=== design 1 ===
File: config.mk
export PLATFORM = sky130hd
export DESIGN_NAME = tx_source_arbiter_flat
export DESIGN_NICKNAME = d
export VERILOG_FILES = /design/src/rtl/tx_source_arbiter_pkg.sv /design/src/rtl/tx_source_arbiter_if.sv /design/src/rtl/tx_source_arbiter_rr_grant.sv /design/src/rtl/tx_source_arbiter.sv /design/src/flat_wrapper.sv
export SDC_FILE = /design/constraint.sdc
export NUM_CORES = 1
export LEC_CHECK = 0
export CAP_MARGIN = 10
export CORE_MARGIN = 4
export CORE_UTILIZATION = 36
export DETAILED_ROUTE_END_ITERATION = 7
export PLACE_DENSITY = 0.81
export SYNTH_ARGS = -nofsm -noshare
export SYNTH_HDL_FRONTEND = slang
export SYNTH_SLANG_ARGS = --single-unit
File: constraint.sdc
create_clock -name clk -period 3.59 [get_ports clk]
set_input_delay 1.077 -clock clk [delete_from_list [all_inputs] [get_ports clk]]
set_output_delay 1.077 -clock clk [all_outputs]
set_load 0.05 [all_outputs]
File: src/rtl/tx_source_arbiter_pkg.sv
// Shared constants for the TX source arbiter and the TX datapath top:
// source-select mode encodings and the channel-index width helper.
package tx_source_arbiter_pkg;

    typedef enum logic {
        MODE_FIXED = 1'b0,
        MODE_RR    = 1'b1
    } mode_e;

    // Width of a channel index; never narrower than one bit.
    function automatic int sel_width(input int num_ch);
        return (num_ch > 1) ? $clog2(num_ch) : 1;
    endfunction

endpackage

File: src/rtl/tx_source_arbiter_if.sv
// Source-side and output-side handshake bundle of the TX source arbiter.
interface tx_source_arbiter_if
    import tx_source_arbiter_pkg::*;
#(
    parameter  int WIDTH  = 32,
    parameter  int NUM_CH = 4,
    localparam int SEL_W  = sel_width(NUM_CH)
);

    logic [NUM_CH*WIDTH-1:0] in_data;
    logic [NUM_CH-1:0]       in_valid;
    logic [NUM_CH-1:0]       in_ready;
    logic [WIDTH-1:0]        out_data;
    logic                    out_valid;
    logic                    out_ready;
    logic [SEL_W-1:0]        out_ch;

    // Sources and downstream sink.
    modport master (
        output in_data, in_valid, out_ready,
        input  in_ready, out_data, out_valid, out_ch
    );

    // The arbiter itself.
    modport slave (
        input  in_data, in_valid, out_ready,
        output in_ready, out_data, out_valid, out_ch
    );

endinterface

File: src/rtl/tx_source_arbiter_rr_grant.sv
// Rotating priority encoder: picks the first valid channel after last_grant,
// wrapping modulo NUM_CH.
module rr_grant
    import tx_source_arbiter_pkg::*;
#(
    parameter  int NUM_CH = 4,
    localparam int SEL_W  = sel_width(NUM_CH)
) (
    input  logic [NUM_CH-1:0] valid,
    input  logic [SEL_W-1:0]  last_grant,
    output logic [SEL_W-1:0]  grant,
    output logic              grant_exists
);

    int idx;

    // Scan from the lowest priority down so the nearest channel after
    // last_grant is written last and wins.
    always_comb begin
        // NOTE: every output gets a default first so no path can infer a latch.
        idx          = 0;
        grant        = '0;
        grant_exists = 1'b0;
        for (int i = NUM_CH; i >= 1; i--) begin
            idx = int'(last_grant) + i;
            if (idx >= NUM_CH) idx = idx - NUM_CH;
            if (valid[idx[SEL_W-1:0]]) begin
                grant        = idx[SEL_W-1:0];
                grant_exists = 1'b1;
            end
        end
    end

endmodule

File: src/rtl/tx_source_arbiter.sv
// Selects one of NUM_CH sources (fixed select or round-robin) and loads its
// word into a one-entry output register feeding the UART transmit path.
module tx_source_arbiter
    import tx_source_arbiter_pkg::*;
#(
    parameter  int WIDTH  = 32,
    parameter  int NUM_CH = 4,
    localparam int SEL_W  = sel_width(NUM_CH)
) (
    input  logic                 clk,
    input  logic                 rst,
    input  logic                 enable,
    input  mode_e                mode,
    input  logic [SEL_W-1:0]     sel,
    tx_source_arbiter_if.slave   bus
);

    logic [WIDTH-1:0]  words [NUM_CH];
    logic [SEL_W-1:0]  last_grant;
    logic [SEL_W-1:0]  rr_idx;
    logic              rr_exists;
    logic [SEL_W-1:0]  grant;
    logic              grant_exists;
    logic              load_ok;
    logic              xfer;
    logic [NUM_CH-1:0] ready_vec;

    rr_grant #(.NUM_CH(NUM_CH)) u_rr_grant (
        .valid        (bus.in_valid),
        .last_grant   (last_grant),
        .grant        (rr_idx),
        .grant_exists (rr_exists)
    );

    always_comb begin
        for (int k = 0; k < NUM_CH; k++) begin
            words[k] = bus.in_data[k*WIDTH +: WIDTH];
        end
    end

    // An out-of-range sel never grants, even when it aliases a real channel.
    always_comb begin
        grant        = '0;
        grant_exists = 1'b0;
        if (mode == MODE_RR) begin
            grant        = rr_idx;
            grant_exists = rr_exists;
        end else if (int'(sel) < NUM_CH) begin
            grant        = sel;
            grant_exists = bus.in_valid[sel];
        end
    end

    assign load_ok = enable & (~bus.out_valid | bus.out_ready);
    assign xfer    = load_ok & grant_exists & rst;

    always_comb begin
        ready_vec = '0;
        if (xfer) ready_vec[grant] = 1'b1;
    end

    assign bus.in_ready = ready_vec;

    // A load replaces the held word in the same edge it drains.
    always_ff @(posedge clk or negedge rst) begin
        if (!rst) begin
            // NOTE: sequential state uses non-blocking assignments only.
            bus.out_data  <= '0;
            bus.out_ch    <= '0;
            bus.out_valid <= 1'b0;
            last_grant    <= SEL_W'(NUM_CH - 1);
        end else if (xfer) begin
            bus.out_data  <= words[grant];
            bus.out_ch    <= grant;
            bus.out_valid <= 1'b1;
            last_grant    <= grant;
        end else if (bus.out_ready) begin
            bus.out_valid <= 1'b0;
        end
    end

endmodule

File: src/flat_wrapper.sv
// flat-port wrapper written by rule: the top's interface ports become plain ports
module tx_source_arbiter_flat import tx_source_arbiter_pkg::*;
#(
    parameter  int WIDTH  = 32,
    parameter  int NUM_CH = 4,
    localparam int SEL_W  = sel_width(NUM_CH)
)
  (clk, rst, enable, mode, sel, bus_in_data, bus_in_valid, bus_out_ready, bus_in_ready, bus_out_data, bus_out_valid, bus_out_ch);
  tx_source_arbiter_if #(.WIDTH(WIDTH), .NUM_CH(NUM_CH)) bus_i ();
  input  logic clk;
  input  logic rst;
  input  logic enable;
  input  mode_e mode;
  input  logic [SEL_W-1:0] sel;
  input wire logic [$bits(bus_i.in_data)-1:0] bus_in_data;
  input wire logic [$bits(bus_i.in_valid)-1:0] bus_in_valid;
  input wire logic [$bits(bus_i.out_ready)-1:0] bus_out_ready;
  output wire logic [$bits(bus_i.in_ready)-1:0] bus_in_ready;
  output wire logic [$bits(bus_i.out_data)-1:0] bus_out_data;
  output wire logic [$bits(bus_i.out_valid)-1:0] bus_out_valid;
  output wire logic [$bits(bus_i.out_ch)-1:0] bus_out_ch;
  assign bus_i.in_data = bus_in_data;
  assign bus_i.in_valid = bus_in_valid;
  assign bus_i.out_ready = bus_out_ready;
  assign bus_in_ready = bus_i.in_ready;
  assign bus_out_data = bus_i.out_data;
  assign bus_out_valid = bus_i.out_valid;
  assign bus_out_ch = bus_i.out_ch;
  tx_source_arbiter #(.WIDTH(WIDTH), .NUM_CH(NUM_CH)) u_core (.clk(clk), .rst(rst), .enable(enable), .mode(mode), .sel(sel), .bus(bus_i));
endmodule
=== design 2 ===
===== config.mk =====
export PLATFORM = sky130hd
export DESIGN_NAME = keyload_c432_32
export DESIGN_NICKNAME = d
export VERILOG_FILES = /design/src/rtl/keyload_c432_32.sv
export SDC_FILE = /design/constraint.sdc
export NUM_CORES = 1
export LEC_CHECK = 0
export CAP_MARGIN = 20
export CORE_ASPECT_RATIO = 1.25
export CORE_MARGIN = 5
export CORE_UTILIZATION = 55
export DETAILED_ROUTE_END_ITERATION = 10
export PLACE_DENSITY = 0.8
export SETUP_SLACK_MARGIN = 0.2
export SLEW_MARGIN = 10
export SYNTH_ARGS = -nofsm -noshare
export SYNTH_HDL_FRONTEND = slang
export SYNTH_SLANG_ARGS = --single-unit
export TNS_END_PERCENT = 100

===== constraint.sdc =====
create_clock -name clk -period 3.74 [get_ports clk]
set_clock_uncertainty 0.05 [all_clocks]
set_input_delay 0.935 -clock clk [delete_from_list [all_inputs] [get_ports clk]]
set_output_delay 0.935 -clock clk [all_outputs]
set_load 0.05 [all_outputs]

===== src/rtl/keyload_c432_32.sv =====
// Serial key loader for the locked c432 netlist: shifts in a key LSB first, validates it,
// and drives keyinput only once a complete key is committed. `KEYLOAD_PARITY_EN adds per-byte parity.
module keyload_c432_32 #(
  parameter int unsigned      KEY_W = 32,
  parameter logic [KEY_W-1:0] DECOY = 32'h0000_0000
) (
  input  logic             clk,
  input  logic             rst_n,
  input  logic             key_start,
  input  logic             key_clr,
  input  logic             key_sdi,
  input  logic             key_sdv,
  output logic             key_sdr,
  output logic [KEY_W-1:0] keyinput,
  output logic             key_ready,
  output logic             key_busy,
  output logic             key_err
);

  localparam int unsigned CNT_W = 6;
`ifdef KEYLOAD_PARITY_EN
  localparam int unsigned FRAME_LEN = KEY_W + 4;
`else
  localparam int unsigned FRAME_LEN = KEY_W;
`endif

  typedef enum logic [2:0] {IDLE, SHIFT, CHECK, DONE, ERR} state_t;

  state_t           state, state_nx;
  logic [KEY_W-1:0] shadow;
  logic [CNT_W-1:0] cnt;
  logic             accept_c, restart_c, par_ok_c;

`ifdef KEYLOAD_PARITY_EN
  logic [3:0] par;
  logic [3:0] par_calc_c;

  // Even parity of each received key byte
  always_comb begin
    par_calc_c = '0;
    for (int k = 0; k < 4; k++) par_calc_c[k] = ^shadow[8*k +: 8];
  end

  assign par_ok_c = (par_calc_c == par);

  // Parity bits follow the data bits and never enter shadow
  always_ff @(posedge clk or negedge rst_n) begin
    if (!rst_n) begin
      par <= '0;
    end else if (key_clr || restart_c) begin
      par <= '0;
    end else if (accept_c && (cnt >= CNT_W'(KEY_W))) begin
      par <= {key_sdi, par[3:1]};
    end
  end
`else
  assign par_ok_c = 1'b1;
`endif

  always_ff @(posedge clk or negedge rst_n) begin
    if (!rst_n) state <= IDLE;
    else        state <= state_nx;
  end

  // Next state plus the datapath strobes; key_clr overrides everything
  always_comb begin
    state_nx  = state;
    accept_c  = 1'b0;
    restart_c = 1'b0;
    if (key_clr) begin
      state_nx = IDLE;
    end else begin
      case (state)
        IDLE, DONE, ERR: begin
          if (key_start) begin
            state_nx  = SHIFT;
            restart_c = 1'b1;
          end
        end
        SHIFT: begin
          if (key_start) begin
            restart_c = 1'b1;
          end else if (key_sdv) begin
            accept_c = 1'b1;
            if (cnt == CNT_W'(FRAME_LEN - 1)) state_nx = CHECK;
          end
        end
        CHECK:   state_nx = par_ok_c ? DONE : ERR;
        default: state_nx = IDLE;
      endcase
    end
  end

  // Shadow, counter and registered outputs
  always_ff @(posedge clk or negedge rst_n) begin
    if (!rst_n) begin
      shadow    <= '0;
      cnt       <= '0;
      keyinput  <= DECOY;
      key_ready <= 1'b0;
      key_err   <= 1'b0;
      key_sdr   <= 1'b0;
      key_busy  <= 1'b0;
    end else begin
      key_sdr  <= (state_nx == SHIFT);
      key_busy <= (state_nx == SHIFT) || (state_nx == CHECK);
      if (key_clr || restart_c) begin
        shadow    <= '0;
        cnt       <= '0;
        keyinput  <= DECOY;
        key_ready <= 1'b0;
        key_err   <= 1'b0;
      end else if (accept_c) begin
        cnt <= cnt + CNT_W'(1);
        if (cnt < CNT_W'(KEY_W)) shadow <= {key_sdi, shadow[KEY_W-1:1]};
      end else if (state == CHECK) begin
        if (par_ok_c) begin
          keyinput  <= shadow;
          key_ready <= 1'b1;
        end else begin
          key_err <= 1'b1;
          shadow  <= '0;
        end
      end
    end
  end

endmodule

=== design 3 ===
--- src/rtl/tank_pkg.sv ---
// tank_pkg: shared button encodings, facing icons and FSM states for the tank blocks.
package tank_pkg;

    localparam logic [4:0] BTN_DOWN  = 5'b00001;
    localparam logic [4:0] BTN_RIGHT = 5'b00010;
    localparam logic [4:0] BTN_UP    = 5'b00100;
    localparam logic [4:0] BTN_LEFT  = 5'b01000;
    localparam logic [4:0] BTN_FIRE  = 5'b10000;

    localparam logic [1:0] ICON_UP    = 2'b00;
    localparam logic [1:0] ICON_DOWN  = 2'b01;
    localparam logic [1:0] ICON_LEFT  = 2'b10;
    localparam logic [1:0] ICON_RIGHT = 2'b11;

    typedef enum logic [1:0] {RUN, BOUNCE, RESPAWN} state_t;

    function automatic logic onehot_dir_valid(input logic [3:0] d);
        return $onehot(d);
    endfunction

    // Only meaningful when onehot_dir_valid(d) holds.
    function automatic logic [1:0] btn_to_icon(input logic [3:0] d);
        return (d == BTN_DOWN[3:0])  ? ICON_DOWN  :
               (d == BTN_RIGHT[3:0]) ? ICON_RIGHT :
               (d == BTN_LEFT[3:0])  ? ICON_LEFT  :
               (d == BTN_UP[3:0])    ? ICON_UP    : ICON_UP;
    endfunction

endpackage

--- src/rtl/tick_gen.sv ---
// tick_gen: free-running 0..TICK_CNT counter emitting a one-cycle tick at the terminal count.
module tick_gen #(
    parameter int TICK_CNT = 500000
) (
    input  logic clk25,
    input  logic reset_n,
    output logic tick
);
    localparam int CW = $clog2(TICK_CNT + 2);

    logic [CW-1:0] cnt_q, cnt_d;

    always_comb begin
        tick  = (cnt_q == CW'(TICK_CNT));
        cnt_d = tick ? '0 : cnt_q + CW'(1);
    end

    always_ff @(posedge clk25) begin
        if (!reset_n) cnt_q <= '0;
        else          cnt_q <= cnt_d;
    end
endmodule

--- src/rtl/tank_motion_ctrl.sv ---
// tank_motion_ctrl: turns one-hot player buttons into a clamped tank position, facing,
// fire pulses, wall bounce-back and an explosion/respawn handshake.
module tank_motion_ctrl
    import tank_pkg::*;
#(
    parameter int XW            = 10,
    parameter int YW            = 9,
    parameter int TICK_CNT      = 500000,
    parameter int STEP          = 1,
    parameter int TANK_SIZE     = 32,
    parameter int X_MIN         = 0,
    parameter int X_MAX         = 639,
    parameter int Y_MIN         = 0,
    parameter int Y_MAX         = 479,
    parameter int RESPAWN_HOLD  = 64,
    parameter int FIRE_COOLDOWN = 32
) (
    input  logic          clk25,
    input  logic          reset_n,
    input  logic [XW-1:0] spawn_x,
    input  logic [YW-1:0] spawn_y,
    input  logic [4:0]    player,
    input  logic          wall_hit,
    input  logic          explosion_flag,
    output logic          red_explosion_ack,
    output logic [XW-1:0] x_tank,
    output logic [YW-1:0] y_tank,
    output logic [1:0]    direction,
    output logic          moving,
    output logic          fire
);
    localparam int HW = $clog2(RESPAWN_HOLD + 2);
    localparam int FW = $clog2(FIRE_COOLDOWN + 2);
    localparam logic [XW:0] X_LO = (XW+1)'(X_MIN);
    localparam logic [XW:0] X_HI = (XW+1)'(X_MAX - TANK_SIZE + 1);
    localparam logic [YW:0] Y_LO = (YW+1)'(Y_MIN);
    localparam logic [YW:0] Y_HI = (YW+1)'(Y_MAX - TANK_SIZE + 1);

    state_t        state_q;
    logic [XW-1:0] x_q, x_d;
    logic [YW-1:0] y_q, y_d;
    logic [XW:0]   x_inc, x_dec;
    logic [YW:0]   y_inc, y_dec;
    logic [1:0]    dir_q, last_dir_q, btn_icon, mv_dir;
    logic [HW-1:0] hold_q;
    logic [FW-1:0] cool_q;
    logic          ack_q, moving_q, fire_q, fire_prev_q;
    logic          tick, dir_ok, fire_edge, moved;

    // neg flags a subtraction that went below zero in the extra top bit.
    function automatic logic [XW-1:0] clamp_x(input logic [XW:0] v, input logic neg);
        return (neg || v < X_LO) ? X_LO[XW-1:0] : (v > X_HI) ? X_HI[XW-1:0] : v[XW-1:0];
    endfunction

    function automatic logic [YW-1:0] clamp_y(input logic [YW:0] v, input logic neg);
        return (neg || v < Y_LO) ? Y_LO[YW-1:0] : (v > Y_HI) ? Y_HI[YW-1:0] : v[YW-1:0];
    endfunction

    tick_gen #(.TICK_CNT(TICK_CNT)) u_tick (
        .clk25   (clk25),
        .reset_n (reset_n),
        .tick    (tick)
    );

    always_comb begin
        dir_ok    = onehot_dir_valid(player[3:0]);
        btn_icon  = btn_to_icon(player[3:0]);
        fire_edge = |(player & BTN_FIRE) && !fire_prev_q;
        // Bounce retreats opposite to the last move: flipping bit0 swaps UP/DOWN and LEFT/RIGHT.
        mv_dir    = (state_q == BOUNCE) ? {last_dir_q[1], ~last_dir_q[0]} : btn_icon;
        x_inc     = {1'b0, x_q} + (XW+1)'(STEP);
        x_dec     = {1'b0, x_q} - (XW+1)'(STEP);
        y_inc     = {1'b0, y_q} + (YW+1)'(STEP);
        y_dec     = {1'b0, y_q} - (YW+1)'(STEP);
        x_d       = (mv_dir == ICON_RIGHT) ? clamp_x(x_inc, 1'b0) :
                    (mv_dir == ICON_LEFT)  ? clamp_x(x_dec, x_dec[XW]) : x_q;
        y_d       = (mv_dir == ICON_DOWN)  ? clamp_y(y_inc, 1'b0) :
                    (mv_dir == ICON_UP)    ? clamp_y(y_dec, y_dec[YW]) : y_q;
        moved     = (x_d != x_q) || (y_d != y_q);
    end

    always_ff @(posedge clk25) begin
        if (!reset_n) begin
            state_q     <= RUN;
            x_q         <= spawn_x;
            y_q         <= spawn_y;
            dir_q       <= ICON_UP;
            last_dir_q  <= ICON_UP;
            ack_q       <= 1'b0;
            moving_q    <= 1'b0;
            fire_q      <= 1'b0;
            fire_prev_q <= 1'b0;
            hold_q      <= '0;
            cool_q      <= '0;
        end else begin
            fire_prev_q <= player[4];
            moving_q    <= 1'b0;
            fire_q      <= 1'b0;
            if (tick && hold_q != '0) hold_q <= hold_q - HW'(1);
            if (tick && cool_q != '0) cool_q <= cool_q - FW'(1);
            if (explosion_flag) begin
                state_q <= RESPAWN;
                x_q     <= spawn_x;
                y_q     <= spawn_y;
                dir_q   <= ICON_UP;
                ack_q   <= 1'b1;
                cool_q  <= '0;
            end else begin
                case (state_q)
                    RUN: begin
                        if (dir_ok) dir_q <= btn_icon;
                        if (tick && dir_ok && hold_q == '0) begin
                            x_q        <= x_d;
                            y_q        <= y_d;
                            last_dir_q <= btn_icon;
                            moving_q   <= moved;
                        end
                        if (fire_edge && cool_q == '0 && hold_q == '0) begin
                            fire_q <= 1'b1;
                            cool_q <= FW'(FIRE_COOLDOWN);
                        end
                        if (wall_hit) state_q <= BOUNCE;
                    end
                    BOUNCE: begin
                        if (tick) begin
                            x_q      <= x_d;
                            y_q      <= y_d;
                            moving_q <= moved;
                            state_q  <= RUN;
                        end
                    end
                    default: begin
                        ack_q   <= 1'b0;
                        hold_q  <= HW'(RESPAWN_HOLD);
                        state_q <= RUN;
                    end
                endcase
            end
        end
    end

    assign red_explosion_ack = ack_q;
    assign x_tank            = x_q;
    assign y_tank            = y_q;
    assign direction         = dir_q;
    assign moving            = moving_q;
    assign fire              = fire_q;
endmodule

--- config.mk ---
export PLATFORM = sky130hd
export DESIGN_NAME = tank_motion_ctrl
export DESIGN_NICKNAME = d
export VERILOG_FILES = /design/src/rtl/tank_pkg.sv /design/src/rtl/tick_gen.sv /design/src/rtl/tank_motion_ctrl.sv
export SDC_FILE = /design/constraint.sdc
export NUM_CORES = 1
export LEC_CHECK = 0
export ABC_AREA = 1
export CAP_MARGIN = 20
export CORE_UTILIZATION = 50
export DETAILED_ROUTE_END_ITERATION = 8
export GPL_TIMING_DRIVEN = 0
export PLACE_DENSITY = 0.72
export SLEW_MARGIN = 20
export SYNTH_ARGS = -nofsm -noshare
export SYNTH_HDL_FRONTEND = slang
export SYNTH_SLANG_ARGS = --single-unit
--- constraint.sdc ---
create_clock -name clk25 -period 6.4 [get_ports clk25]
set_clock_uncertainty 0.15 [all_clocks]
set_input_delay 1.6 -clock clk25 [delete_from_list [all_inputs] [get_ports clk25]]
set_output_delay 1.6 -clock clk25 [all_outputs]
set_load 0.01 [all_outputs]

==> layout pictures side by side <==
M3 wires.
Bar = 20 µm. Cells faint in the background.
Plate I
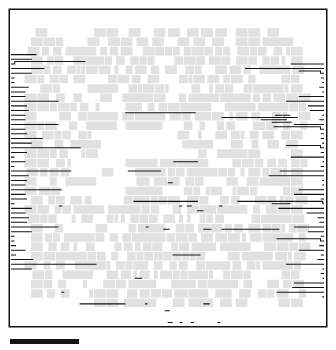
Plate II
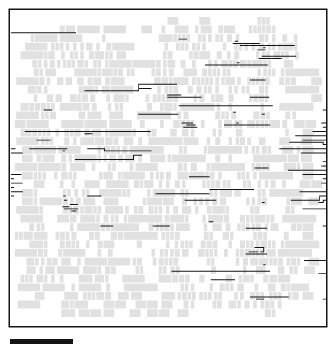
Plate III
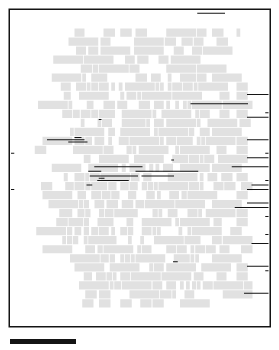
- design 3 = Plate II
- design 1 = Plate I
- design 2 = Plate III
The one with the largest die is Plate II.

design_1/final_clocks.png
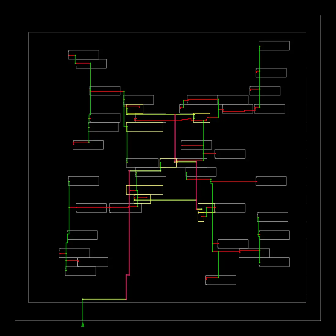
maximum clock skew at final layout: 0.0111 ns
clock latency (worst-skew pair): 0.29 ns

==> flow_metrics.env, design 1 <==
# implementation run metrics
export IMPL_p_leak_nw=2.03
export IMPL_drt_met1_wl_mm=4.04
export IMPL_overflow=0
export IMPL_sw_frac_of_total_pct=43.3
export IMPL_top_logic_kind="AND-OR/OR-AND gates"
export IMPL_drv_cap=0
export IMPL_adder_share_pct=0
export IMPL_r2r_cells=7
export IMPL_p_int_w=0.00136
export IMPL_setup_viol=0
export IMPL_finalMaxSlewViolations=0
export IMPL_cp_max_fo=6
export IMPL_endpoint_kind="primary output"
export IMPL_ff_latch_area_um2=928
export IMPL_outcome="completed"
export IMPL_pwr_share_comb_pct=56.6
export IMPL_critPathKind="primary input to primary output"
export IMPL_ys_sh_simple_pct=24.6
export IMPL_max_slew_margin_pct=55.0
export IMPL_post_cts_setup_buffers=2
export IMPL_synth_flops=37
export IMPL_grt_first_pass_wirelength_mm=15.7
export IMPL_max_slew_worst_pin_slew_ns=0.675
export IMPL_hold_depth=2
design 1: placed cells by master (no fill, tap or decap), drive strengths merged, types with 4 or more instances in the layout:
| cell type | instances |
|---|---|
| a211oi | 64 |
| and3 | 64 |
| buf | 34 |
| clkbuf | 5 |
| clkdlybuf4s50 | 164 |
| dfrtp | 35 |
| dlygate4sd2 | 7 |
| nand2 | 38 |
| nand2b | 5 |
| nor2 | 4 |
| o31ai | 33 |
design 1: sequential cells by signal (all words and copies together), names as in the netlist:
name and count:
u_core.bus.out_valid 1, u_core.last_grant 2, u_core.bus.out_data 32, u_core.bus.out_ch 2
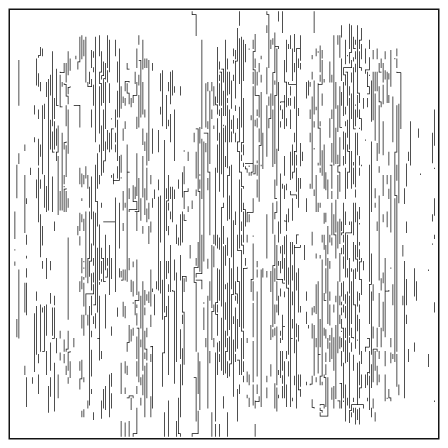
design_3/met2.png
- nets with wire on the layer: 708
- share of all routed wire: 48%
- main direction: vertical
- wire length on this layer: 5,990 µm
total wire length: 12.4 mm
met2 Use GR: 45.7%
via count: 5,040

==> flow_metrics.env, design 3 <==
# implementation run metrics
export IMPL_dp_cells=932
export IMPL_ys_sh_simple_pct=43.1
export IMPL_grt_max_degree=20
export IMPL_ys_sh_aoi_pct=9.61
export IMPL_numClockSinks=61
export IMPL_top_cell="nand2_1"
export IMPL_yosysSeqAreaShare_pct=29.4
export IMPL_power_w=0.00113
export IMPL_ys_cells=752
export IMPL_outcome="completed"
export IMPL_cts_tree="built"
export IMPL_hold_path_endpoint="cool_q[4]"
export IMPL_fp_dieW_um=100
export IMPL_worstPathCellList="clkdlybuf4s50_1 > inv_1 > fa_1 > inv_1 > ha_1 > ha_1 > nor3b_1 > nand3_1 > nand4_1 > nand2_1 > inv_1"
export IMPL_crit_buf_inv=4
export IMPL_endpoint_kind="flip-flop"
export IMPL_vias_per_cell=5.32
export IMPL_firstDrtPassIters=6
export IMPL_drt_met1_wl_mm=5.61
export IMPL_warnings=36
export IMPL_clock_path_buffers=2
export IMPL_post_cts_resize_count=0
export IMPL_max_slew_margin_pct=46.1
export IMPL_synthCells=752
export IMPL_syn_area_mm2=0.00480
export IMPL_powerDensity_mw_per_mm2=200
export IMPL_final_clk_cell_share_pct=3.59
export IMPL_arrival_ns=4.45
export IMPL_buffers=65
export IMPL_antenna_found_initial=0
export IMPL_utilization_pct=61.2
export IMPL_grt_use_met3_pct=4.60
export IMPL_cts_hold_buf=0
export IMPL_wl_met2_mm=5.99
export IMPL_lay_top_count="nand2_1"
export IMPL_top_logic_kind="simple AND/OR/NAND/NOR gates"
export IMPL_cts_root_buf="clkbuf_8"
export IMPL_nFillCells=926
export IMPL_bufAreaShareNonClock_pct=10.3
export IMPL_drive_above_1_share_pct=7.45
export IMPL_rr_endpoint="moving"
export IMPL_path_delay_family="buffers and inverters"
export IMPL_xor_share_pct=3.26
export IMPL_core_area_mm2=0.00928
export IMPL_worstSetupPathDepth=11
export IMPL_finalMaxSlewViolations=0
export IMPL_flop_count=61
export IMPL_cp_max_fo=19
export IMPL_ff_latch_area_mm2=0.00141
export IMPL_p_leak_nw=2.64
## design 3: state kept, by name, indices dropped and copies added (netlist names)
signal	cells
hold_q	7
fire	1
x_tank	10
y_tank	9
moving	1
cool_q	6
red_explosion_ack	1
u_tick.cnt_q	19
direction	2
last_dir_q	2
fire_prev_q	1
state_q	2
## design 3: report_power, final
group,switching (W),internal [W],total [W]
Sequential,0.0000276,0.000422,0.000449
Clock,0.000167,0.000188,0.000355
Combinational,0.000200,0.000130,0.000330
Total,0.000394,0.000740,0.00113
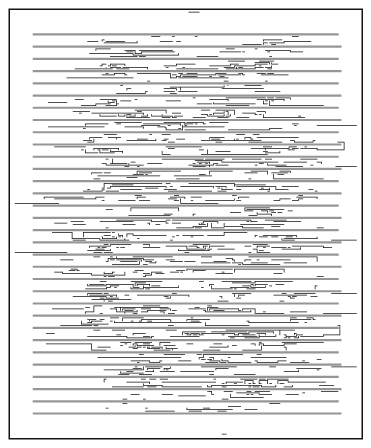
design_2/met1.png
Supply wires on this layer in grey.
- share of all routed wire: 44%
- main direction: horizontal
- longest straight run: 19.3 µm
GRT met1 Usage: 24.4%
via count: 2,201
total wire length: 6.10 mm

==> flow_metrics.env, design 2 <==
# implementation run metrics
export IMPL_outcome="completed"
export IMPL_busiest_layer="met2"
export IMPL_ys_sh_aoi_pct=20.4
export IMPL_ys_sh_simple_pct=13.3
export IMPL_wl_per_cell_um=15.8
export IMPL_placed_cell_area_mm2=0.00363
export IMPL_flop_count=76
export IMPL_cts_clk_slew_worst_paths_ns=0.07
export IMPL_xor_share_pct=0.549
export IMPL_logic_gate_count=177
export IMPL_htreeDepth=3
export IMPL_top_cell_area_share_pct=59.6
export IMPL_finalMaxSlewViolations=0
export IMPL_met3WireLength_um=203
export IMPL_p_int_w=0.00110
export IMPL_cp_max_fo=18
export IMPL_post_cts_resize_count=0
export IMPL_grt_util_met2_pct=28.8
export IMPL_max_slew_margin_pct=38.3
export IMPL_drc_errors=0
export IMPL_synth_cell_types=35
export IMPL_drt_met1_wl_mm=2.69
export IMPL_power_frac_seq_pct=56.9
export IMPL_finalWorstSetupSlack_ns=1.18
export IMPL_seq_share_pct=50.0
export IMPL_r2r_slack_ns=1.89
export IMPL_die_area_mm2=0.00744
export IMPL_final_hold_viol_count=0
export IMPL_antenna_found_initial=0
export IMPL_sw_frac_of_total_pct=24.1
export IMPL_powerDensity_mw_per_mm2=382
export IMPL_numClockSinks=76
export IMPL_endpoint_kind="flip-flop"
export IMPL_lay_top_count="dfrtp_1"
export IMPL_ys_sh_mux_pct=0.980
export IMPL_rsz0062_at_grt="false"
export IMPL_utilization_pct=66.2
export IMPL_worstPathCellList="clkdlybuf4s50_1 > nor4b_4 > and3b_1 > buf_4 > nand2_1 > a21oi_1"
export IMPL_firstDrtPassIters=5
export IMPL_overflow=0
export IMPL_edf_count=0
export IMPL_yosys_area_mm2=0.00319
export IMPL_area_leaders="dfrtp_1 60%, a22o_1 8.8%, a21oi_2 7.7%"
export IMPL_post_route_period_util_pct=68.6
export IMPL_fp_util_pct=55.6
export IMPL_pwr_share_comb_pct=5.2
export IMPL_comb_power_w=0.0000761
export IMPL_yosysWarnings=0
-- design 2: sequential cells by signal (all words and copies together) (netlist names) --
register and flops:
key_ready 1, cnt 6, state 3, key_sdr 1, keyinput 32, key_busy 1
shadow 32
-- design 2: synth_stat cells, drive strengths merged, types with 2 or more instances --
master and number:
xor2 2, mux2i 2, inv 3, nand3 6, nor2 4, a22o 32
o21a 3, buf 14, o21ai 4, and3b 2, a21o 2, clkbuf 8
nand2 68, a211oi 2, nor3 2, a21oi 34, and3 3, dfrtp 76

=== design 4 ===
design_4/met1.png
Supply wires on this layer in grey.
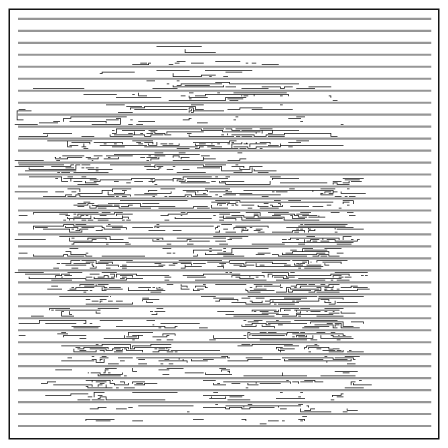

File: src/rtl/spi_xfer_ctrl.sv
// SPI master transfer sequencer: slave select, serial clock generation and
// shift/sample strobes for one 8-bit transfer in any of the four SPI modes.
module spi_xfer_ctrl #(
  parameter int unsigned SETUP_CYC = 2
) (
  input  logic       pclk,
  input  logic       preset_n,
  input  logic       start_i,
  input  logic       abort_i,
  input  logic       cpol_i,
  input  logic       cpha_i,
  input  logic [2:0] sppr_i,
  input  logic [2:0] spr_i,
  output logic       ss_o,
  output logic       sclk_o,
  output logic       send_data_o,
  output logic       rec_data_o,
  output logic       mosi_s_sclk_o,
  output logic       mosi_s_sclk0_o,
  output logic       miso_r_sclk_o,
  output logic       miso_r_sclk0_o,
  output logic       busy_o,
  output logic       done_o,
  output logic [3:0] bit_cnt_o
);

  typedef enum logic [1:0] {StIdle, StSetup, StXfer, StDone} state_e;

  localparam logic [11:0] SetupLast = 12'(SETUP_CYC - 1);

  state_e      state_q, state_d;
  logic        cpol_q, cpha_q;
  logic [2:0]  sppr_q, spr_q;
  logic [11:0] baud_q, baud_d;
  logic [4:0]  tog_q, tog_d;
  logic [3:0]  bit_q, bit_d;
  logic        sclk_q, sclk_d;
  logic        send_q, send_d;

  logic [11:0] half_m1;
  logic [4:0]  tog_num;
  logic        accept, edge_hit, leading, shift_ev, sample_ev, route0;

  // Half-period in pclk cycles is (sppr+1) * 2^spr.
  assign half_m1  = (({9'd0, sppr_q} + 12'd1) << spr_q) - 12'd1;
  assign accept   = (state_q == StIdle) && start_i && !abort_i;
  assign edge_hit = (state_q == StXfer) && (baud_q == half_m1);
  assign tog_num  = tog_q + 5'd1;
  assign leading  = tog_num[0];
  assign route0   = cpol_q ^ cpha_q;

  always_comb begin
    shift_ev  = 1'b0;
    sample_ev = 1'b0;
    // cpha=0 needs the first bit on the line before the first sclk edge.
    if (state_q == StSetup && baud_q == SetupLast && !cpha_q) begin
      shift_ev = 1'b1;
    end
    if (edge_hit) begin
      if (!cpha_q) begin
        sample_ev = leading;
        shift_ev  = !leading && (tog_num != 5'd16);
      end else begin
        shift_ev  = leading;
        sample_ev = !leading;
      end
    end
  end

  always_comb begin
    state_d = state_q;
    baud_d  = baud_q;
    tog_d   = tog_q;
    bit_d   = bit_q;
    sclk_d  = sclk_q;
    send_d  = 1'b0;
    if (sample_ev && bit_q != 4'd8) begin
      bit_d = bit_q + 4'd1;
    end
    unique case (state_q)
      StIdle: begin
        sclk_d = cpol_i;
        if (accept) begin
          state_d = StSetup;
          send_d  = 1'b1;
          baud_d  = '0;
          tog_d   = '0;
          bit_d   = '0;
        end
      end
      StSetup: begin
        sclk_d = cpol_q;
        if (baud_q == SetupLast) begin
          state_d = StXfer;
          baud_d  = '0;
        end else begin
          baud_d = baud_q + 12'd1;
        end
      end
      StXfer: begin
        if (edge_hit) begin
          baud_d = '0;
          sclk_d = ~sclk_q;
          tog_d  = tog_q + 5'd1;
          if (tog_q == 5'd15) begin
            state_d = StDone;
          end
        end else begin
          baud_d = baud_q + 12'd1;
        end
      end
      StDone: begin
        state_d = StIdle;
        sclk_d  = cpol_i;
      end
    endcase
    if (abort_i && state_q != StIdle) begin
      state_d = StIdle;
      sclk_d  = cpol_i;
      baud_d  = '0;
      tog_d   = '0;
      bit_d   = '0;
      send_d  = 1'b0;
    end
  end

  always_ff @(posedge pclk or negedge preset_n) begin
    if (!preset_n) begin
      state_q <= StIdle;
      baud_q  <= '0;
      tog_q   <= '0;
      bit_q   <= '0;
      sclk_q  <= 1'b0;
      send_q  <= 1'b0;
      cpol_q  <= 1'b0;
      cpha_q  <= 1'b0;
      sppr_q  <= '0;
      spr_q   <= '0;
    end else begin
      state_q <= state_d;
      baud_q  <= baud_d;
      tog_q   <= tog_d;
      bit_q   <= bit_d;
      sclk_q  <= sclk_d;
      send_q  <= send_d;
      if (accept) begin
        cpol_q <= cpol_i;
        cpha_q <= cpha_i;
        sppr_q <= sppr_i;
        spr_q  <= spr_i;
      end
    end
  end

  assign ss_o           = (state_q == StIdle);
  assign busy_o         = (state_q != StIdle);
  assign sclk_o         = sclk_q;
  assign send_data_o    = send_q;
  assign done_o         = (state_q == StDone) && !abort_i;
  assign rec_data_o     = (state_q == StDone) && !abort_i;
  assign mosi_s_sclk_o  = shift_ev && !route0;
  assign mosi_s_sclk0_o = shift_ev && route0;
  assign miso_r_sclk_o  = sample_ev && !route0;
  assign miso_r_sclk0_o = sample_ev && route0;
  assign bit_cnt_o      = bit_q;

endmodule

File: config.mk
export PLATFORM = sky130hd
export DESIGN_NAME = spi_xfer_ctrl
export DESIGN_NICKNAME = d
export VERILOG_FILES = /design/src/rtl/spi_xfer_ctrl.sv
export SDC_FILE = /design/constraint.sdc
export NUM_CORES = 1
export LEC_CHECK = 0
export CAP_MARGIN = 10
export CORE_MARGIN = 1.5
export CORE_UTILIZATION = 35
export DETAILED_ROUTE_END_ITERATION = 6
export GPL_TIMING_DRIVEN = 0
export PLACE_DENSITY = 0.62
export SYNTH_ARGS = -nofsm -noshare
export SYNTH_HDL_FRONTEND = slang
export SYNTH_SLANG_ARGS = --single-unit
export TNS_END_PERCENT = 100
File: constraint.sdc
create_clock -name pclk -period 12.3 [get_ports pclk]
set_input_delay 2.46 -clock pclk [delete_from_list [all_inputs] [get_ports pclk]]
set_output_delay 2.46 -clock pclk [all_outputs]
set_load 0.02 [all_outputs]
=== design 5 ===
<file path="config.mk">
export PLATFORM = sky130hd
export DESIGN_NAME = pipeline_ctrl_flat
export DESIGN_NICKNAME = d
export VERILOG_FILES = /design/src/rtl/pipeline_ctrl_pkg.sv /design/src/rtl/pipeline_ctrl_if.sv /design/src/rtl/pipeline_ctrl_sat_counter.sv /design/src/rtl/pipeline_ctrl.sv /design/src/flat_wrapper.sv
export SDC_FILE = /design/constraint.sdc
export NUM_CORES = 1
export LEC_CHECK = 0
export CAP_MARGIN = 20
export CORE_MARGIN = 10
export CORE_UTILIZATION = 37
export DETAILED_ROUTE_END_ITERATION = 8
export DONT_BUFFER_PORTS = 1
export SYNTH_ARGS = -nofsm -noshare
export SYNTH_HDL_FRONTEND = slang
export SYNTH_SLANG_ARGS = --single-unit
</file>
<file path="constraint.sdc">
create_clock -name clk -period 5.63 [get_ports clk]
set_input_delay 1.126 -clock clk [delete_from_list [all_inputs] [get_ports clk]]
set_output_delay 1.126 -clock clk [all_outputs]
set_load 0.005 [all_outputs]
</file>
<file path="src/rtl/pipeline_ctrl_pkg.sv">
// Shared types for the RV32 pipeline sequencing controller: FSM state,
// priority-rule codes and the per-rule stage control pattern.
package pipeline_pkg;

    typedef enum logic {RUN = 1'b0, MD_WAIT = 1'b1} pctrl_state_t;

    localparam logic [2:0] RULE_NONE = 3'd0;
    localparam logic [2:0] RULE_DMEM = 3'd1;
    localparam logic [2:0] RULE_MD   = 3'd2;
    localparam logic [2:0] RULE_MISP = 3'd3;
    localparam logic [2:0] RULE_HZ   = 3'd4;
    localparam logic [2:0] RULE_IMEM = 3'd5;

    typedef struct packed {
        logic en_f;
        logic en_d;
        logic en_e;
        logic en_m;
        logic flush_d;
        logic flush_e;
        logic flush_m;
    } pctrl_ctrl_t;

    // Unknown rule codes fall back to a fully frozen, bubbling pipeline.
    function automatic pctrl_ctrl_t rule_ctrl(input logic [2:0] rule);
        pctrl_ctrl_t c;
        case (rule)
            RULE_DMEM: c = '{1'b0, 1'b0, 1'b0, 1'b0, 1'b0, 1'b0, 1'b1};
            RULE_MD:   c = '{1'b0, 1'b0, 1'b0, 1'b1, 1'b0, 1'b0, 1'b1};
            RULE_MISP: c = '{1'b1, 1'b1, 1'b1, 1'b1, 1'b1, 1'b1, 1'b0};
            RULE_HZ:   c = '{1'b0, 1'b0, 1'b1, 1'b1, 1'b1, 1'b0, 1'b0};
            RULE_IMEM: c = '{1'b0, 1'b1, 1'b1, 1'b1, 1'b1, 1'b0, 1'b0};
            RULE_NONE: c = '{1'b1, 1'b1, 1'b1, 1'b1, 1'b0, 1'b0, 1'b0};
            default:   c = '{1'b0, 1'b0, 1'b0, 1'b0, 1'b1, 1'b1, 1'b1};
        endcase
        return c;
    endfunction

endpackage

</file>
<file path="src/rtl/pipeline_ctrl_if.sv">
// Request/control bundle between the core datapath (master) and the
// pipeline sequencing controller (slave).
interface pipeline_ctrl_if;
    logic hz_stall;
    logic mispredict;
    logic imem_busy;
    logic dmem_busy;
    logic md_start;
    logic md_issue;
    logic en_F;
    logic en_D;
    logic en_E;
    logic en_M;
    logic flush_D;
    logic flush_E;
    logic flush_M;

    modport master (
        output hz_stall, mispredict, imem_busy, dmem_busy, md_start,
        input  md_issue, en_F, en_D, en_E, en_M, flush_D, flush_E, flush_M
    );

    modport slave (
        input  hz_stall, mispredict, imem_busy, dmem_busy, md_start,
        output md_issue, en_F, en_D, en_E, en_M, flush_D, flush_E, flush_M
    );
endinterface

</file>
<file path="src/rtl/pipeline_ctrl_sat_counter.sv">
// Saturating up-counter used for the stall and flush performance counters.
module sat_counter #(
    parameter int W = 32
) (
    input  logic         clk,
    input  logic         rst_n,
    input  logic         inc,
    output logic [W-1:0] count
);

    // Count qualified cycles, holding at all-ones.
    always_ff @(posedge clk or negedge rst_n) begin
        if (!rst_n) begin
            count <= {W{1'b0}};
        end else if (inc && (count != {W{1'b1}})) begin
            count <= count + W'(1'b1);
        end else begin
            count <= count;
        end
    end

endmodule

</file>
<file path="src/rtl/pipeline_ctrl.sv">
// Pipeline sequencing controller: merges hazard, mispredict, cache-miss and
// mul/div waits into per-stage enables/bubbles, with perf counters.
module pipeline_ctrl
    import pipeline_pkg::*;
#(
    parameter int MD_LAT = 4,
    parameter int CNT_W  = 32
) (
    input  logic             clk,
    input  logic             rst_n,
    pipeline_ctrl_if.slave   bus,
    output logic [CNT_W-1:0] stall_cnt,
    output logic [CNT_W-1:0] flush_cnt
);

    localparam int MDC_W = (MD_LAT > 1) ? $clog2(MD_LAT) : 1;
    localparam logic [MDC_W-1:0] MDC_INIT = MDC_W'((MD_LAT > 1) ? (MD_LAT - 2) : 0);
    localparam logic MD_EN = (MD_LAT > 1) ? 1'b1 : 1'b0;

    pctrl_state_t     state_r;
    logic [MDC_W-1:0] md_cnt_r;
    logic             md_freeze_s;
    logic             issue_s;
    logic [2:0]       rule_s;
    pctrl_ctrl_t      ctrl_s;

    // Mul/div freeze and issue decode; md_start is ignored outside RUN.
    always_comb begin
        md_freeze_s = 1'b0;
        issue_s     = 1'b0;
        if (state_r == RUN) begin
            md_freeze_s = MD_EN & bus.md_start;
            issue_s     = MD_EN & bus.md_start & ~bus.dmem_busy;
        end else begin
            md_freeze_s = (md_cnt_r != {MDC_W{1'b0}});
            issue_s     = 1'b0;
        end
    end

    // Strict-priority rule selection.
    always_comb begin
        rule_s = RULE_NONE;
        if (bus.dmem_busy) begin
            rule_s = RULE_DMEM;
        end else if (md_freeze_s) begin
            rule_s = RULE_MD;
        end else if (bus.mispredict) begin
            rule_s = RULE_MISP;
        end else if (bus.hz_stall) begin
            rule_s = RULE_HZ;
        end else if (bus.imem_busy) begin
            rule_s = RULE_IMEM;
        end else begin
            rule_s = RULE_NONE;
        end
    end

    assign ctrl_s = rule_ctrl(rule_s);

    // Drive stage controls; reset freezes every stage and bubbles all registers.
    always_comb begin
        if (!rst_n) begin
            bus.md_issue = 1'b0;
            bus.en_F     = 1'b0;
            bus.en_D     = 1'b0;
            bus.en_E     = 1'b0;
            bus.en_M     = 1'b0;
            bus.flush_D  = 1'b1;
            bus.flush_E  = 1'b1;
            bus.flush_M  = 1'b1;
        end else begin
            bus.md_issue = issue_s;
            bus.en_F     = ctrl_s.en_f;
            bus.en_D     = ctrl_s.en_d;
            bus.en_E     = ctrl_s.en_e;
            bus.en_M     = ctrl_s.en_m;
            bus.flush_D  = ctrl_s.flush_d;
            bus.flush_E  = ctrl_s.flush_e;
            bus.flush_M  = ctrl_s.flush_m;
        end
    end

    // Mul/div FSM: md_cnt keeps counting under dmem stalls, release waits for dmem.
    always_ff @(posedge clk or negedge rst_n) begin
        if (!rst_n) begin
            state_r  <= RUN;
            md_cnt_r <= {MDC_W{1'b0}};
        end else begin
            case (state_r)
                RUN: begin
                    if (issue_s) begin
                        state_r  <= MD_WAIT;
                        md_cnt_r <= MDC_INIT;
                    end else begin
                        state_r  <= RUN;
                        md_cnt_r <= {MDC_W{1'b0}};
                    end
                end
                MD_WAIT: begin
                    if (md_cnt_r != {MDC_W{1'b0}}) begin
                        md_cnt_r <= md_cnt_r - MDC_W'(1'b1);
                    end else if (!bus.dmem_busy) begin
                        state_r  <= RUN;
                    end else begin
                        state_r  <= MD_WAIT;
                    end
                end
                default: begin
                    state_r  <= RUN;
                    md_cnt_r <= {MDC_W{1'b0}};
                end
            endcase
        end
    end

    sat_counter #(.W(CNT_W)) u_stall_cnt (
        .clk   (clk),
        .rst_n (rst_n),
        .inc   (~ctrl_s.en_f),
        .count (stall_cnt)
    );

    sat_counter #(.W(CNT_W)) u_flush_cnt (
        .clk   (clk),
        .rst_n (rst_n),
        .inc   (rule_s == RULE_MISP),
        .count (flush_cnt)
    );

endmodule

</file>
<file path="src/flat_wrapper.sv">
// flat-port wrapper written by rule: the top's interface ports become plain ports
module pipeline_ctrl_flat import pipeline_pkg::*;
#(
    parameter int MD_LAT = 4,
    parameter int CNT_W  = 32
)
  (clk, rst_n, stall_cnt, flush_cnt, bus_hz_stall, bus_mispredict, bus_imem_busy, bus_dmem_busy, bus_md_start, bus_md_issue, bus_en_F, bus_en_D, bus_en_E, bus_en_M, bus_flush_D, bus_flush_E, bus_flush_M);
  pipeline_ctrl_if bus_i ();
  input  logic clk;
  input  logic rst_n;
  output logic [CNT_W-1:0] stall_cnt;
  output logic [CNT_W-1:0] flush_cnt;
  input wire logic [$bits(bus_i.hz_stall)-1:0] bus_hz_stall;
  input wire logic [$bits(bus_i.mispredict)-1:0] bus_mispredict;
  input wire logic [$bits(bus_i.imem_busy)-1:0] bus_imem_busy;
  input wire logic [$bits(bus_i.dmem_busy)-1:0] bus_dmem_busy;
  input wire logic [$bits(bus_i.md_start)-1:0] bus_md_start;
  output wire logic [$bits(bus_i.md_issue)-1:0] bus_md_issue;
  output wire logic [$bits(bus_i.en_F)-1:0] bus_en_F;
  output wire logic [$bits(bus_i.en_D)-1:0] bus_en_D;
  output wire logic [$bits(bus_i.en_E)-1:0] bus_en_E;
  output wire logic [$bits(bus_i.en_M)-1:0] bus_en_M;
  output wire logic [$bits(bus_i.flush_D)-1:0] bus_flush_D;
  output wire logic [$bits(bus_i.flush_E)-1:0] bus_flush_E;
  output wire logic [$bits(bus_i.flush_M)-1:0] bus_flush_M;
  assign bus_i.hz_stall = bus_hz_stall;
  assign bus_i.mispredict = bus_mispredict;
  assign bus_i.imem_busy = bus_imem_busy;
  assign bus_i.dmem_busy = bus_dmem_busy;
  assign bus_i.md_start = bus_md_start;
  assign bus_md_issue = bus_i.md_issue;
  assign bus_en_F = bus_i.en_F;
  assign bus_en_D = bus_i.en_D;
  assign bus_en_E = bus_i.en_E;
  assign bus_en_M = bus_i.en_M;
  assign bus_flush_D = bus_i.flush_D;
  assign bus_flush_E = bus_i.flush_E;
  assign bus_flush_M = bus_i.flush_M;
  pipeline_ctrl #(.MD_LAT(MD_LAT), .CNT_W(CNT_W)) u_core (.clk(clk), .rst_n(rst_n), .bus(bus_i), .stall_cnt(stall_cnt), .flush_cnt(flush_cnt));
endmodule
</file>
=== design 6 ===
--- config.mk ---
export PLATFORM = sky130hd
export DESIGN_NAME = cordic_rot_iter
export DESIGN_NICKNAME = d
export VERILOG_FILES = /design/src/rtl/cordic_rot_iter.sv
export SDC_FILE = /design/constraint.sdc
export NUM_CORES = 1
export LEC_CHECK = 0
export ABC_AREA = 1
export CAP_MARGIN = 0
export CELL_PAD_IN_SITES_DETAIL_PLACEMENT = 1
export CELL_PAD_IN_SITES_GLOBAL_PLACEMENT = 1
export CORE_ASPECT_RATIO = 0.8
export CORE_MARGIN = 4
export CORE_UTILIZATION = 46
export DETAILED_ROUTE_END_ITERATION = 8
export PLACE_DENSITY = 0.83
export SYNTH_ARGS = -nofsm -noshare
export SYNTH_HDL_FRONTEND = slang
export SYNTH_SLANG_ARGS = --single-unit
--- constraint.sdc ---
create_clock -name clk -period 7.3 [get_ports clk]
set_input_delay 1.46 -clock clk [delete_from_list [all_inputs] [get_ports clk]]
set_output_delay 1.46 -clock clk [all_outputs]
set_load 0.005 [all_outputs]
--- src/rtl/cordic_rot_iter.sv ---
// Iterative rotation-mode CORDIC: converts (r, angle in 0.01 deg) to (r*cos, r*sin),
// with one micro-rotation per clock on a single shared datapath and a ready/valid handshake.
module cordic_rot_iter #(
  parameter int N     = 16,
  parameter int STAGE = 16
) (
  input  logic                clk,
  input  logic                rst,
  input  logic                in_valid,
  output logic                in_ready,
  input  logic signed [N-1:0] r_in,
  input  logic signed [N-1:0] angle_in,
  output logic                out_valid,
  input  logic                out_ready,
  output logic signed [N-1:0] x_out,
  output logic signed [N-1:0] y_out,
  output logic                range_err
);

  localparam int W = N + 2;
  localparam logic signed [W-1:0] ZMAX = W'(9000);
  localparam logic signed [W-1:0] ZMIN = -ZMAX;
  localparam logic signed [W-1:0] SMAX = {3'b000, {(N-1){1'b1}}};
  localparam logic signed [W-1:0] SMIN = {3'b111, {(N-1){1'b0}}};
  localparam logic [4:0]          LAST = 5'(STAGE - 1);

  typedef enum logic [1:0] {IDLE, BUSY, DONE} state_t;

  state_t              state;
  logic signed [W-1:0] x, y, z;
  logic [4:0]          i;
  logic                err_pend;

  logic signed [N+15:0] prod;
  logic signed [W-1:0]  x_init, a_ext, z_init;
  logic                 clamped;
  logic signed [W-1:0]  xs, ys, at;
  logic signed [W-1:0]  x_nxt, y_nxt, z_nxt;

  function automatic logic signed [W-1:0] atan_lut(input logic [4:0] k);
    case (k)
      5'd0:    atan_lut = W'(4500);
      5'd1:    atan_lut = W'(2656);
      5'd2:    atan_lut = W'(1403);
      5'd3:    atan_lut = W'(712);
      5'd4:    atan_lut = W'(357);
      5'd5:    atan_lut = W'(179);
      5'd6:    atan_lut = W'(89);
      5'd7:    atan_lut = W'(44);
      5'd8:    atan_lut = W'(22);
      5'd9:    atan_lut = W'(11);
      5'd10:   atan_lut = W'(5);
      5'd11:   atan_lut = W'(2);
      5'd12:   atan_lut = W'(1);
      default: atan_lut = '0;
    endcase
  endfunction

  function automatic logic signed [N-1:0] sat(input logic signed [W-1:0] v);
    if (v > SMAX)      sat = SMAX[N-1:0];
    else if (v < SMIN) sat = SMIN[N-1:0];
    else               sat = v[N-1:0];
  endfunction

  // Load path: gain pre-compensation (19898/2^15 ~ 1/1.64676) and angle clamping.
  always_comb begin
    prod    = $signed({{16{r_in[N-1]}}, r_in}) * (N+16)'(19898);
    x_init  = W'(prod >>> 15);
    a_ext   = W'(angle_in);
    clamped = 1'b0;
    z_init  = a_ext;
    if (a_ext > ZMAX) begin
      z_init  = ZMAX;
      clamped = 1'b1;
    end else if (a_ext < ZMIN) begin
      z_init  = ZMIN;
      clamped = 1'b1;
    end
  end

  always_comb begin
    xs = x >>> i;
    ys = y >>> i;
    at = atan_lut(i);
    if (!z[W-1]) begin
      x_nxt = x - ys;
      y_nxt = y + xs;
      z_nxt = z - at;
    end else begin
      x_nxt = x + ys;
      y_nxt = y - xs;
      z_nxt = z + at;
    end
  end

  always_ff @(posedge clk) begin
    if (!rst) begin
      state     <= IDLE;
      in_ready  <= 1'b1;
      out_valid <= 1'b0;
      x_out     <= '0;
      y_out     <= '0;
      range_err <= 1'b0;
      x         <= '0;
      y         <= '0;
      z         <= '0;
      i         <= '0;
      err_pend  <= 1'b0;
    end else begin
      case (state)
        IDLE: begin
          if (in_valid) begin
            x        <= x_init;
            y        <= '0;
            z        <= z_init;
            i        <= '0;
            err_pend <= clamped;
            in_ready <= 1'b0;
            state    <= BUSY;
          end
        end
        BUSY: begin
          x <= x_nxt;
          y <= y_nxt;
          z <= z_nxt;
          i <= i + 5'd1;
          // Results are saturated from the final iteration's next-state values on the same edge.
          if (i == LAST) begin
            x_out     <= sat(x_nxt);
            y_out     <= sat(y_nxt);
            range_err <= err_pend;
            out_valid <= 1'b1;
            state     <= DONE;
          end
        end
        DONE: begin
          if (out_ready) begin
            out_valid <= 1'b0;
            in_ready  <= 1'b1;
            state     <= IDLE;
          end
        end
        default: begin
          out_valid <= 1'b0;
          in_ready  <= 1'b1;
          state     <= IDLE;
        end
      endcase
    end
  end

endmodule
design_4/final_clocks.png
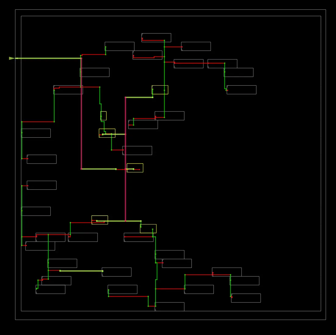
clock buffer count from CTS: 5
clock buf count: 5
maximum clock skew at final layout: 0.00245 ns
Flops: 33

Notes on design_4/met1.png above:
- share of all routed wire: 47%
- main direction: horizontal
- nets with wire on the layer: 403
total wire length: 8.04 mm
GRT met1 Usage: 23.9%
via count: 2,997

==> flow_metrics.env, design 4 <==
# implementation run metrics
export IMPL_clock_path_buffers=2
export IMPL_yosys_top_cells_count="46 x nand2_1, 33 x dfrtp_1, 25 x inv_1"
export IMPL_worstSetupPathDepth=13
export IMPL_die_h_um=97.2
export IMPL_crit_buf_inv=3
export IMPL_yosysWarnings=0
export IMPL_rsz0062_at_grt="false"
export IMPL_pre_cts_ws_ns=5.48
export IMPL_critPathKind="flip-flop to primary output"
export IMPL_warnings=31
export IMPL_area_growth_pct=14.3
export IMPL_max_freq_ghz=0.140
export IMPL_yosysSeqAreaShare_pct=26.6
export IMPL_grt_use_met3_pct=2.81
export IMPL_logic_area_mm2=0.00204
export IMPL_yosys_area_mm2=0.00311
export IMPL_bufAreaShareNonClock_pct=10.6
export IMPL_place_gp_congestion=0.876
export IMPL_ios=26
export IMPL_arrival_ns=4.70
export IMPL_cts_root_buf="clkbuf_8"
export IMPL_htreeDepth=2
export IMPL_lay_top_count="nand2_1"
export IMPL_clkLatencyLatePin_ns=0.28
export IMPL_seq_share_pct=23.3
export IMPL_drt_met1_wl_mm=3.81
export IMPL_design_area_mm2=0.00355
export IMPL_drc_errors=0
export IMPL_post_route_period_util_pct=58.2
export IMPL_top_logic_kind="AND-OR/OR-AND gates"
export IMPL_cp_required_ns=9.84
export IMPL_drt_initial_drc_count=174
export IMPL_wl_per_cell_um=15.4
export IMPL_post_cts_resize_count=0
export IMPL_async_reset_ff_share_pct=100
export IMPL_num_rows=34
export IMPL_met3WireLength_um=273
export IMPL_globalRouteTotalUtil_pct=17.8
export IMPL_worstSetupStartpoint="sppr_q[1]"
export IMPL_outcome="completed"
export IMPL_xor_share_pct=5.03
export IMPL_grt_pass1_vias=2970
export IMPL_cts_tree="built"
export IMPL_critPathMaxStageDelay_ns=0.66
export IMPL_yosys_area_top_type="dfrtp_1"
export IMPL_highest_layer="met4"
export IMPL_syn_area_mm2=0.00311
design 4: sequential cells by signal (all words and copies together), names as in the netlist:
signal	cells
baud_q	12
tog_q	5
bit_cnt_o	4
sppr_q	3
spr_q	3
state_q	2
cpha_q	1
cpol_q	1
sclk_o	1
send_data_o	1
design 4: logic make-up after synthesis:
logic type | count (synthesis)
AND/OR/NAND/NOR | 152
AND-OR/OR-AND | 109
buffers and inverters | 53
flip-flops | 33
XOR/XNOR | 17
adder cells (fa/ha/maj) | 12
multiplexers | 9
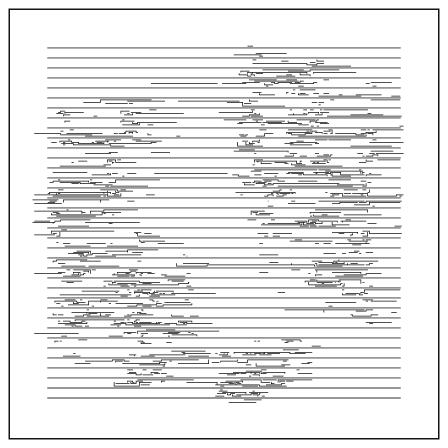
design_5/met1.png
Supply wires on this layer in grey.
- longest straight run: 29.2 µm
- wire length on this layer: 3,170 µm
total wire length: 7.78 mm
via count: 2,459
GRT met1 Usage: 13.7%

==> flow_metrics.env, design 5 <==
# implementation run metrics
export IMPL_cts_buffers=9
export IMPL_cts_clk_slew_worst_paths_ns=0.08
export IMPL_crit_slowest_cell="nor4_4"
export IMPL_busiest_layer="met2"
export IMPL_buffers=0
export IMPL_overflow=0
export IMPL_drv_cap=0
export IMPL_outcome="completed"
export IMPL_highest_layer="met4"
export IMPL_synthCells=320
export IMPL_yosysSeqAreaShare_pct=48.8
export IMPL_fp_nets=330
export IMPL_grt_max_degree=72
export IMPL_comb_share_pct=45.6
export IMPL_place_gp_congestion=0.776
export IMPL_min_period_ns=3.17
export IMPL_rsz0062_at_grt="false"
export IMPL_ios=79
export IMPL_r2r_start="u_core.md_cnt_r[0]"
export IMPL_max_slew_worst_pin_slew_ns=0.920
export IMPL_finalWorstSetupSlack_ns=2.46
export IMPL_critPathCapture="bus_en_F"
export IMPL_warnings=26
export IMPL_reg_top3="u_core.u_flush_cnt.count x32, u_core.u_stall_cnt.count x32, u_core.md_cnt_r x2"
export IMPL_edf_count=0
export IMPL_finalMaxSlewViolations=0
export IMPL_instances_no_fill=442
export IMPL_n_antenna_cell=0
export IMPL_async_reset_ff_share_pct=100
export IMPL_grt_pass1_vias=2527
export IMPL_dominant_cells="multi-input combinational cells"
export IMPL_max_freq_ghz=0.315
export IMPL_pre_cts_ws_ns=2.44
export IMPL_syn_area_mm2=0.00344
export IMPL_firstDrtPassIters=4
export IMPL_hold_ws_ns=0.490
export IMPL_top_cell="dfrtp_1"
export IMPL_numClockSinks=67
## design 5: cell families after synthesis
group,after synthesis,synth area share (%)
xor+xnor,57,14.5
mux,2,0.655
compound gates,24,4.84
simple gates,154,28.7
flops,67,48.8
fa+ha+maj,3,1.09
buf+inv,13,1.46
## design 5: worst register-to-register path, cell delays in order, from the launching register on
cell      delay (ns)
dfrtp_1         0.39
inv_1           0.06
ha_1            0.31
nand2b_1        0.19
nand3_1         0.44
or4_4           0.76
nor3_2          0.21
xor2_1          0.15
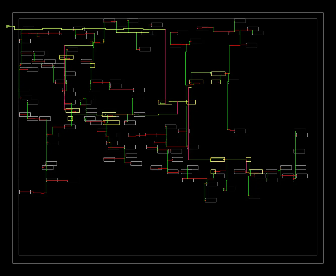
design_6/final_clocks.png
clock buffer count from CTS: 9
number of clock sinks: 110
clock latency (worst-skew pair): 0.38 ns

==> flow_metrics.env, design 6 <==
# implementation run metrics
export IMPL_final_hold_viol_count=0
export IMPL_drt_met1_wl_mm=25.4
export IMPL_nFillCells=4122
export IMPL_min_from="in_ready"
export IMPL_antenna_found_initial=0
export IMPL_ys_sh_simple_pct=23.3
export IMPL_cp_max_fo=5
export IMPL_overflow=0
export IMPL_cp_required_ns=7.61
export IMPL_crit_slowest_cell="fa_1"
export IMPL_wirelength_mm=50.4
export IMPL_skew_ns=0.0140
export IMPL_syn_area_per_cell_um2=6.99
export IMPL_cts_clk_slew_worst_paths_ns=0.08
export IMPL_yosysSeqAreaShare_pct=15.1
export IMPL_rsz0062_at_grt="false"
export IMPL_setup_viol=0
export IMPL_wl_per_cell_um=19.8
export IMPL_r2r_cells=24
export IMPL_die_h_um=167
export IMPL_outcome="completed"
export IMPL_buffers=95
export IMPL_async_reset_ff_share_pct=0
export IMPL_ys_sh_mux_pct=0
export IMPL_drt_initial_drc_count=948
export IMPL_max_freq_ghz=0.145
export IMPL_area_leaders="dfxtp_1 15%, fa_1 15%, ha_1 14%"
export IMPL_lay_top_count="nand2_1"
export IMPL_top_cell="nand2_1"
export IMPL_io_buffers=70
export IMPL_arrival_ns=7.19
export IMPL_comb_share_pct=67.4
export IMPL_rr_endpoint="y_out[6]"
export IMPL_ios=71
export IMPL_path_delay_family="adder cells"
design 6: through the flow:
step	cell area, µm²	utilization (%)	TNS [ns]	setup WS (ns)	cells
2_1_floorplan	14600	-	0	1.15	2086
3_3_place_gp	15600	49.8	0	0.184	2532
3_5_place_dp	15600	49.8	-0.123	-0.108	2532
4_1_cts	15900	50.8	0	0.278	2548
5_1_grt	15900	50.9	0	0.00102	2548
6_report	15900	50.9	0	0.421	2548
design 6: worst min path at each step:
stage                     end  slack, ns
finish               in_ready       0.49
global route        out_valid       0.51
CTS                 out_valid       0.49
detailed placement  out_valid       0.46
global placement    out_valid       0.45
floorplan            in_ready       0.44

=== design 7 ===
design_7/met4.png
Supply wires on this layer in grey. Cells faint in the background.
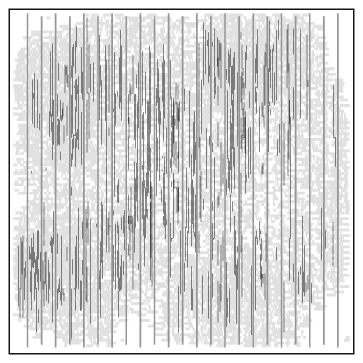

===== config.mk =====
export PLATFORM = sky130hd
export DESIGN_NAME = ap_ctrl_perf_monitor
export DESIGN_NICKNAME = d
export VERILOG_FILES = /design/src/rtl/ap_ctrl_perf_monitor.sv
export SDC_FILE = /design/constraint.sdc
export NUM_CORES = 2
export LEC_CHECK = 0
export ABC_AREA = 0
export CORE_MARGIN = 3
export CORE_UTILIZATION = 55
export DETAILED_ROUTE_END_ITERATION = 10
export PLACE_DENSITY_LB_ADDON = 0.25
export SETUP_SLACK_MARGIN = 0.5
export SLEW_MARGIN = 25
export SYNTH_ARGS = -nofsm -noshare
export SYNTH_HDL_FRONTEND = slang
export SYNTH_SLANG_ARGS = --single-unit

===== constraint.sdc =====
create_clock -name clock -period 4.16 [get_ports clock]
set_input_delay 0.624 -clock clock [delete_from_list [all_inputs] [get_ports clock]]
set_output_delay 0.624 -clock clock [all_outputs]
set_load 0.005 [all_outputs]

===== src/rtl/ap_ctrl_perf_monitor.sv =====
// ap_ctrl_perf_monitor: passive observer of N_CH ap_ctrl_chain handshakes.
// Each channel runs a small IDLE/RUN/WAIT_CONT tracker and keeps saturating
// counters for transactions, active cycles, stall cycles, loop iterations
// and latency. Any counter can be read back through a one-cycle-latency port.
module ap_ctrl_perf_monitor #(
    parameter int N_CH  = 4,
    parameter int CNT_W = 32,
    parameter int SEL_W = (N_CH > 1) ? $clog2(N_CH) : 1
) (
    input  logic             clock,
    input  logic             reset,
    input  logic             enable,
    input  logic             clear,
    input  logic [N_CH-1:0]  ap_start,
    input  logic [N_CH-1:0]  ap_ready,
    input  logic [N_CH-1:0]  ap_done,
    input  logic [N_CH-1:0]  ap_continue,
    input  logic [N_CH-1:0]  iter_end,
    input  logic             rd_en,
    input  logic [SEL_W-1:0] rd_ch,
    input  logic [2:0]       rd_field,
    output logic             rd_valid,
    output logic [CNT_W-1:0] rd_data,
    output logic [N_CH-1:0]  busy,
    output logic [N_CH-1:0]  overflow
);

    typedef enum logic [1:0] {
        IDLE      = 2'd0,
        RUN       = 2'd1,
        WAIT_CONT = 2'd2
    } chState_e;

    localparam logic [CNT_W-1:0] CNT_MAX = {CNT_W{1'b1}};
    localparam logic [CNT_W-1:0] CNT_ONE = {{(CNT_W-1){1'b0}}, 1'b1};

    chState_e         state_q   [N_CH];
    chState_e         state_d   [N_CH];
    logic [CNT_W-1:0] lat_q     [N_CH];
    logic [CNT_W-1:0] lat_d     [N_CH];
    logic [CNT_W-1:0] txn_q     [N_CH];
    logic [CNT_W-1:0] txn_d     [N_CH];
    logic [CNT_W-1:0] active_q  [N_CH];
    logic [CNT_W-1:0] active_d  [N_CH];
    logic [CNT_W-1:0] stall_q   [N_CH];
    logic [CNT_W-1:0] stall_d   [N_CH];
    logic [CNT_W-1:0] iter_q    [N_CH];
    logic [CNT_W-1:0] iter_d    [N_CH];
    logic [CNT_W-1:0] maxLat_q  [N_CH];
    logic [CNT_W-1:0] maxLat_d  [N_CH];
    logic [CNT_W-1:0] lastLat_q [N_CH];
    logic [CNT_W-1:0] lastLat_d [N_CH];
    logic [N_CH-1:0]  ovf_q;
    logic [N_CH-1:0]  ovf_d;
    logic             rdValid_q;
    logic [CNT_W-1:0] rdData_q;
    logic [CNT_W-1:0] rdData_d;

    // Saturating increment; the top bit of the result flags an increment
    // that was attempted while the counter was already at its ceiling.
    function automatic logic [CNT_W:0] satInc(input logic [CNT_W-1:0] v, input logic inc);
        logic [CNT_W:0] r;
        r = {1'b0, v};
        if (inc) begin
            if (v == CNT_MAX) begin
                r = {1'b1, v};
            end else begin
                r = {1'b0, v + CNT_ONE};
            end
        end
        return r;
    endfunction

    // Per-channel handshake tracking, latency measurement and counter next-state.
    always_comb begin
        logic           isRun;
        logic           incTxn;
        logic           incAct;
        logic           incStall;
        logic           recLat;
        logic           satHit;
        logic [CNT_W-1:0] curLat;
        logic [CNT_W:0] tmp;
        isRun    = 1'b0;
        incTxn   = 1'b0;
        incAct   = 1'b0;
        incStall = 1'b0;
        recLat   = 1'b0;
        satHit   = 1'b0;
        curLat   = '0;
        tmp      = '0;
        for (int c = 0; c < N_CH; c++) begin
            state_d[c]   = state_q[c];
            lat_d[c]     = lat_q[c];
            txn_d[c]     = txn_q[c];
            active_d[c]  = active_q[c];
            stall_d[c]   = stall_q[c];
            iter_d[c]    = iter_q[c];
            maxLat_d[c]  = maxLat_q[c];
            lastLat_d[c] = lastLat_q[c];
            ovf_d[c]     = ovf_q[c];

            incTxn   = 1'b0;
            incAct   = 1'b0;
            incStall = 1'b0;
            recLat   = 1'b0;
            satHit   = 1'b0;

            // The cycle in which IDLE sees ap_start behaves exactly like a RUN
            // cycle, so a start and done in the same cycle is a 1-cycle job.
            isRun  = (state_q[c] == RUN) || ((state_q[c] == IDLE) && ap_start[c]);
            curLat = (state_q[c] == IDLE) ? CNT_ONE :
                     ((lat_q[c] == CNT_MAX) ? CNT_MAX : lat_q[c] + CNT_ONE);

            if (isRun) begin
                incAct     = 1'b1;
                state_d[c] = RUN;
                lat_d[c]   = curLat;
                if (ap_done[c]) begin
                    recLat = 1'b1;
                    if (ap_continue[c]) begin
                        incTxn     = 1'b1;
                        state_d[c] = ap_start[c] ? RUN : IDLE;
                        lat_d[c]   = ap_start[c] ? CNT_ONE : '0;
                    end else begin
                        incStall   = 1'b1;
                        state_d[c] = WAIT_CONT;
                    end
                end
            end else if (state_q[c] == WAIT_CONT) begin
                incStall = 1'b1;
                if (ap_continue[c]) begin
                    incTxn     = 1'b1;
                    state_d[c] = ap_start[c] ? RUN : IDLE;
                    lat_d[c]   = ap_start[c] ? CNT_ONE : '0;
                end
            end else if (state_q[c] != IDLE) begin
                state_d[c] = IDLE;
                lat_d[c]   = '0;
            end

            if (clear) begin
                txn_d[c]     = '0;
                active_d[c]  = '0;
                stall_d[c]   = '0;
                iter_d[c]    = '0;
                maxLat_d[c]  = '0;
                lastLat_d[c] = '0;
                ovf_d[c]     = 1'b0;
            end else begin
                if ((state_q[c] == WAIT_CONT) && ap_ready[c]) begin
                    ovf_d[c] = 1'b1;
                end
                if (enable) begin
                    tmp         = satInc(txn_q[c], incTxn);
                    txn_d[c]    = tmp[CNT_W-1:0];
                    satHit      = satHit | tmp[CNT_W];
                    tmp         = satInc(active_q[c], incAct);
                    active_d[c] = tmp[CNT_W-1:0];
                    satHit      = satHit | tmp[CNT_W];
                    tmp         = satInc(stall_q[c], incStall);
                    stall_d[c]  = tmp[CNT_W-1:0];
                    satHit      = satHit | tmp[CNT_W];
                    tmp         = satInc(iter_q[c], iter_end[c]);
                    iter_d[c]   = tmp[CNT_W-1:0];
                    satHit      = satHit | tmp[CNT_W];
                    if (recLat) begin
                        lastLat_d[c] = curLat;
                        if (curLat > maxLat_q[c]) begin
                            maxLat_d[c] = curLat;
                        end
                    end
                    if (satHit) begin
                        ovf_d[c] = 1'b1;
                    end
                end
            end
        end
    end

    // Channel state and counter registers.
    always_ff @(posedge clock or negedge reset) begin
        if (!reset) begin
            for (int c = 0; c < N_CH; c++) begin
                state_q[c]   <= IDLE;
                lat_q[c]     <= '0;
                txn_q[c]     <= '0;
                active_q[c]  <= '0;
                stall_q[c]   <= '0;
                iter_q[c]    <= '0;
                maxLat_q[c]  <= '0;
                lastLat_q[c] <= '0;
            end
            ovf_q <= '0;
        end else begin
            for (int c = 0; c < N_CH; c++) begin
                state_q[c]   <= state_d[c];
                lat_q[c]     <= lat_d[c];
                txn_q[c]     <= txn_d[c];
                active_q[c]  <= active_d[c];
                stall_q[c]   <= stall_d[c];
                iter_q[c]    <= iter_d[c];
                maxLat_q[c]  <= maxLat_d[c];
                lastLat_q[c] <= lastLat_d[c];
            end
            ovf_q <= ovf_d;
        end
    end

    // Readout mux over current register values; unknown channels and fields read 0.
    always_comb begin
        rdData_d = '0;
        for (int c = 0; c < N_CH; c++) begin
            if (rd_ch == SEL_W'(c)) begin
                case (rd_field)
                    3'd0:    rdData_d = txn_q[c];
                    3'd1:    rdData_d = active_q[c];
                    3'd2:    rdData_d = stall_q[c];
                    3'd3:    rdData_d = iter_q[c];
                    3'd4:    rdData_d = maxLat_q[c];
                    3'd5:    rdData_d = lastLat_q[c];
                    default: rdData_d = '0;
                endcase
            end
        end
    end

    // Read response register; data holds its last value between requests.
    always_ff @(posedge clock or negedge reset) begin
        if (!reset) begin
            rdValid_q <= 1'b0;
            rdData_q  <= '0;
        end else begin
            rdValid_q <= rd_en;
            if (rd_en) begin
                rdData_q <= rdData_d;
            end
        end
    end

    // A channel is busy whenever a transaction is open or awaiting continue.
    always_comb begin
        for (int c = 0; c < N_CH; c++) begin
            busy[c] = (state_q[c] != IDLE);
        end
    end

    assign overflow = ovf_q;
    assign rd_valid = rdValid_q;
    assign rd_data  = rdData_q;

endmodule


=== design 8 ===
<file path="config.mk">
export PLATFORM = sky130hd
export DESIGN_NAME = mc_control
export DESIGN_NICKNAME = d
export VERILOG_FILES = /design/src/rtl/mc_control.sv
export SDC_FILE = /design/constraint.sdc
export NUM_CORES = 1
export LEC_CHECK = 0
export ABC_AREA = 1
export CORE_UTILIZATION = 42
export CTS_CLUSTER_SIZE = 10
export DETAILED_ROUTE_END_ITERATION = 10
export PLACE_DENSITY = 0.84
export SYNTH_ARGS = -nofsm -noshare
export SYNTH_HDL_FRONTEND = slang
export SYNTH_SLANG_ARGS = --single-unit
</file>
<file path="constraint.sdc">
create_clock -name clk -period 3.2 [get_ports clk]
set_clock_uncertainty 0.05 [all_clocks]
set_input_delay 0.48 -clock clk [delete_from_list [all_inputs] [get_ports clk]]
set_output_delay 0.48 -clock clk [all_outputs]
set_load 0.01 [all_outputs]
</file>
<file path="src/rtl/mc_control.sv">
// mc_control: multicycle LEGv8 Moore control FSM driving datapath selects and strobes.
module mc_control (
  input  logic        clk,
  input  logic        reset_n,
  input  logic [10:0] Op,
  input  logic        Zero,
  input  logic        condTrue,
  input  logic        mem_ready,
  output logic        IorD,
  output logic        MemRead,
  output logic        MemWrite,
  output logic        IRWrite,
  output logic        PCWrite,
  output logic        PCWriteCond,
  output logic        PCSrc,
  output logic        Reg2Loc,
  output logic        RegWrite,
  output logic        MemtoReg,
  output logic        FlagWrite,
  output logic        ALUSrcA,
  output logic [1:0]  ALUSrcB,
  output logic [1:0]  ALUOp,
  output logic        instr_done,
  output logic        illegal,
  output logic [3:0]  state
);
  typedef enum logic [3:0] {
    S_FETCH = 4'd0, S_DECODE = 4'd1, S_EXEC_R = 4'd2, S_EXEC_I = 4'd3,
    S_ALUWB = 4'd4, S_MEMADR = 4'd5, S_MEMRD = 4'd6, S_MEMWB = 4'd7,
    S_MEMWR = 4'd8, S_CBZ = 4'd9, S_BCOND = 4'd10, S_HALT = 4'd15
  } state_t;
  state_t r_state, w_next;
  logic r_illegal;
  logic w_ldur, w_stur, w_rfmt, w_ifmt, w_cbz, w_bcond, w_rflag;
  logic w_mem_read, w_mem_write, w_ir_write, w_pc_write, w_pc_write_cond;
  logic w_reg_write, w_flag_write, w_done;
  logic w_unused_zero;
  // Zero qualifies PCWriteCond inside the datapath, not here
  assign w_unused_zero = Zero;
  assign w_ldur  = Op == 11'b11111000010;
  assign w_stur  = Op == 11'b11111000000;
  assign w_rfmt  = Op inside {11'b10001011000, 11'b11001011000, 11'b10101011000,
                              11'b11101011000, 11'b10001010000, 11'b10101010000};
  assign w_rflag = Op inside {11'b10101011000, 11'b11101011000};
  assign w_ifmt  = Op ==? 11'b1??1000100?;
  assign w_cbz   = Op ==? 11'b10110100???;
  assign w_bcond = Op ==? 11'b01010100???;
  assign Reg2Loc = w_stur | w_cbz;
  always_ff @(posedge clk or negedge reset_n)
    if (!reset_n) begin
      r_state   <= S_FETCH;
      r_illegal <= 1'b0;
    end else begin
      r_state   <= w_next;
      r_illegal <= r_illegal | (w_next == S_HALT);
    end
  always_comb begin
    w_next = r_state;
    IorD = 1'b0;
    PCSrc = 1'b0;
    MemtoReg = 1'b0;
    ALUSrcA = 1'b0;
    ALUSrcB = 2'b00;
    ALUOp = 2'b00;
    w_mem_read = 1'b0;
    w_mem_write = 1'b0;
    w_ir_write = 1'b0;
    w_pc_write = 1'b0;
    w_pc_write_cond = 1'b0;
    w_reg_write = 1'b0;
    w_flag_write = 1'b0;
    w_done = 1'b0;
    case (r_state)
      S_FETCH: begin
        w_mem_read = 1'b1;
        ALUSrcB = 2'b01;
        w_ir_write = mem_ready;
        w_pc_write = mem_ready;
        w_next = mem_ready ? S_DECODE : S_FETCH;
      end
      S_DECODE: begin
        ALUSrcB = 2'b11;
        w_next = (w_ldur | w_stur) ? S_MEMADR :
                 w_rfmt  ? S_EXEC_R :
                 w_ifmt  ? S_EXEC_I :
                 w_cbz   ? S_CBZ :
                 w_bcond ? S_BCOND : S_HALT;
      end
      S_EXEC_R: begin
        ALUSrcA = 1'b1;
        ALUOp = 2'b10;
        w_flag_write = w_rflag;
        w_next = S_ALUWB;
      end
      S_EXEC_I: begin
        ALUSrcA = 1'b1;
        ALUSrcB = 2'b10;
        ALUOp = 2'b10;
        w_flag_write = Op[8];
        w_next = S_ALUWB;
      end
      S_ALUWB: begin
        w_reg_write = 1'b1;
        w_done = 1'b1;
        w_next = S_FETCH;
      end
      S_MEMADR: begin
        ALUSrcA = 1'b1;
        ALUSrcB = 2'b10;
        w_next = w_ldur ? S_MEMRD : S_MEMWR;
      end
      S_MEMRD: begin
        IorD = 1'b1;
        w_mem_read = 1'b1;
        w_next = mem_ready ? S_MEMWB : S_MEMRD;
      end
      S_MEMWB: begin
        w_reg_write = 1'b1;
        MemtoReg = 1'b1;
        w_done = 1'b1;
        w_next = S_FETCH;
      end
      S_MEMWR: begin
        IorD = 1'b1;
        w_mem_write = 1'b1;
        w_done = mem_ready;
        w_next = mem_ready ? S_FETCH : S_MEMWR;
      end
      S_CBZ: begin
        ALUSrcA = 1'b1;
        ALUOp = 2'b01;
        w_pc_write_cond = 1'b1;
        PCSrc = 1'b1;
        w_done = 1'b1;
        w_next = S_FETCH;
      end
      S_BCOND: begin
        w_pc_write = condTrue;
        PCSrc = 1'b1;
        w_done = 1'b1;
        w_next = S_FETCH;
      end
      S_HALT: w_next = S_HALT;
      default: w_next = S_HALT;
    endcase
  end
  // strobes are masked by reset so nothing writes while reset_n is held low
  assign MemRead     = w_mem_read & reset_n;
  assign MemWrite    = w_mem_write & reset_n;
  assign IRWrite     = w_ir_write & reset_n;
  assign PCWrite     = w_pc_write & reset_n;
  assign PCWriteCond = w_pc_write_cond & reset_n;
  assign RegWrite    = w_reg_write & reset_n;
  assign FlagWrite   = w_flag_write & reset_n;
  assign instr_done  = w_done & reset_n;
  assign illegal     = r_illegal;
  assign state       = r_state;
endmodule

</file>
=== design 9 ===
## config.mk

```make
export PLATFORM = sky130hd
export DESIGN_NAME = uart_tx_fifo
export DESIGN_NICKNAME = d
export VERILOG_FILES = /design/src/rtl/uart_pkg.sv /design/src/rtl/uart_fifo_mem.sv /design/src/rtl/uart_tx_fifo.sv
export SDC_FILE = /design/constraint.sdc
export NUM_CORES = 1
export LEC_CHECK = 0
export CELL_PAD_IN_SITES_DETAIL_PLACEMENT = 1
export CELL_PAD_IN_SITES_GLOBAL_PLACEMENT = 1
export CORE_UTILIZATION = 50
export CTS_CLUSTER_DIAMETER = 50
export DETAILED_ROUTE_END_ITERATION = 7
export PLACE_DENSITY_LB_ADDON = 0.1
export SKIP_LAST_GASP = 1
export SYNTH_ARGS = -nofsm -noshare
export SYNTH_HDL_FRONTEND = slang
export SYNTH_SLANG_ARGS = --single-unit
export TNS_END_PERCENT = 5
```

## constraint.sdc

```tcl
create_clock -name clk -period 2.78 [get_ports clk]
set_clock_uncertainty 0.2 [all_clocks]
set_input_delay 0.556 -clock clk [delete_from_list [all_inputs] [get_ports clk]]
set_output_delay 0.556 -clock clk [all_outputs]
set_load 0.02 [all_outputs]
```

## src/rtl/uart_pkg.sv

```systemverilog
// Shared UART definitions: data width, TX FIFO depth and pointer sizing.
// Imported by the UART FIFO and datapath modules.
package uart_pkg;

    localparam int UART_DATA_W       = 8;
    localparam int UART_TXFIFO_DEPTH = 16;

    // Pointer width for a power-of-two FIFO: index bits plus one wrap bit.
    function automatic int fifo_ptr_w(input int depth);
        return $clog2(depth) + 1;
    endfunction

    localparam int UART_TXFIFO_PTR_W = fifo_ptr_w(UART_TXFIFO_DEPTH);

endpackage

```

## src/rtl/uart_fifo_mem.sv

```systemverilog
// Flop-based storage array with one synchronous write port and one
// combinational read port; shared by the TX and RX FIFOs.
// Ports:
//   clk   - clock
//   we    - write enable
//   waddr - write index
//   wdata - write data
//   raddr - read index
//   rdata - read data (combinational from the array)
module uart_fifo_mem #(
    parameter int DEPTH = 16,
    parameter int WIDTH = 8,
    parameter int AW    = $clog2(DEPTH)
) (
    input  logic             clk,
    input  logic             we,
    input  logic [AW-1:0]    waddr,
    input  logic [WIDTH-1:0] wdata,
    input  logic [AW-1:0]    raddr,
    output logic [WIDTH-1:0] rdata
);

    logic [WIDTH-1:0] mem [DEPTH];

    // Storage is intentionally not reset.
    always_ff @(posedge clk) begin
        if (we) begin
            mem[waddr] <= wdata;
        end
    end

    assign rdata = mem[raddr];

endmodule

```

## src/rtl/uart_tx_fifo.sv

```systemverilog
// Transmit FIFO in front of uart_tx: bus-side write port, show-ahead
// read port to the transmitter, occupancy, low-watermark irq, sticky ovf.
// Ports:
//   clk, rst             - clock, async active-high reset
//   cfg_txen, cfg_flush  - transmitter enable, synchronous flush
//   cfg_wm               - low-watermark level
//   ovf_clear            - clears sticky overflow flag
//   wr_valid/wr_data/wr_ready - bus-side write handshake
//   tx_valid/tx_data/tx_ready - transmitter-side handshake
//   count, full, empty, ovf, irq_txwm - status
module uart_tx_fifo
    import uart_pkg::*;
#(
    parameter int DEPTH = UART_TXFIFO_DEPTH,
    parameter int WIDTH = UART_DATA_W,
    parameter int PW    = fifo_ptr_w(DEPTH)
) (
    input  logic             clk,
    input  logic             rst,
    input  logic             cfg_txen,
    input  logic             cfg_flush,
    input  logic [PW-1:0]    cfg_wm,
    input  logic             ovf_clear,
    input  logic             wr_valid,
    input  logic [WIDTH-1:0] wr_data,
    output logic             wr_ready,
    output logic             tx_valid,
    output logic [WIDTH-1:0] tx_data,
    input  logic             tx_ready,
    output logic [PW-1:0]    count,
    output logic             full,
    output logic             empty,
    output logic             ovf,
    output logic             irq_txwm
);

    localparam int AW = PW - 1;

    logic [PW-1:0] wr_ptr;
    logic [PW-1:0] rd_ptr;
    logic          push;
    logic          pop;

    // All flow-control outputs decode from registered state only.
    assign full     = (count == PW'(DEPTH));
    assign empty    = (count == '0);
    assign wr_ready = !full;
    assign tx_valid = !empty;
    assign irq_txwm = (count <= cfg_wm);

    // A byte only leaves when the transmitter is enabled.
    assign push = wr_valid & wr_ready;
    assign pop  = tx_valid & tx_ready & cfg_txen;

    always_ff @(posedge clk or posedge rst) begin
        if (rst) begin
            wr_ptr <= '0;
            rd_ptr <= '0;
            count  <= '0;
        end else if (cfg_flush) begin
            wr_ptr <= '0;
            rd_ptr <= '0;
            count  <= '0;
        end else begin
            if (push) begin
                wr_ptr <= wr_ptr + PW'(1);
            end
            if (pop) begin
                rd_ptr <= rd_ptr + PW'(1);
            end
            if (push && !pop) begin
                count <= count + PW'(1);
            end else if (pop && !push) begin
                count <= count - PW'(1);
            end
        end
    end

    // Set has priority over clear so no overflow event is lost.
    always_ff @(posedge clk or posedge rst) begin
        if (rst) begin
            ovf <= 1'b0;
        end else if (wr_valid && full) begin
            ovf <= 1'b1;
        end else if (ovf_clear) begin
            ovf <= 1'b0;
        end
    end

    uart_fifo_mem #(
        .DEPTH (DEPTH),
        .WIDTH (WIDTH),
        .AW    (AW)
    ) u_mem (
        .clk   (clk),
        .we    (push & !cfg_flush),
        .waddr (wr_ptr[AW-1:0]),
        .wdata (wr_data),
        .raddr (rd_ptr[AW-1:0]),
        .rdata (tx_data)
    );

endmodule

```

design_8/met3.png
Bar = 10 µm. Cells faint in the background.
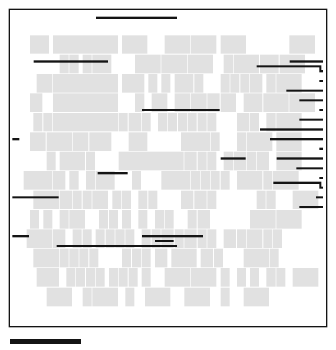
- wire length on this layer: 137 µm
- longest straight run: 16.6 µm
- main direction: horizontal
- nets with wire on the layer: 26
- share of all routed wire: 6.6%
Global Route met3 Usage: 3.67%
via count: 981
total wire length: 2.07 mm

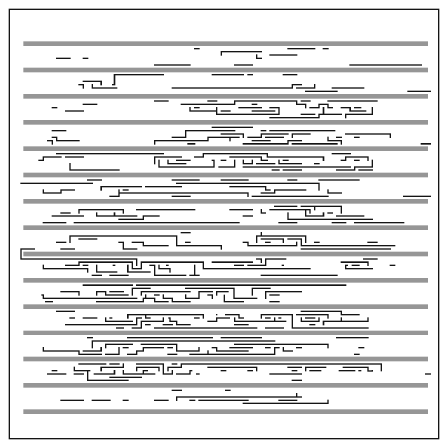
design_8/met1.png
Supply wires on this layer in grey.
- main direction: horizontal
- share of all routed wire: 49%
- longest straight run: 21.6 µm
GRT met1 Usage: 32.1%

==> flow_metrics.env, design 8 <==
# implementation run metrics
export IMPL_p_clk_w=0.0000735
export IMPL_cts_buffers=3
export IMPL_flop_count=5
export IMPL_power_w=0.000181
export IMPL_outcome="completed"
export IMPL_grt_first_pass_wirelength_mm=3.41
export IMPL_crit_buf_inv=2
export IMPL_critPathKind="primary input to primary output"
export IMPL_antenna_left=0
export IMPL_async_reset_ff_share_pct=100
export IMPL_edf_count=0
export IMPL_numClockSinks=5
export IMPL_r2r_slack_ns=1.79
export IMPL_nClkBuffers=4
export IMPL_cp_common_cell="clkdlybuf4s50_1"
export IMPL_power_frac_seq_pct=35.1
export IMPL_vias_per_cell=4.76
export IMPL_dominant_cells="multi-input combinational cells"
export IMPL_logic_gate_count=108
export IMPL_max_freq_ghz=0.381
export IMPL_seq_cell_power_w=0.0000635
export IMPL_synth_cell_types=22
export IMPL_worstPathCellList="clkdlybuf4s50_1 > nor2_1 > nand3_1 > o21ai_0 > clkdlybuf4s50_1"
export IMPL_wl_met2_um=902
export IMPL_yosysWarnings=0
export IMPL_clkLatencyLatePin_ns=0.25
export IMPL_cts_tree="built"
export IMPL_ios=38
export IMPL_comb_power_w=0.0000437
export IMPL_instances_no_fill=206
export IMPL_finalMaxSlewViolations=0
export IMPL_highest_layer="met4"
export IMPL_critPathMaxStageDelay_ns=0.56
export IMPL_top_logic_kind="simple AND/OR/NAND/NOR gates"
export IMPL_hold_path_endpoint="illegal"
export IMPL_worstSetupPathDepth=5
export IMPL_utilization_pct=73.0
export IMPL_post_cts_resize_count=0
export IMPL_ir_drop_v=0.000244
export IMPL_drt_met1_wl_mm=1.01
export IMPL_powerDensity_mw_per_mm2=155
export IMPL_core_area_mm2=0.00159
export IMPL_design_area_mm2=0.00116
export IMPL_largest_reg_flops=4
export IMPL_path_delay_family="buffers and inverters"
export IMPL_arrival_ns=2.09
export IMPL_drv_cap=0
export IMPL_die_h_um=44.3
==> design 8: synth_stat cells (2+ instances only) <==
master | count | area (µm²)
dfrtp_1 | 5 | 125
a21oi_2 | 2 | 17.5
nand2_1 | 33 | 124
nor2_4 | 3 | 33.8
a21oi_1 | 3 | 15.0
inv_2 | 8 | 30.0
nor3_1 | 2 | 10.0
nor2_2 | 3 | 18.8
nor2_1 | 36 | 135
nand2_2 | 6 | 37.5
o21ai_0 | 2 | 10.0
inv_1 | 19 | 71.3
nand3_1 | 11 | 55.1
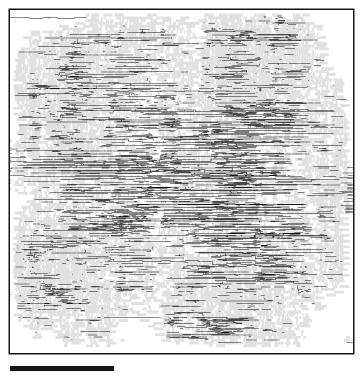
design_7/met3.png
Bar = 100 µm. Cells faint in the background.
- nets with wire on the layer: 1,209
- wire length on this layer: 28.2 mm
- longest straight run: 136 µm
Global Route met3 Usage: 11.1%
via count: 58,514
total wire length: 227 mm

About design_7/met4.png:
- main direction: vertical
- nets with wire on the layer: 340
- share of all routed wire: 6.3%
- longest straight run: 185 µm

==> flow_metrics.env, design 7 <==
# implementation run metrics
export IMPL_path_delay_family="simple AND/OR/NAND/NOR gates"
export IMPL_critPathMaxStageDelay_ns=0.51
export IMPL_worstSetupPathDepth=16
export IMPL_drv_cap=0
export IMPL_synth_cell_types=92
export IMPL_cp_max_fo=8
export IMPL_antenna_left=0
export IMPL_fp_util_pct=55.6
export IMPL_cp_common_cell="nand4_1"
export IMPL_final_hold_viol_count=0
export IMPL_power_frac_seq_pct=41.3
export IMPL_drc_errors=0
export IMPL_cp_required_ns=4.80
export IMPL_overflow=0
export IMPL_outcome="completed"
export IMPL_io_buffers=70
export IMPL_grt_util_met2_pct=58.0
export IMPL_die_area_mm2=0.109
export IMPL_hold_ws_ns=0.129
export IMPL_met3WireLength_mm=28.2
export IMPL_r2r_slack_ns=0.03
export IMPL_ys_sh_simple_pct=24.0
export IMPL_firstDrtPassIters=7
export IMPL_xor_share_pct=6.79
export IMPL_fin_nets=7193
export IMPL_dp_cells=8068
export IMPL_busiest_layer="met2"
export IMPL_syn_area_per_cell_um2=8.61
export IMPL_die_h_um=330
design 7: registers in the layout, summed over array words and instances, names as in the netlist:
register,count
active_q,128
iter_q,128
lastLat_q,128
lat_q,128
maxLat_q,128
stall_q,128
txn_q,128
rd_data,32
state_q,8
overflow,4
rd_valid,1
design 7: power by group through the flow:
stage               sequential, W  combinational [W]  clock (W)
floorplan                 0.00955            0.00144          0
global placement          0.00960            0.00261          0
detailed placement        0.00961            0.00265          0
CTS                       0.00946            0.00315    0.00990
global route              0.00948            0.00374     0.0103
finish                    0.00948            0.00358    0.00987
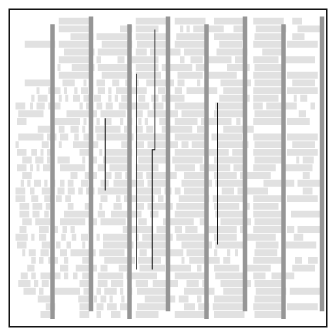
design_9/met4.png
Supply wires on this layer in grey. Cells faint in the background.
- nets with wire on the layer: 4
- longest straight run: 68.7 µm
- share of all routed wire: 1.6%
- main direction: vertical
- wire length on this layer: 229 µm
via count: 3,501
total wire length: 14.4 mm

==> flow_metrics.env, design 9 <==
# implementation run metrics
export IMPL_pre_cts_ws_ns=-0.506
export IMPL_core_area_mm2=0.0115
export IMPL_comb_share_pct=22.8
export IMPL_post_route_period_util_pct=106
export IMPL_reg_top3="u_mem.mem x128, count x5"
export IMPL_cts_buffers=17
export IMPL_violations="DRC, setup timing"
export IMPL_design_area_mm2=0.00756
export IMPL_final_cell_mix="128 x edfxtp_1, 43 x buf_4, 32 x mux4_2, 29 x clkdlybuf4s50_1, 27 x nor2_1"
export IMPL_io_buffers=38
export IMPL_r2r_start="count[1]"
export IMPL_overflow=0
export IMPL_wl_per_cell_um=24.2
export IMPL_outcome="finished, violations left"
export IMPL_grt_first_pass_wirelength_mm=22.5
export IMPL_clock_path_buffers=2
export IMPL_setup_viol=11
export IMPL_firstDrtPassIters=6
export IMPL_max_freq_ghz=0.339
export IMPL_drc_errors=6
export IMPL_fp_dieW_um=111
export IMPL_pwr_share_comb_pct=27.9
export IMPL_finalWorstSetupSlack_ns=-0.169
export IMPL_final_hold_viol_count=0
export IMPL_syn_area_per_cell_um2=17.4
export IMPL_die_h_um=111
export IMPL_p_leak_nw=2.68
export IMPL_crit_slowest_cell="mux4_2"
export IMPL_p_int_w=0.00455
export IMPL_buffers=91
export IMPL_cts_clk_slew_worst_paths_ns=0.06
export IMPL_r2r_cells=10
export IMPL_seq_share_pct=55.5
export IMPL_place_gp_congestion=0.853
export IMPL_largest_reg_flops=128
export IMPL_cp_required_ns=2.02
## design 9: logic make-up after synthesis
| group | count (synthesis) | synth area share [%] |
|---|---|---|
| AOI/OAI and AO/OA | 47 | 5.44 |
| xor gates and xnor gates | 6 | 0.879 |
| adders and majority gates | 15 | 3.26 |
| buffers and inverters | 29 | 1.92 |
| DFF | 142 | 70.1 |
| muxes | 37 | 13.0 |
| and+or+nand+nor | 67 | 5.40 |
## design 9: per-layer routing
layer	routed length [µm]	track usage [%]	vias to the layer above
li1	-	-	1553
met1	5560	32.2	1792
met2	7450	44.1	145
met3	1130	6.31	11
met4	228	8.29	0
met5	0	0	-

==> layout pictures side by side <==
M2 wires.
shot_01.png
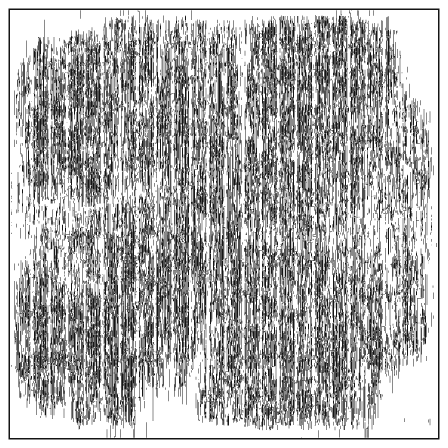
shot_02.png
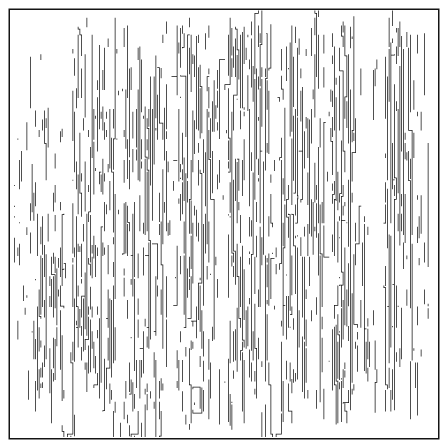
shot_03.png
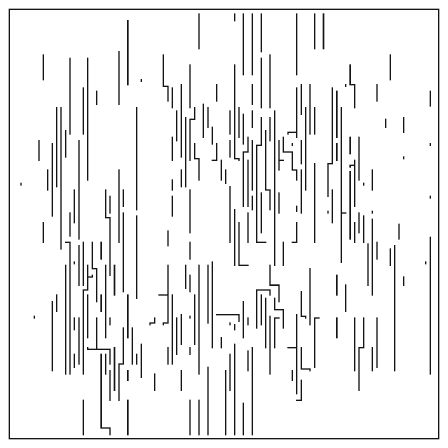
For design 9, see shot_02.png.
For design 7, see shot_01.png.
For design 8, see shot_03.png.

Key to shot_01.png:
- wire length on this layer: 98.4 mm
- longest straight run: 109 µm
- share of all routed wire: 43%
- main direction: vertical
- nets with wire on the layer: 6,141


=== design 10 ===
design_10/final_clocks.png
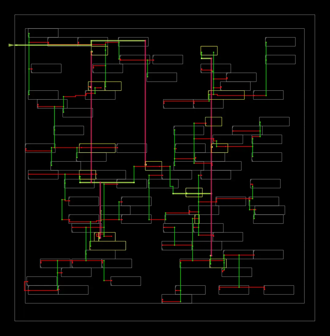

File: src/rtl/softmax_div_seq.sv
// Softmax divide sequencer: latches a row denominator, streams N numerators through an
// external fixed-point divider and returns quotients on a backpressured stream.
module softmax_div_seq #(
  parameter int unsigned D_W      = 16,
  parameter int unsigned FRAC_BIT = 13,
  parameter int unsigned N        = 64,
  parameter int unsigned DIV_TO   = 8
) (
  input  logic           I_CLK,
  input  logic           I_RST_N,
  input  logic           I_START,
  input  logic [D_W-1:0] I_DENOM,
  input  logic           I_NUM_VLD,
  input  logic [D_W-1:0] I_NUM,
  output logic           O_NUM_RDY,
  output logic           O_DIV_START,
  output logic [D_W-1:0] O_DIVIDEND,
  output logic [D_W-1:0] O_DIVISOR,
  input  logic [D_W-1:0] I_DIV_QUOTIENT,
  input  logic           I_DIV_VLD,
  output logic           O_Q_VLD,
  output logic [D_W-1:0] O_Q,
  output logic           O_Q_LAST,
  input  logic           I_Q_RDY,
  output logic           O_BUSY,
  output logic           O_DONE,
  output logic [1:0]     O_ERR
);

  localparam int unsigned CntW = (N > 1) ? $clog2(N) : 1;
  localparam int unsigned ToW  = (DIV_TO > 1) ? $clog2(DIV_TO) : 1;
  localparam logic [CntW-1:0] CntLast = CntW'(N - 1);
  localparam logic [ToW-1:0]  ToLast  = ToW'(DIV_TO - 1);
  localparam logic [D_W-1:0]  SatPos  = {1'b0, {(D_W - 1){1'b1}}};
  localparam logic [D_W-1:0]  SatNeg  = {1'b1, {(D_W - 1){1'b0}}};

  // The fraction position only matters to the divider; reject nonsensical formats early.
  if (FRAC_BIT > D_W - 1) begin : g_bad_frac
    $error("FRAC_BIT must not exceed D_W-1");
  end

  typedef enum logic [2:0] {StIdle, StFetch, StDiv, StOut, StDone} state_e;

  state_e          state_q, state_d;
  logic [CntW-1:0] cnt_q, cnt_d;
  logic [ToW-1:0]  to_cnt_q, to_cnt_d;
  logic [D_W-1:0]  denom_q, denom_d;
  logic [D_W-1:0]  dividend_q, dividend_d;
  logic [D_W-1:0]  divisor_q, divisor_d;
  logic [D_W-1:0]  q_q, q_d;
  logic [1:0]      err_q, err_d;

  always_ff @(posedge I_CLK or negedge I_RST_N) begin
    if (!I_RST_N) begin
      state_q    <= StIdle;
      cnt_q      <= '0;
      to_cnt_q   <= '0;
      denom_q    <= '0;
      dividend_q <= '0;
      divisor_q  <= '0;
      q_q        <= '0;
      err_q      <= '0;
    end else begin
      state_q    <= state_d;
      cnt_q      <= cnt_d;
      to_cnt_q   <= to_cnt_d;
      denom_q    <= denom_d;
      dividend_q <= dividend_d;
      divisor_q  <= divisor_d;
      q_q        <= q_d;
      err_q      <= err_d;
    end
  end

  always_comb begin
    state_d    = state_q;
    cnt_d      = cnt_q;
    to_cnt_d   = to_cnt_q;
    denom_d    = denom_q;
    dividend_d = dividend_q;
    divisor_d  = divisor_q;
    q_d        = q_q;
    err_d      = err_q;
    unique case (state_q)
      StIdle: begin
        if (I_START) begin
          denom_d = I_DENOM;
          cnt_d   = '0;
          err_d   = {1'b0, (I_DENOM == '0)};
          state_d = StFetch;
        end
      end
      StFetch: begin
        if (I_NUM_VLD) begin
          dividend_d = I_NUM;
          divisor_d  = denom_q;
          to_cnt_d   = '0;
          if ((denom_q != '0) && (I_NUM != '0)) begin
            state_d = StDiv;
          end else begin
            // Zero numerator or zero denominator never reaches the divider.
            if (I_NUM == '0)        q_d = '0;
            else if (I_NUM[D_W-1])  q_d = SatNeg;
            else                    q_d = SatPos;
            state_d = StOut;
          end
        end
      end
      StDiv: begin
        // A quotient arriving on the final allowed cycle beats the timeout.
        if (I_DIV_VLD) begin
          q_d     = I_DIV_QUOTIENT;
          state_d = StOut;
        end else if (to_cnt_q == ToLast) begin
          q_d      = '0;
          err_d[1] = 1'b1;
          state_d  = StOut;
        end else begin
          to_cnt_d = to_cnt_q + 1'b1;
        end
      end
      StOut: begin
        if (I_Q_RDY) begin
          if (cnt_q == CntLast) begin
            state_d = StDone;
          end else begin
            cnt_d   = cnt_q + 1'b1;
            state_d = StFetch;
          end
        end
      end
      StDone:  state_d = StIdle;
      default: state_d = StIdle;
    endcase
  end

  assign O_NUM_RDY   = (state_q == StFetch);
  assign O_DIV_START = (state_q == StDiv);
  assign O_DIVIDEND  = dividend_q;
  assign O_DIVISOR   = divisor_q;
  assign O_Q_VLD     = (state_q == StOut);
  assign O_Q         = q_q;
  assign O_Q_LAST    = (state_q == StOut) && (cnt_q == CntLast);
  assign O_BUSY      = (state_q != StIdle);
  assign O_DONE      = (state_q == StDone);
  assign O_ERR       = err_q;

endmodule

File: config.mk
export PLATFORM = sky130hd
export DESIGN_NAME = softmax_div_seq
export DESIGN_NICKNAME = d
export VERILOG_FILES = /design/src/rtl/softmax_div_seq.sv
export SDC_FILE = /design/constraint.sdc
export NUM_CORES = 1
export LEC_CHECK = 0
export ABC_AREA = 1
export CORE_AREA = 3 3 89 91
export CTS_CLUSTER_DIAMETER = 100
export DETAILED_ROUTE_END_ITERATION = 8
export DIE_AREA = 0 0 92 94
export PLACE_DENSITY_LB_ADDON = 0.05
export SLEW_MARGIN = 20
export SYNTH_ARGS = -nofsm -noshare
export SYNTH_HDL_FRONTEND = slang
export SYNTH_SLANG_ARGS = --single-unit
File: constraint.sdc
create_clock -name I_CLK -period 3.9 [get_ports I_CLK]
set_input_delay 0.975 -clock I_CLK [delete_from_list [all_inputs] [get_ports I_CLK]]
set_output_delay 0.975 -clock I_CLK [all_outputs]
set_load 0.05 [all_outputs]
=== design 11 ===
`config.mk`:
```
export PLATFORM = sky130hd
export DESIGN_NAME = residue_lane
export DESIGN_NICKNAME = d
export VERILOG_FILES = /design/src/rtl/multiples_pkg.sv /design/src/rtl/residue_lane.sv
export SDC_FILE = /design/constraint.sdc
export NUM_CORES = 1
export LEC_CHECK = 0
export CAP_MARGIN = 20
export CELL_PAD_IN_SITES_DETAIL_PLACEMENT = 2
export CELL_PAD_IN_SITES_GLOBAL_PLACEMENT = 2
export CORE_AREA = 2 2 39 41
export DETAILED_ROUTE_END_ITERATION = 8
export DIE_AREA = 0 0 41 43
export MAX_ROUTING_LAYER = met4
export PLACE_DENSITY_LB_ADDON = 0.1
export SLEW_MARGIN = 20
export SYNTH_ARGS = -nofsm -noshare
export SYNTH_HDL_FRONTEND = slang
export SYNTH_SLANG_ARGS = --single-unit
```
`constraint.sdc`:
```
create_clock -name clk -period 1.3 [get_ports clk]
set_input_delay 0.13 -clock clk [delete_from_list [all_inputs] [get_ports clk]]
set_output_delay 0.13 -clock clk [all_outputs]
set_load 0.05 [all_outputs]
```
`src/rtl/multiples_pkg.sv`:
```
// Shared types and helpers for the bit-serial divisibility checker.
package multiples_pkg;

    typedef enum logic {
        IDLE,
        SHIFT
    } state_e;

    // Bits needed to hold any residue modulo a divisor up to maxdiv.
    function automatic int unsigned resw(input int unsigned maxdiv);
        return $clog2(maxdiv + 1);
    endfunction

endpackage

```
`src/rtl/residue_lane.sv`:
```
// Running residue modulo DIV of an MSB-first bit stream.
// zero reports whether the residue after the current bit would be zero.
module residue_lane
    import multiples_pkg::*;
#(
    parameter int unsigned DIV = 3,
    parameter int unsigned RW  = resw(DIV)
) (
    input  logic clk,
    input  logic rst,
    input  logic clr,
    input  logic en,
    input  logic sbit,
    output logic zero
);

    localparam logic [RW:0] DivT = (RW + 1)'(DIV);

    logic [RW-1:0] r_q;
    logic [RW-1:0] r_next;
    logic [RW:0]   t;
    logic [RW:0]   t_sub;

    // t = 2r + b never reaches 2*DIV, so one conditional subtract is enough.
    always_comb begin
        t      = {r_q, sbit};
        t_sub  = t - DivT;
        r_next = (t >= DivT) ? t_sub[RW-1:0] : t[RW-1:0];
    end

    assign zero = (r_next == '0);

    always_ff @(posedge clk) begin
        if (rst || clr) begin
            r_q <= '0;
        end else if (en) begin
            r_q <= r_next;
        end
    end

endmodule

```
=== design 12 ===
**config.mk**
```make
export PLATFORM = sky130hd
export DESIGN_NAME = alu_share_sched
export DESIGN_NICKNAME = d
export VERILOG_FILES = /design/src/rtl/alu_share_sched.sv
export SDC_FILE = /design/constraint.sdc
export NUM_CORES = 1
export LEC_CHECK = 0
export ABC_AREA = 1
export ABC_CLOCK_PERIOD_IN_PS = 2800
export CAP_MARGIN = 20
export CORE_MARGIN = 2
export CORE_UTILIZATION = 42
export CTS_CLUSTER_DIAMETER = 200
export DETAILED_ROUTE_END_ITERATION = 10
export GPL_ROUTABILITY_DRIVEN = 0
export PLACE_DENSITY = 0.89
export SYNTH_ARGS = -nofsm -noshare
export SYNTH_HDL_FRONTEND = slang
export SYNTH_SLANG_ARGS = --single-unit
```
**constraint.sdc**
```tcl
create_clock -name clk -period 2.8 [get_ports clk]
set_input_delay 0.56 -clock clk [delete_from_list [all_inputs] [get_ports clk]]
set_output_delay 0.56 -clock clk [all_outputs]
set_load 0.02 [all_outputs]
```
**src/rtl/alu_share_sched.sv**
```systemverilog
// rtl/alu_share_sched.sv - round-robin scheduler sharing one 8-bit ALU between two requesters
module alu_share_sched #(
  parameter int DATA_W = 8,
  parameter int OP_W   = 4,
  parameter int MAX_OP = 7
) (
  input  logic              clk,
  input  logic              reset,
  input  logic [1:0]        req_valid,
  output logic [1:0]        req_ready,
  input  logic [DATA_W-1:0] req_a0,
  input  logic [DATA_W-1:0] req_b0,
  input  logic [OP_W-1:0]   req_op0,
  input  logic [DATA_W-1:0] req_a1,
  input  logic [DATA_W-1:0] req_b1,
  input  logic [OP_W-1:0]   req_op1,
  output logic [DATA_W-1:0] alu_a,
  output logic [DATA_W-1:0] alu_b,
  output logic [OP_W-1:0]   alu_ctrl,
  input  logic [DATA_W-1:0] alu_y,
  input  logic              alu_c,
  input  logic              alu_v,
  input  logic              alu_n,
  input  logic              alu_z,
  output logic              resp_valid,
  input  logic              resp_ready,
  output logic              resp_id,
  output logic [DATA_W-1:0] resp_y,
  output logic [3:0]        resp_flags,
  output logic              resp_err,
  output logic              busy
);

  typedef enum logic [1:0] {
    IDLE = 2'd0,
    EXEC = 2'd1,
    RESP = 2'd2
  } state_t;

  localparam logic [OP_W-1:0] MAX_CODE = OP_W'(MAX_OP);

  state_t     state;
  state_t     stateNext;
  logic [1:0] grant;
  logic       last;
  logic       owner;
  logic       opIllegal;

  // The ALU operand registers double as the latched request, so the
  // function code being executed is what decides legality.
  assign opIllegal  = (alu_ctrl > MAX_CODE);
  assign req_ready  = grant;
  assign resp_valid = (state == RESP);
  assign busy       = (state != IDLE);

  // State register.
  always_ff @(posedge clk) begin
    if (reset) begin
      state <= IDLE;
    end else begin
      state <= stateNext;
    end
  end

  // Next-state and grant: round-robin favours the requester that was not served last.
  always_comb begin
    grant     = 2'b00;
    stateNext = state;
    case (state)
      IDLE: begin
        case (req_valid)
          2'b01:   grant = 2'b01;
          2'b10:   grant = 2'b10;
          2'b11:   grant = last ? 2'b01 : 2'b10;
          default: grant = 2'b00;
        endcase
        if (grant != 2'b00) begin
          stateNext = EXEC;
        end
      end
      EXEC: stateNext = RESP;
      RESP: begin
        if (resp_ready) begin
          stateNext = IDLE;
        end
      end
      default: stateNext = IDLE;
    endcase
  end

  // Datapath: latch the winning request, then capture the ALU result one cycle later.
  always_ff @(posedge clk) begin
    if (reset) begin
      last       <= 1'b1;
      owner      <= 1'b0;
      alu_a      <= '0;
      alu_b      <= '0;
      alu_ctrl   <= '0;
      resp_id    <= 1'b0;
      resp_y     <= '0;
      resp_flags <= 4'b0000;
      resp_err   <= 1'b0;
    end else begin
      case (state)
        IDLE: begin
          if (grant != 2'b00) begin
            owner    <= grant[1];
            alu_a    <= grant[1] ? req_a1  : req_a0;
            alu_b    <= grant[1] ? req_b1  : req_b0;
            alu_ctrl <= grant[1] ? req_op1 : req_op0;
          end
        end
        EXEC: begin
          resp_id <= owner;
          last    <= owner;
          if (opIllegal) begin
            resp_y     <= '0;
            resp_flags <= 4'b0000;
            resp_err   <= 1'b1;
          end else begin
            resp_y     <= alu_y;
            resp_flags <= {alu_c, alu_v, alu_n, alu_z};
            resp_err   <= 1'b0;
          end
        end
        default: begin
        end
      endcase
    end
  end

endmodule

```
design_10/met4.png
Supply wires on this layer in grey. Cells faint in the background.
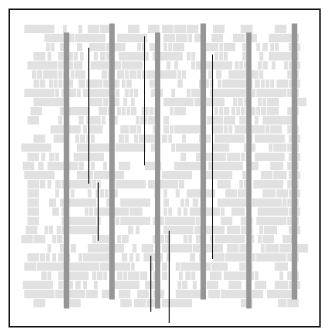
- main direction: vertical
- share of all routed wire: 2.5%
- longest straight run: 60.5 µm
- wire length on this layer: 199 µm
total wire length: 8.13 mm
via count: 2,988

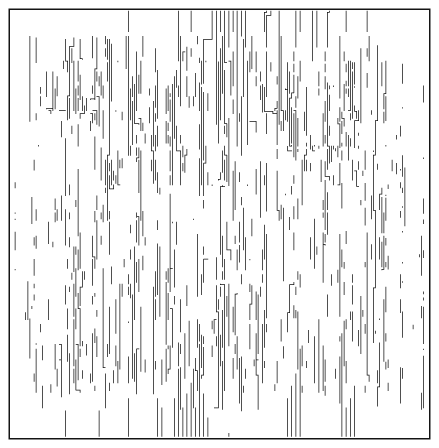
design_10/met2.png
- nets with wire on the layer: 468
- longest straight run: 31.2 µm
met2 Use GR: 30.3%

Notes on design_10/final_clocks.png above:
clock buffer count from CTS: 9
clock network power: 0.000743 W
Flops: 78
maximum clock skew at final layout: 0.00800 ns
clock latency (worst-skew pair): 0.35 ns

==> flow_metrics.env, design 10 <==
# implementation run metrics
export IMPL_outcome="completed"
export IMPL_grt_use_met3_pct=4.57
export IMPL_grt_max_degree=79
export IMPL_powerDensity_mw_per_mm2=922
export IMPL_totalNegativeSetupSlack_ns=0
export IMPL_arrival_ns=2.11
export IMPL_r2r_cells=6
export IMPL_clock_path_buffers=2
export IMPL_hold_ws_ns=0.480
export IMPL_yosysWarnings=0
export IMPL_critPathMaxStageDelay_ns=0.80
export IMPL_syn_area_per_cell_um2=8.85
export IMPL_post_cts_setup_buffers=0
export IMPL_grt_first_pass_wirelength_mm=13.6
export IMPL_utilization_pct=68.1
export IMPL_core_area_mm2=0.00721
export IMPL_use_met1_pct=26.8
export IMPL_yosysSeqAreaShare_pct=55.0
export IMPL_rr_endpoint="O_ERR[1]"
export IMPL_drive_above_1_share_pct=9.75
export IMPL_rsz0062_at_grt="false"
export IMPL_cp_max_fo=3
export IMPL_max_slew_margin_pct=36.3
export IMPL_seq_cell_power_w=0.00134
export IMPL_post_cts_resize_count=0
export IMPL_p_int_w=0.00242
export IMPL_power_group_top="combinational cells"
export IMPL_ys_sh_aoi_pct=6.24
export IMPL_nFillCells=612
export IMPL_io_buffers=109
export IMPL_antenna_left=0
export IMPL_ios=110
export IMPL_pwr_share_comb_pct=53.9
export IMPL_cp_start_kind="flip-flop"
==> design 10: critical path: cells and delay by family (launching register included) <==
kind                       cells  cell delay, ns
adders and majority gates      1            0.20
buffers and inverters          1            0.80
and+or+nand+nor                4            0.40
DFF                            1            0.37
==> design 10: layer usage <==
layer	wire length, µm	vias to the layer above
met1	3740	1379
met2	3670	97
met3	515	15
met5	0	-
met4	199	0
li1	-	1497
==> design 10: final cells by class <==
cell class	instances	area share, %
inverters	31	2.50
multi-input cells	279	28.0
clock buffers	13	3.23
repair buffers	109	22.2
well taps	99	2.52
clock inverters	3	1.83
flip-flops and latches	78	39.7
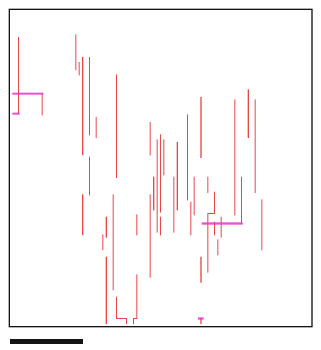
design_11/metal_stack.png
Bar = 10 µm. Only two layers are drawn.
- met3: magenta (wire length 10.1 µm)
- met2: red (wire length 281 µm)
WL/cell: 11.3 µm
via count: 182

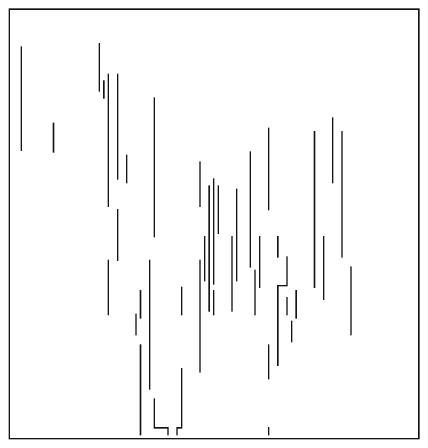
design_11/met2.png
- wire length on this layer: 281 µm
- main direction: vertical
total wire length: 518 µm
met2 Use GR: 12.2%

==> flow_metrics.env, design 11 <==
# implementation run metrics
export IMPL_r2r_cells=4
export IMPL_placed_cell_area_um2=303
export IMPL_grt_max_degree=6
export IMPL_min_period_ns=1.49
export IMPL_comb_power_w=0.000102
export IMPL_utilization_pct=26.2
export IMPL_cp_start_kind="flip-flop"
export IMPL_violations="setup timing"
export IMPL_adder_share_pct=8.47
export IMPL_worstPathCellList="ha_4 > nor3_4 > mux2i_4 > buf_12"
export IMPL_outcome="finished, violations left"
export IMPL_rsz0062_at_grt="true"
export IMPL_grt_first_pass_wirelength_um=952
export IMPL_clkLatencyLatePin_ns=0.23
export IMPL_finalWorstSetupSlack_ns=-0.188
export IMPL_p_leak_nw=0.139
export IMPL_cts_root_buf="clkbuf_4"
export IMPL_p_int_w=0.000224
export IMPL_setup_viol=3
export IMPL_max_freq_ghz=0.672
export IMPL_dp_cells=41
export IMPL_ios=6
export IMPL_fp_util_pct=10.7
-- design 11: layout make-up --
| class | instances | area, µm² |
|---|---|---|
| timing repair buffer | 12 | 115 |
| multi-input combinational | 13 | 161 |
| fill | 155 | 1020 |
| tap | 16 | 20.0 |
| clock buffer | 3 | 22.5 |
| sequential | 2 | 43.8 |
-- design 11: repair_timing --
item	CTS	global route
pin swaps	4	0
setup buffers	2	0
setup endpoints to repair	3	3
gates resized	5	0
-- design 11: metal layers --
metal  global-route usage [%]  vias up
li1                         -       88
met1                     8.95       88
met3                     3.14        2
met4                     10.0        0
met2                     12.2        4
met5                        -        -
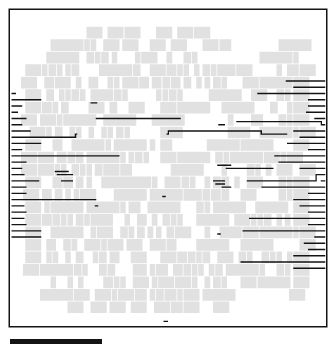
design_12/met3.png
Bar = 20 µm. Cells faint in the background.
- nets with wire on the layer: 65
- share of all routed wire: 9.5%
- wire length on this layer: 444 µm
- longest straight run: 23.2 µm
via count: 1,930
total wire length: 4.66 mm

==> flow_metrics.env, design 12 <==
# implementation run metrics
export IMPL_fp_nets=314
export IMPL_overflow=0
export IMPL_pwr_share_comb_pct=31.1
export IMPL_edf_count=0
export IMPL_min_period_ns=2.52
export IMPL_pre_cts_ws_ns=0.281
export IMPL_grt_pass1_vias=1739
export IMPL_final_hold_viol_count=0
export IMPL_ys_sh_mux_pct=0
export IMPL_endpoint_kind="primary output"
export IMPL_p_switching_w=0.000463
export IMPL_path_delay_family="buffers and inverters"
export IMPL_post_cts_setup_buffers=0
export IMPL_p_leak_nw=1.26
export IMPL_power_group_top="registers"
export IMPL_area_growth_pct=60.6
export IMPL_logic_area_um2=742
export IMPL_outcome="completed"
export IMPL_post_route_period_util_pct=90.0
export IMPL_clock_power_share_pct=28.6
export IMPL_top_logic_kind="simple AND/OR/NAND/NOR gates"
==> design 12: placed cells by master, fill, tap and decap left out <==
cell type,synthesis,routed
clkdlybuf4s50_1,0,94
nand2_1,66,66
inv_1,41,41
dfxtp_1,38,38
a21oi_1,35,35
nand3_1,22,22
nand4_1,20,20
buf_4,3,7
nor2_1,5,5
clkbuf_8,0,5
inv_2,4,4
nor2_4,2,2
a22oi_1,2,2
clkinv_2,0,2
nor3b_1,1,1
o21ai_2,1,1
nand2_2,1,1
nor3_1,1,1
bufinv_16,0,1

==> gallery <==
M1 wires.
Supply wires on this layer in grey.
picture 1
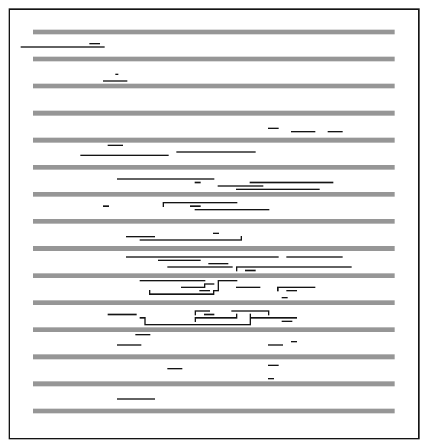
picture 2
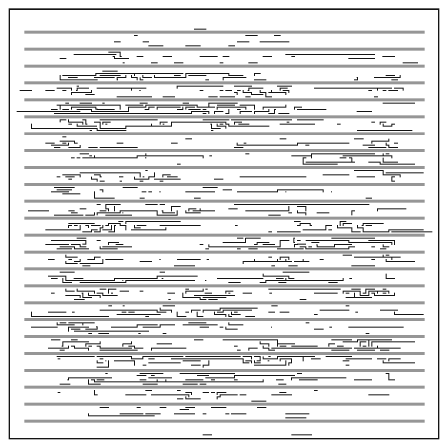
picture 3
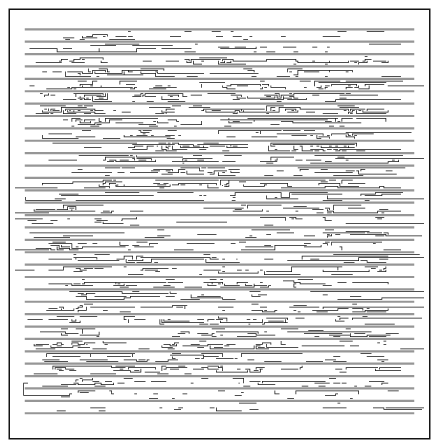
| from | picture |
|---|---|
| design 11 | picture 1 |
| design 10 | picture 3 |
| design 12 | picture 2 |


=== design 13 ===
--- src/rtl/operand_fetch_stage.sv ---
// Operand fetch stage: resolves rs1/rs2 with mem/wb forwarding,
// stalls on load-use, and holds the ID/EX register under handshake.
// Ports:
//   clk, reset                  sync active-high reset
//   in_valid/in_ready, in_*     instruction from decode
//   rf_rs*_addr/rf_rs*_data     async register-file read port
//   mem_*                       EX/MEM producer status and ALU result
//   wb_*                        register-file write this cycle
//   flush                       drop held and incoming instruction
//   out_valid/out_ready, out_*  ID/EX register to execute
//   stall_count                 saturating load-use stall counter
module operand_fetch_stage #(
  parameter int XLEN   = 32,
  parameter int CTRL_W = 16
) (
  input  logic              clk,
  input  logic              reset,
  input  logic              in_valid,
  output logic              in_ready,
  input  logic [XLEN-1:0]   in_pc,
  input  logic [XLEN-1:0]   in_imm,
  input  logic [4:0]        in_rs1_addr,
  input  logic [4:0]        in_rs2_addr,
  input  logic [4:0]        in_rd_addr,
  input  logic              in_rd_we,
  input  logic              in_is_load,
  input  logic [CTRL_W-1:0] in_ctrl,
  output logic [4:0]        rf_rs1_addr,
  output logic [4:0]        rf_rs2_addr,
  input  logic [XLEN-1:0]   rf_rs1_data,
  input  logic [XLEN-1:0]   rf_rs2_data,
  input  logic              mem_valid,
  input  logic              mem_rd_we,
  input  logic              mem_is_load,
  input  logic [4:0]        mem_rd_addr,
  input  logic [XLEN-1:0]   mem_result,
  input  logic              wb_we,
  input  logic [4:0]        wb_rd_addr,
  input  logic [XLEN-1:0]   wb_data,
  input  logic              flush,
  output logic              out_valid,
  input  logic              out_ready,
  output logic [XLEN-1:0]   out_pc,
  output logic [XLEN-1:0]   out_imm,
  output logic [XLEN-1:0]   out_rs1_val,
  output logic [XLEN-1:0]   out_rs2_val,
  output logic [4:0]        out_rd_addr,
  output logic              out_rd_we,
  output logic              out_is_load,
  output logic [CTRL_W-1:0] out_ctrl,
  output logic [15:0]       stall_count
);

  logic [XLEN-1:0] rs1_val;
  logic [XLEN-1:0] rs2_val;
  logic            m1;
  logic            m2;
  logic            hazard;
  logic            accept;

  assign rf_rs1_addr = in_rs1_addr;
  assign rf_rs2_addr = in_rs2_addr;

  // Loads in EX/MEM have no result yet, so only ALU results forward.
  // The register file writes at the edge, so wb must bypass it.
  function automatic logic [XLEN-1:0] fwd(
    input logic [4:0]      a,
    input logic [XLEN-1:0] rf
  );
    if (a == 5'd0)
      fwd = '0;
    else if (mem_valid && mem_rd_we && !mem_is_load
             && mem_rd_addr == a)
      fwd = mem_result;
    else if (wb_we && wb_rd_addr == a)
      fwd = wb_data;
    else
      fwd = rf;
  endfunction

  // A source waits on a load held here or sitting in EX/MEM.
  function automatic logic ld_hit(input logic [4:0] a);
    ld_hit =
      (out_valid && out_is_load && out_rd_we
       && out_rd_addr == a) ||
      (mem_valid && mem_is_load && mem_rd_we
       && mem_rd_addr == a);
  endfunction

  assign rs1_val = fwd(in_rs1_addr, rf_rs1_data);
  assign rs2_val = fwd(in_rs2_addr, rf_rs2_data);

  assign m1 = in_valid && in_rs1_addr != 5'd0;
  assign m2 = in_valid && in_rs2_addr != 5'd0;

  assign hazard = (m1 && ld_hit(in_rs1_addr))
               || (m2 && ld_hit(in_rs2_addr));

  assign in_ready = !reset && !flush && !hazard
                 && (!out_valid || out_ready);

  assign accept = in_valid && in_ready;

  always_ff @(posedge clk) begin
    if (reset) begin
      out_valid   <= 1'b0;
      out_pc      <= '0;
      out_imm     <= '0;
      out_rs1_val <= '0;
      out_rs2_val <= '0;
      out_rd_addr <= '0;
      out_rd_we   <= 1'b0;
      out_is_load <= 1'b0;
      out_ctrl    <= '0;
      stall_count <= '0;
    end else begin
      if (flush) begin
        out_valid <= 1'b0;
      end else if (accept) begin
        out_valid   <= 1'b1;
        out_pc      <= in_pc;
        out_imm     <= in_imm;
        out_rs1_val <= rs1_val;
        out_rs2_val <= rs2_val;
        out_rd_addr <= in_rd_addr;
        out_rd_we   <= in_rd_we;
        out_is_load <= in_is_load;
        out_ctrl    <= in_ctrl;
      end else if (out_ready) begin
        out_valid <= 1'b0;
      end
      if (hazard && !flush && stall_count != 16'hFFFF)
        stall_count <= stall_count + 16'd1;
    end
  end

endmodule

--- config.mk ---
export PLATFORM = sky130hd
export DESIGN_NAME = operand_fetch_stage
export DESIGN_NICKNAME = d
export VERILOG_FILES = /design/src/rtl/operand_fetch_stage.sv
export SDC_FILE = /design/constraint.sdc
export NUM_CORES = 1
export LEC_CHECK = 0
export ABC_AREA = 1
export CORE_AREA = 2 2 181 183
export DETAILED_ROUTE_END_ITERATION = 7
export DIE_AREA = 0 0 183 185
export GPL_ROUTABILITY_DRIVEN = 0
export SETUP_SLACK_MARGIN = 0.2
export SYNTH_ARGS = -nofsm -noshare
export SYNTH_HDL_FRONTEND = slang
export SYNTH_SLANG_ARGS = --single-unit
--- constraint.sdc ---
create_clock -name clk -period 4.1 [get_ports clk]
set_clock_uncertainty 0.2 [all_clocks]
set_input_delay 0.615 -clock clk [delete_from_list [all_inputs] [get_ports clk]]
set_output_delay 0.615 -clock clk [all_outputs]
set_load 0.05 [all_outputs]
==> flow_metrics.env <==
# implementation run metrics
export IMPL_wl_met2_mm=18.8
export IMPL_logic_gate_count=1202
export IMPL_dominant_cells="multi-input combinational cells"
export IMPL_nNonClkInverters=228
export IMPL_vias_per_cell=4.84
export IMPL_wl_per_cell_um=16.6
export IMPL_flop_cell="dfxtp_1"
export IMPL_placed_cell_area_mm2=0.0145
export IMPL_seq_cell_power_w=0.00176
export IMPL_tap_cells=408
export IMPL_sw_frac_of_total_pct=35.3
export IMPL_powerDensity_mw_per_mm2=309
export IMPL_cts_root_buf="clkbuf_16"
export IMPL_final_hold_viol_count=0
export IMPL_totalNegativeSetupSlack_ns=0
export IMPL_met3WireLength_mm=4.16
export IMPL_grt_max_degree=176
export IMPL_async_reset_ff_share_pct=0
export IMPL_hold_depth=2
export IMPL_synth_flops=168
export IMPL_comb_share_pct=35.1
export IMPL_cts_clk_slew_worst_paths_ns=0.08
export IMPL_outcome="completed"
export IMPL_ff_latch_area_mm2=0.00336
export IMPL_area_leaders="dfxtp_1 33%, nand2_1 19%, nand3_1 10%"
export IMPL_cts_hold_buf=0
export IMPL_fin_nets=2307
export IMPL_highest_layer="met5"
export IMPL_grt_pass1_vias=11648
export IMPL_max_freq_ghz=0.301
export IMPL_io_buffers=422
-- worst max-delay path, stage by stage --
cell and delay [ns]:
clkdlybuf4s50_1 0.60, xor2_1 0.35, inv_2 0.05, nand4_1 0.09, nand2_1 0.05, nand2_1 0.08
nand2_2 0.23, nor2_4 0.26, buf_12 0.17
-- cell families (layout without fill, tap and decap cells) --
kind of cell,count (synthesis),in the layout,synth area share (%)
other,0,4,0
DFF,168,168,33.5
xor gates and xnor gates,17,17,1.48
and+or+nand+nor,1092,1092,45.9
buffers and inverters,356,705,14.4
adders and majority gates,1,1,0.124
AOI/OAI and AO/OA,92,92,4.64
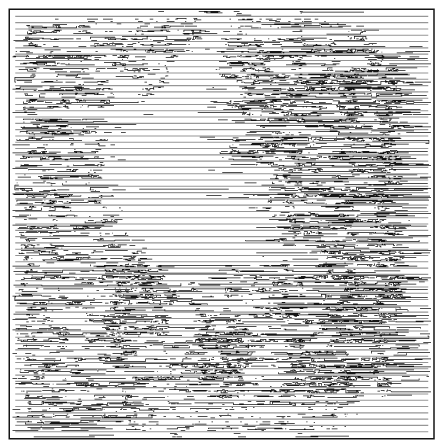
design_13/met1.png
Supply wires on this layer in grey.
- wire length on this layer: 17,100 µm
- share of all routed wire: 41%
- main direction: horizontal
- nets with wire on the layer: 2,084
- longest straight run: 40.9 µm
GRT met1 Usage: 29.2%
via count: 12,030

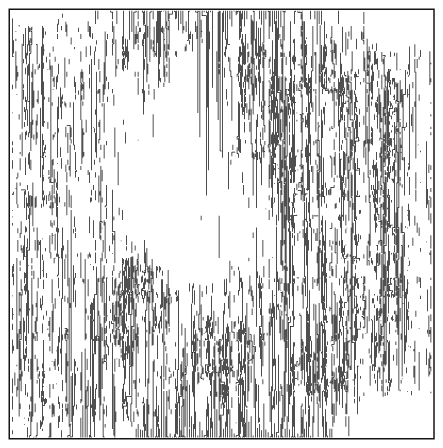
design_13/met2.png
- longest straight run: 77.7 µm
- main direction: vertical
- nets with wire on the layer: 1,689
- wire length on this layer: 18,800 µm
met2 Use GR: 39.8%
total wire length: 41.4 mm



==> notes/layouts.md <==
Pictures saved along the way, in no particular order.

Clock wiring as the flow saved it.
image #1
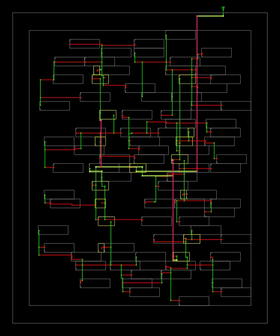
image #2
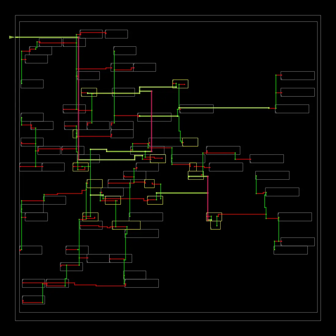
image #3
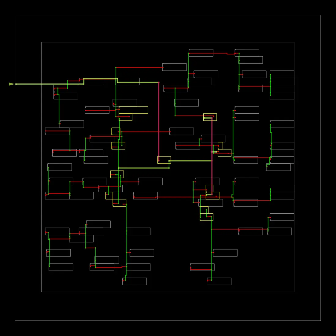
image #4
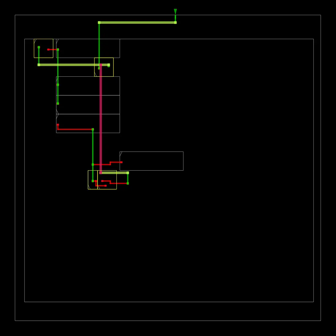
image #5
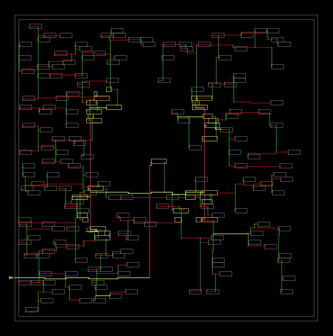
image #6
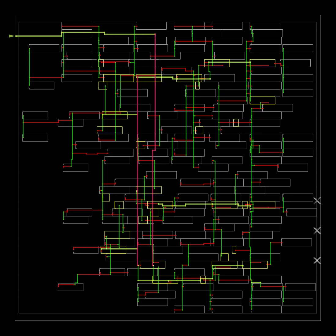
- image #5 = design 13
- image #3 = design 5
- image #2 = design 3
- image #1 = design 2
- image #4 = design 8
- image #6 = design 9
Of these, fewest clock buffers: image #4
Of these, fewest sequential cells: image #4


## Gallery

Clock wiring as the flow saved it.
(a)
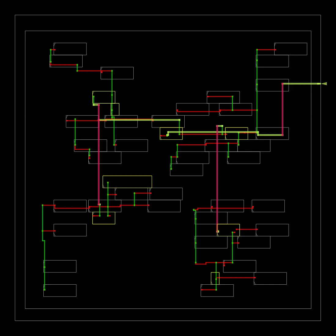
(b)
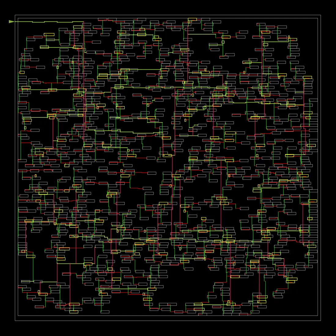
(c)
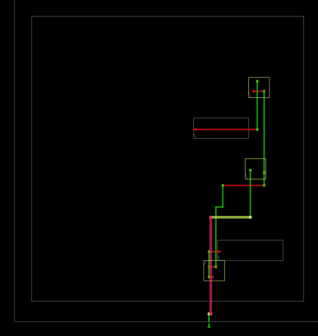
Design 7 is (b).
Design 11 is (c).
Design 12 is (a).

Power figures rest on the tool's default switching activity, not on a simulated workload.
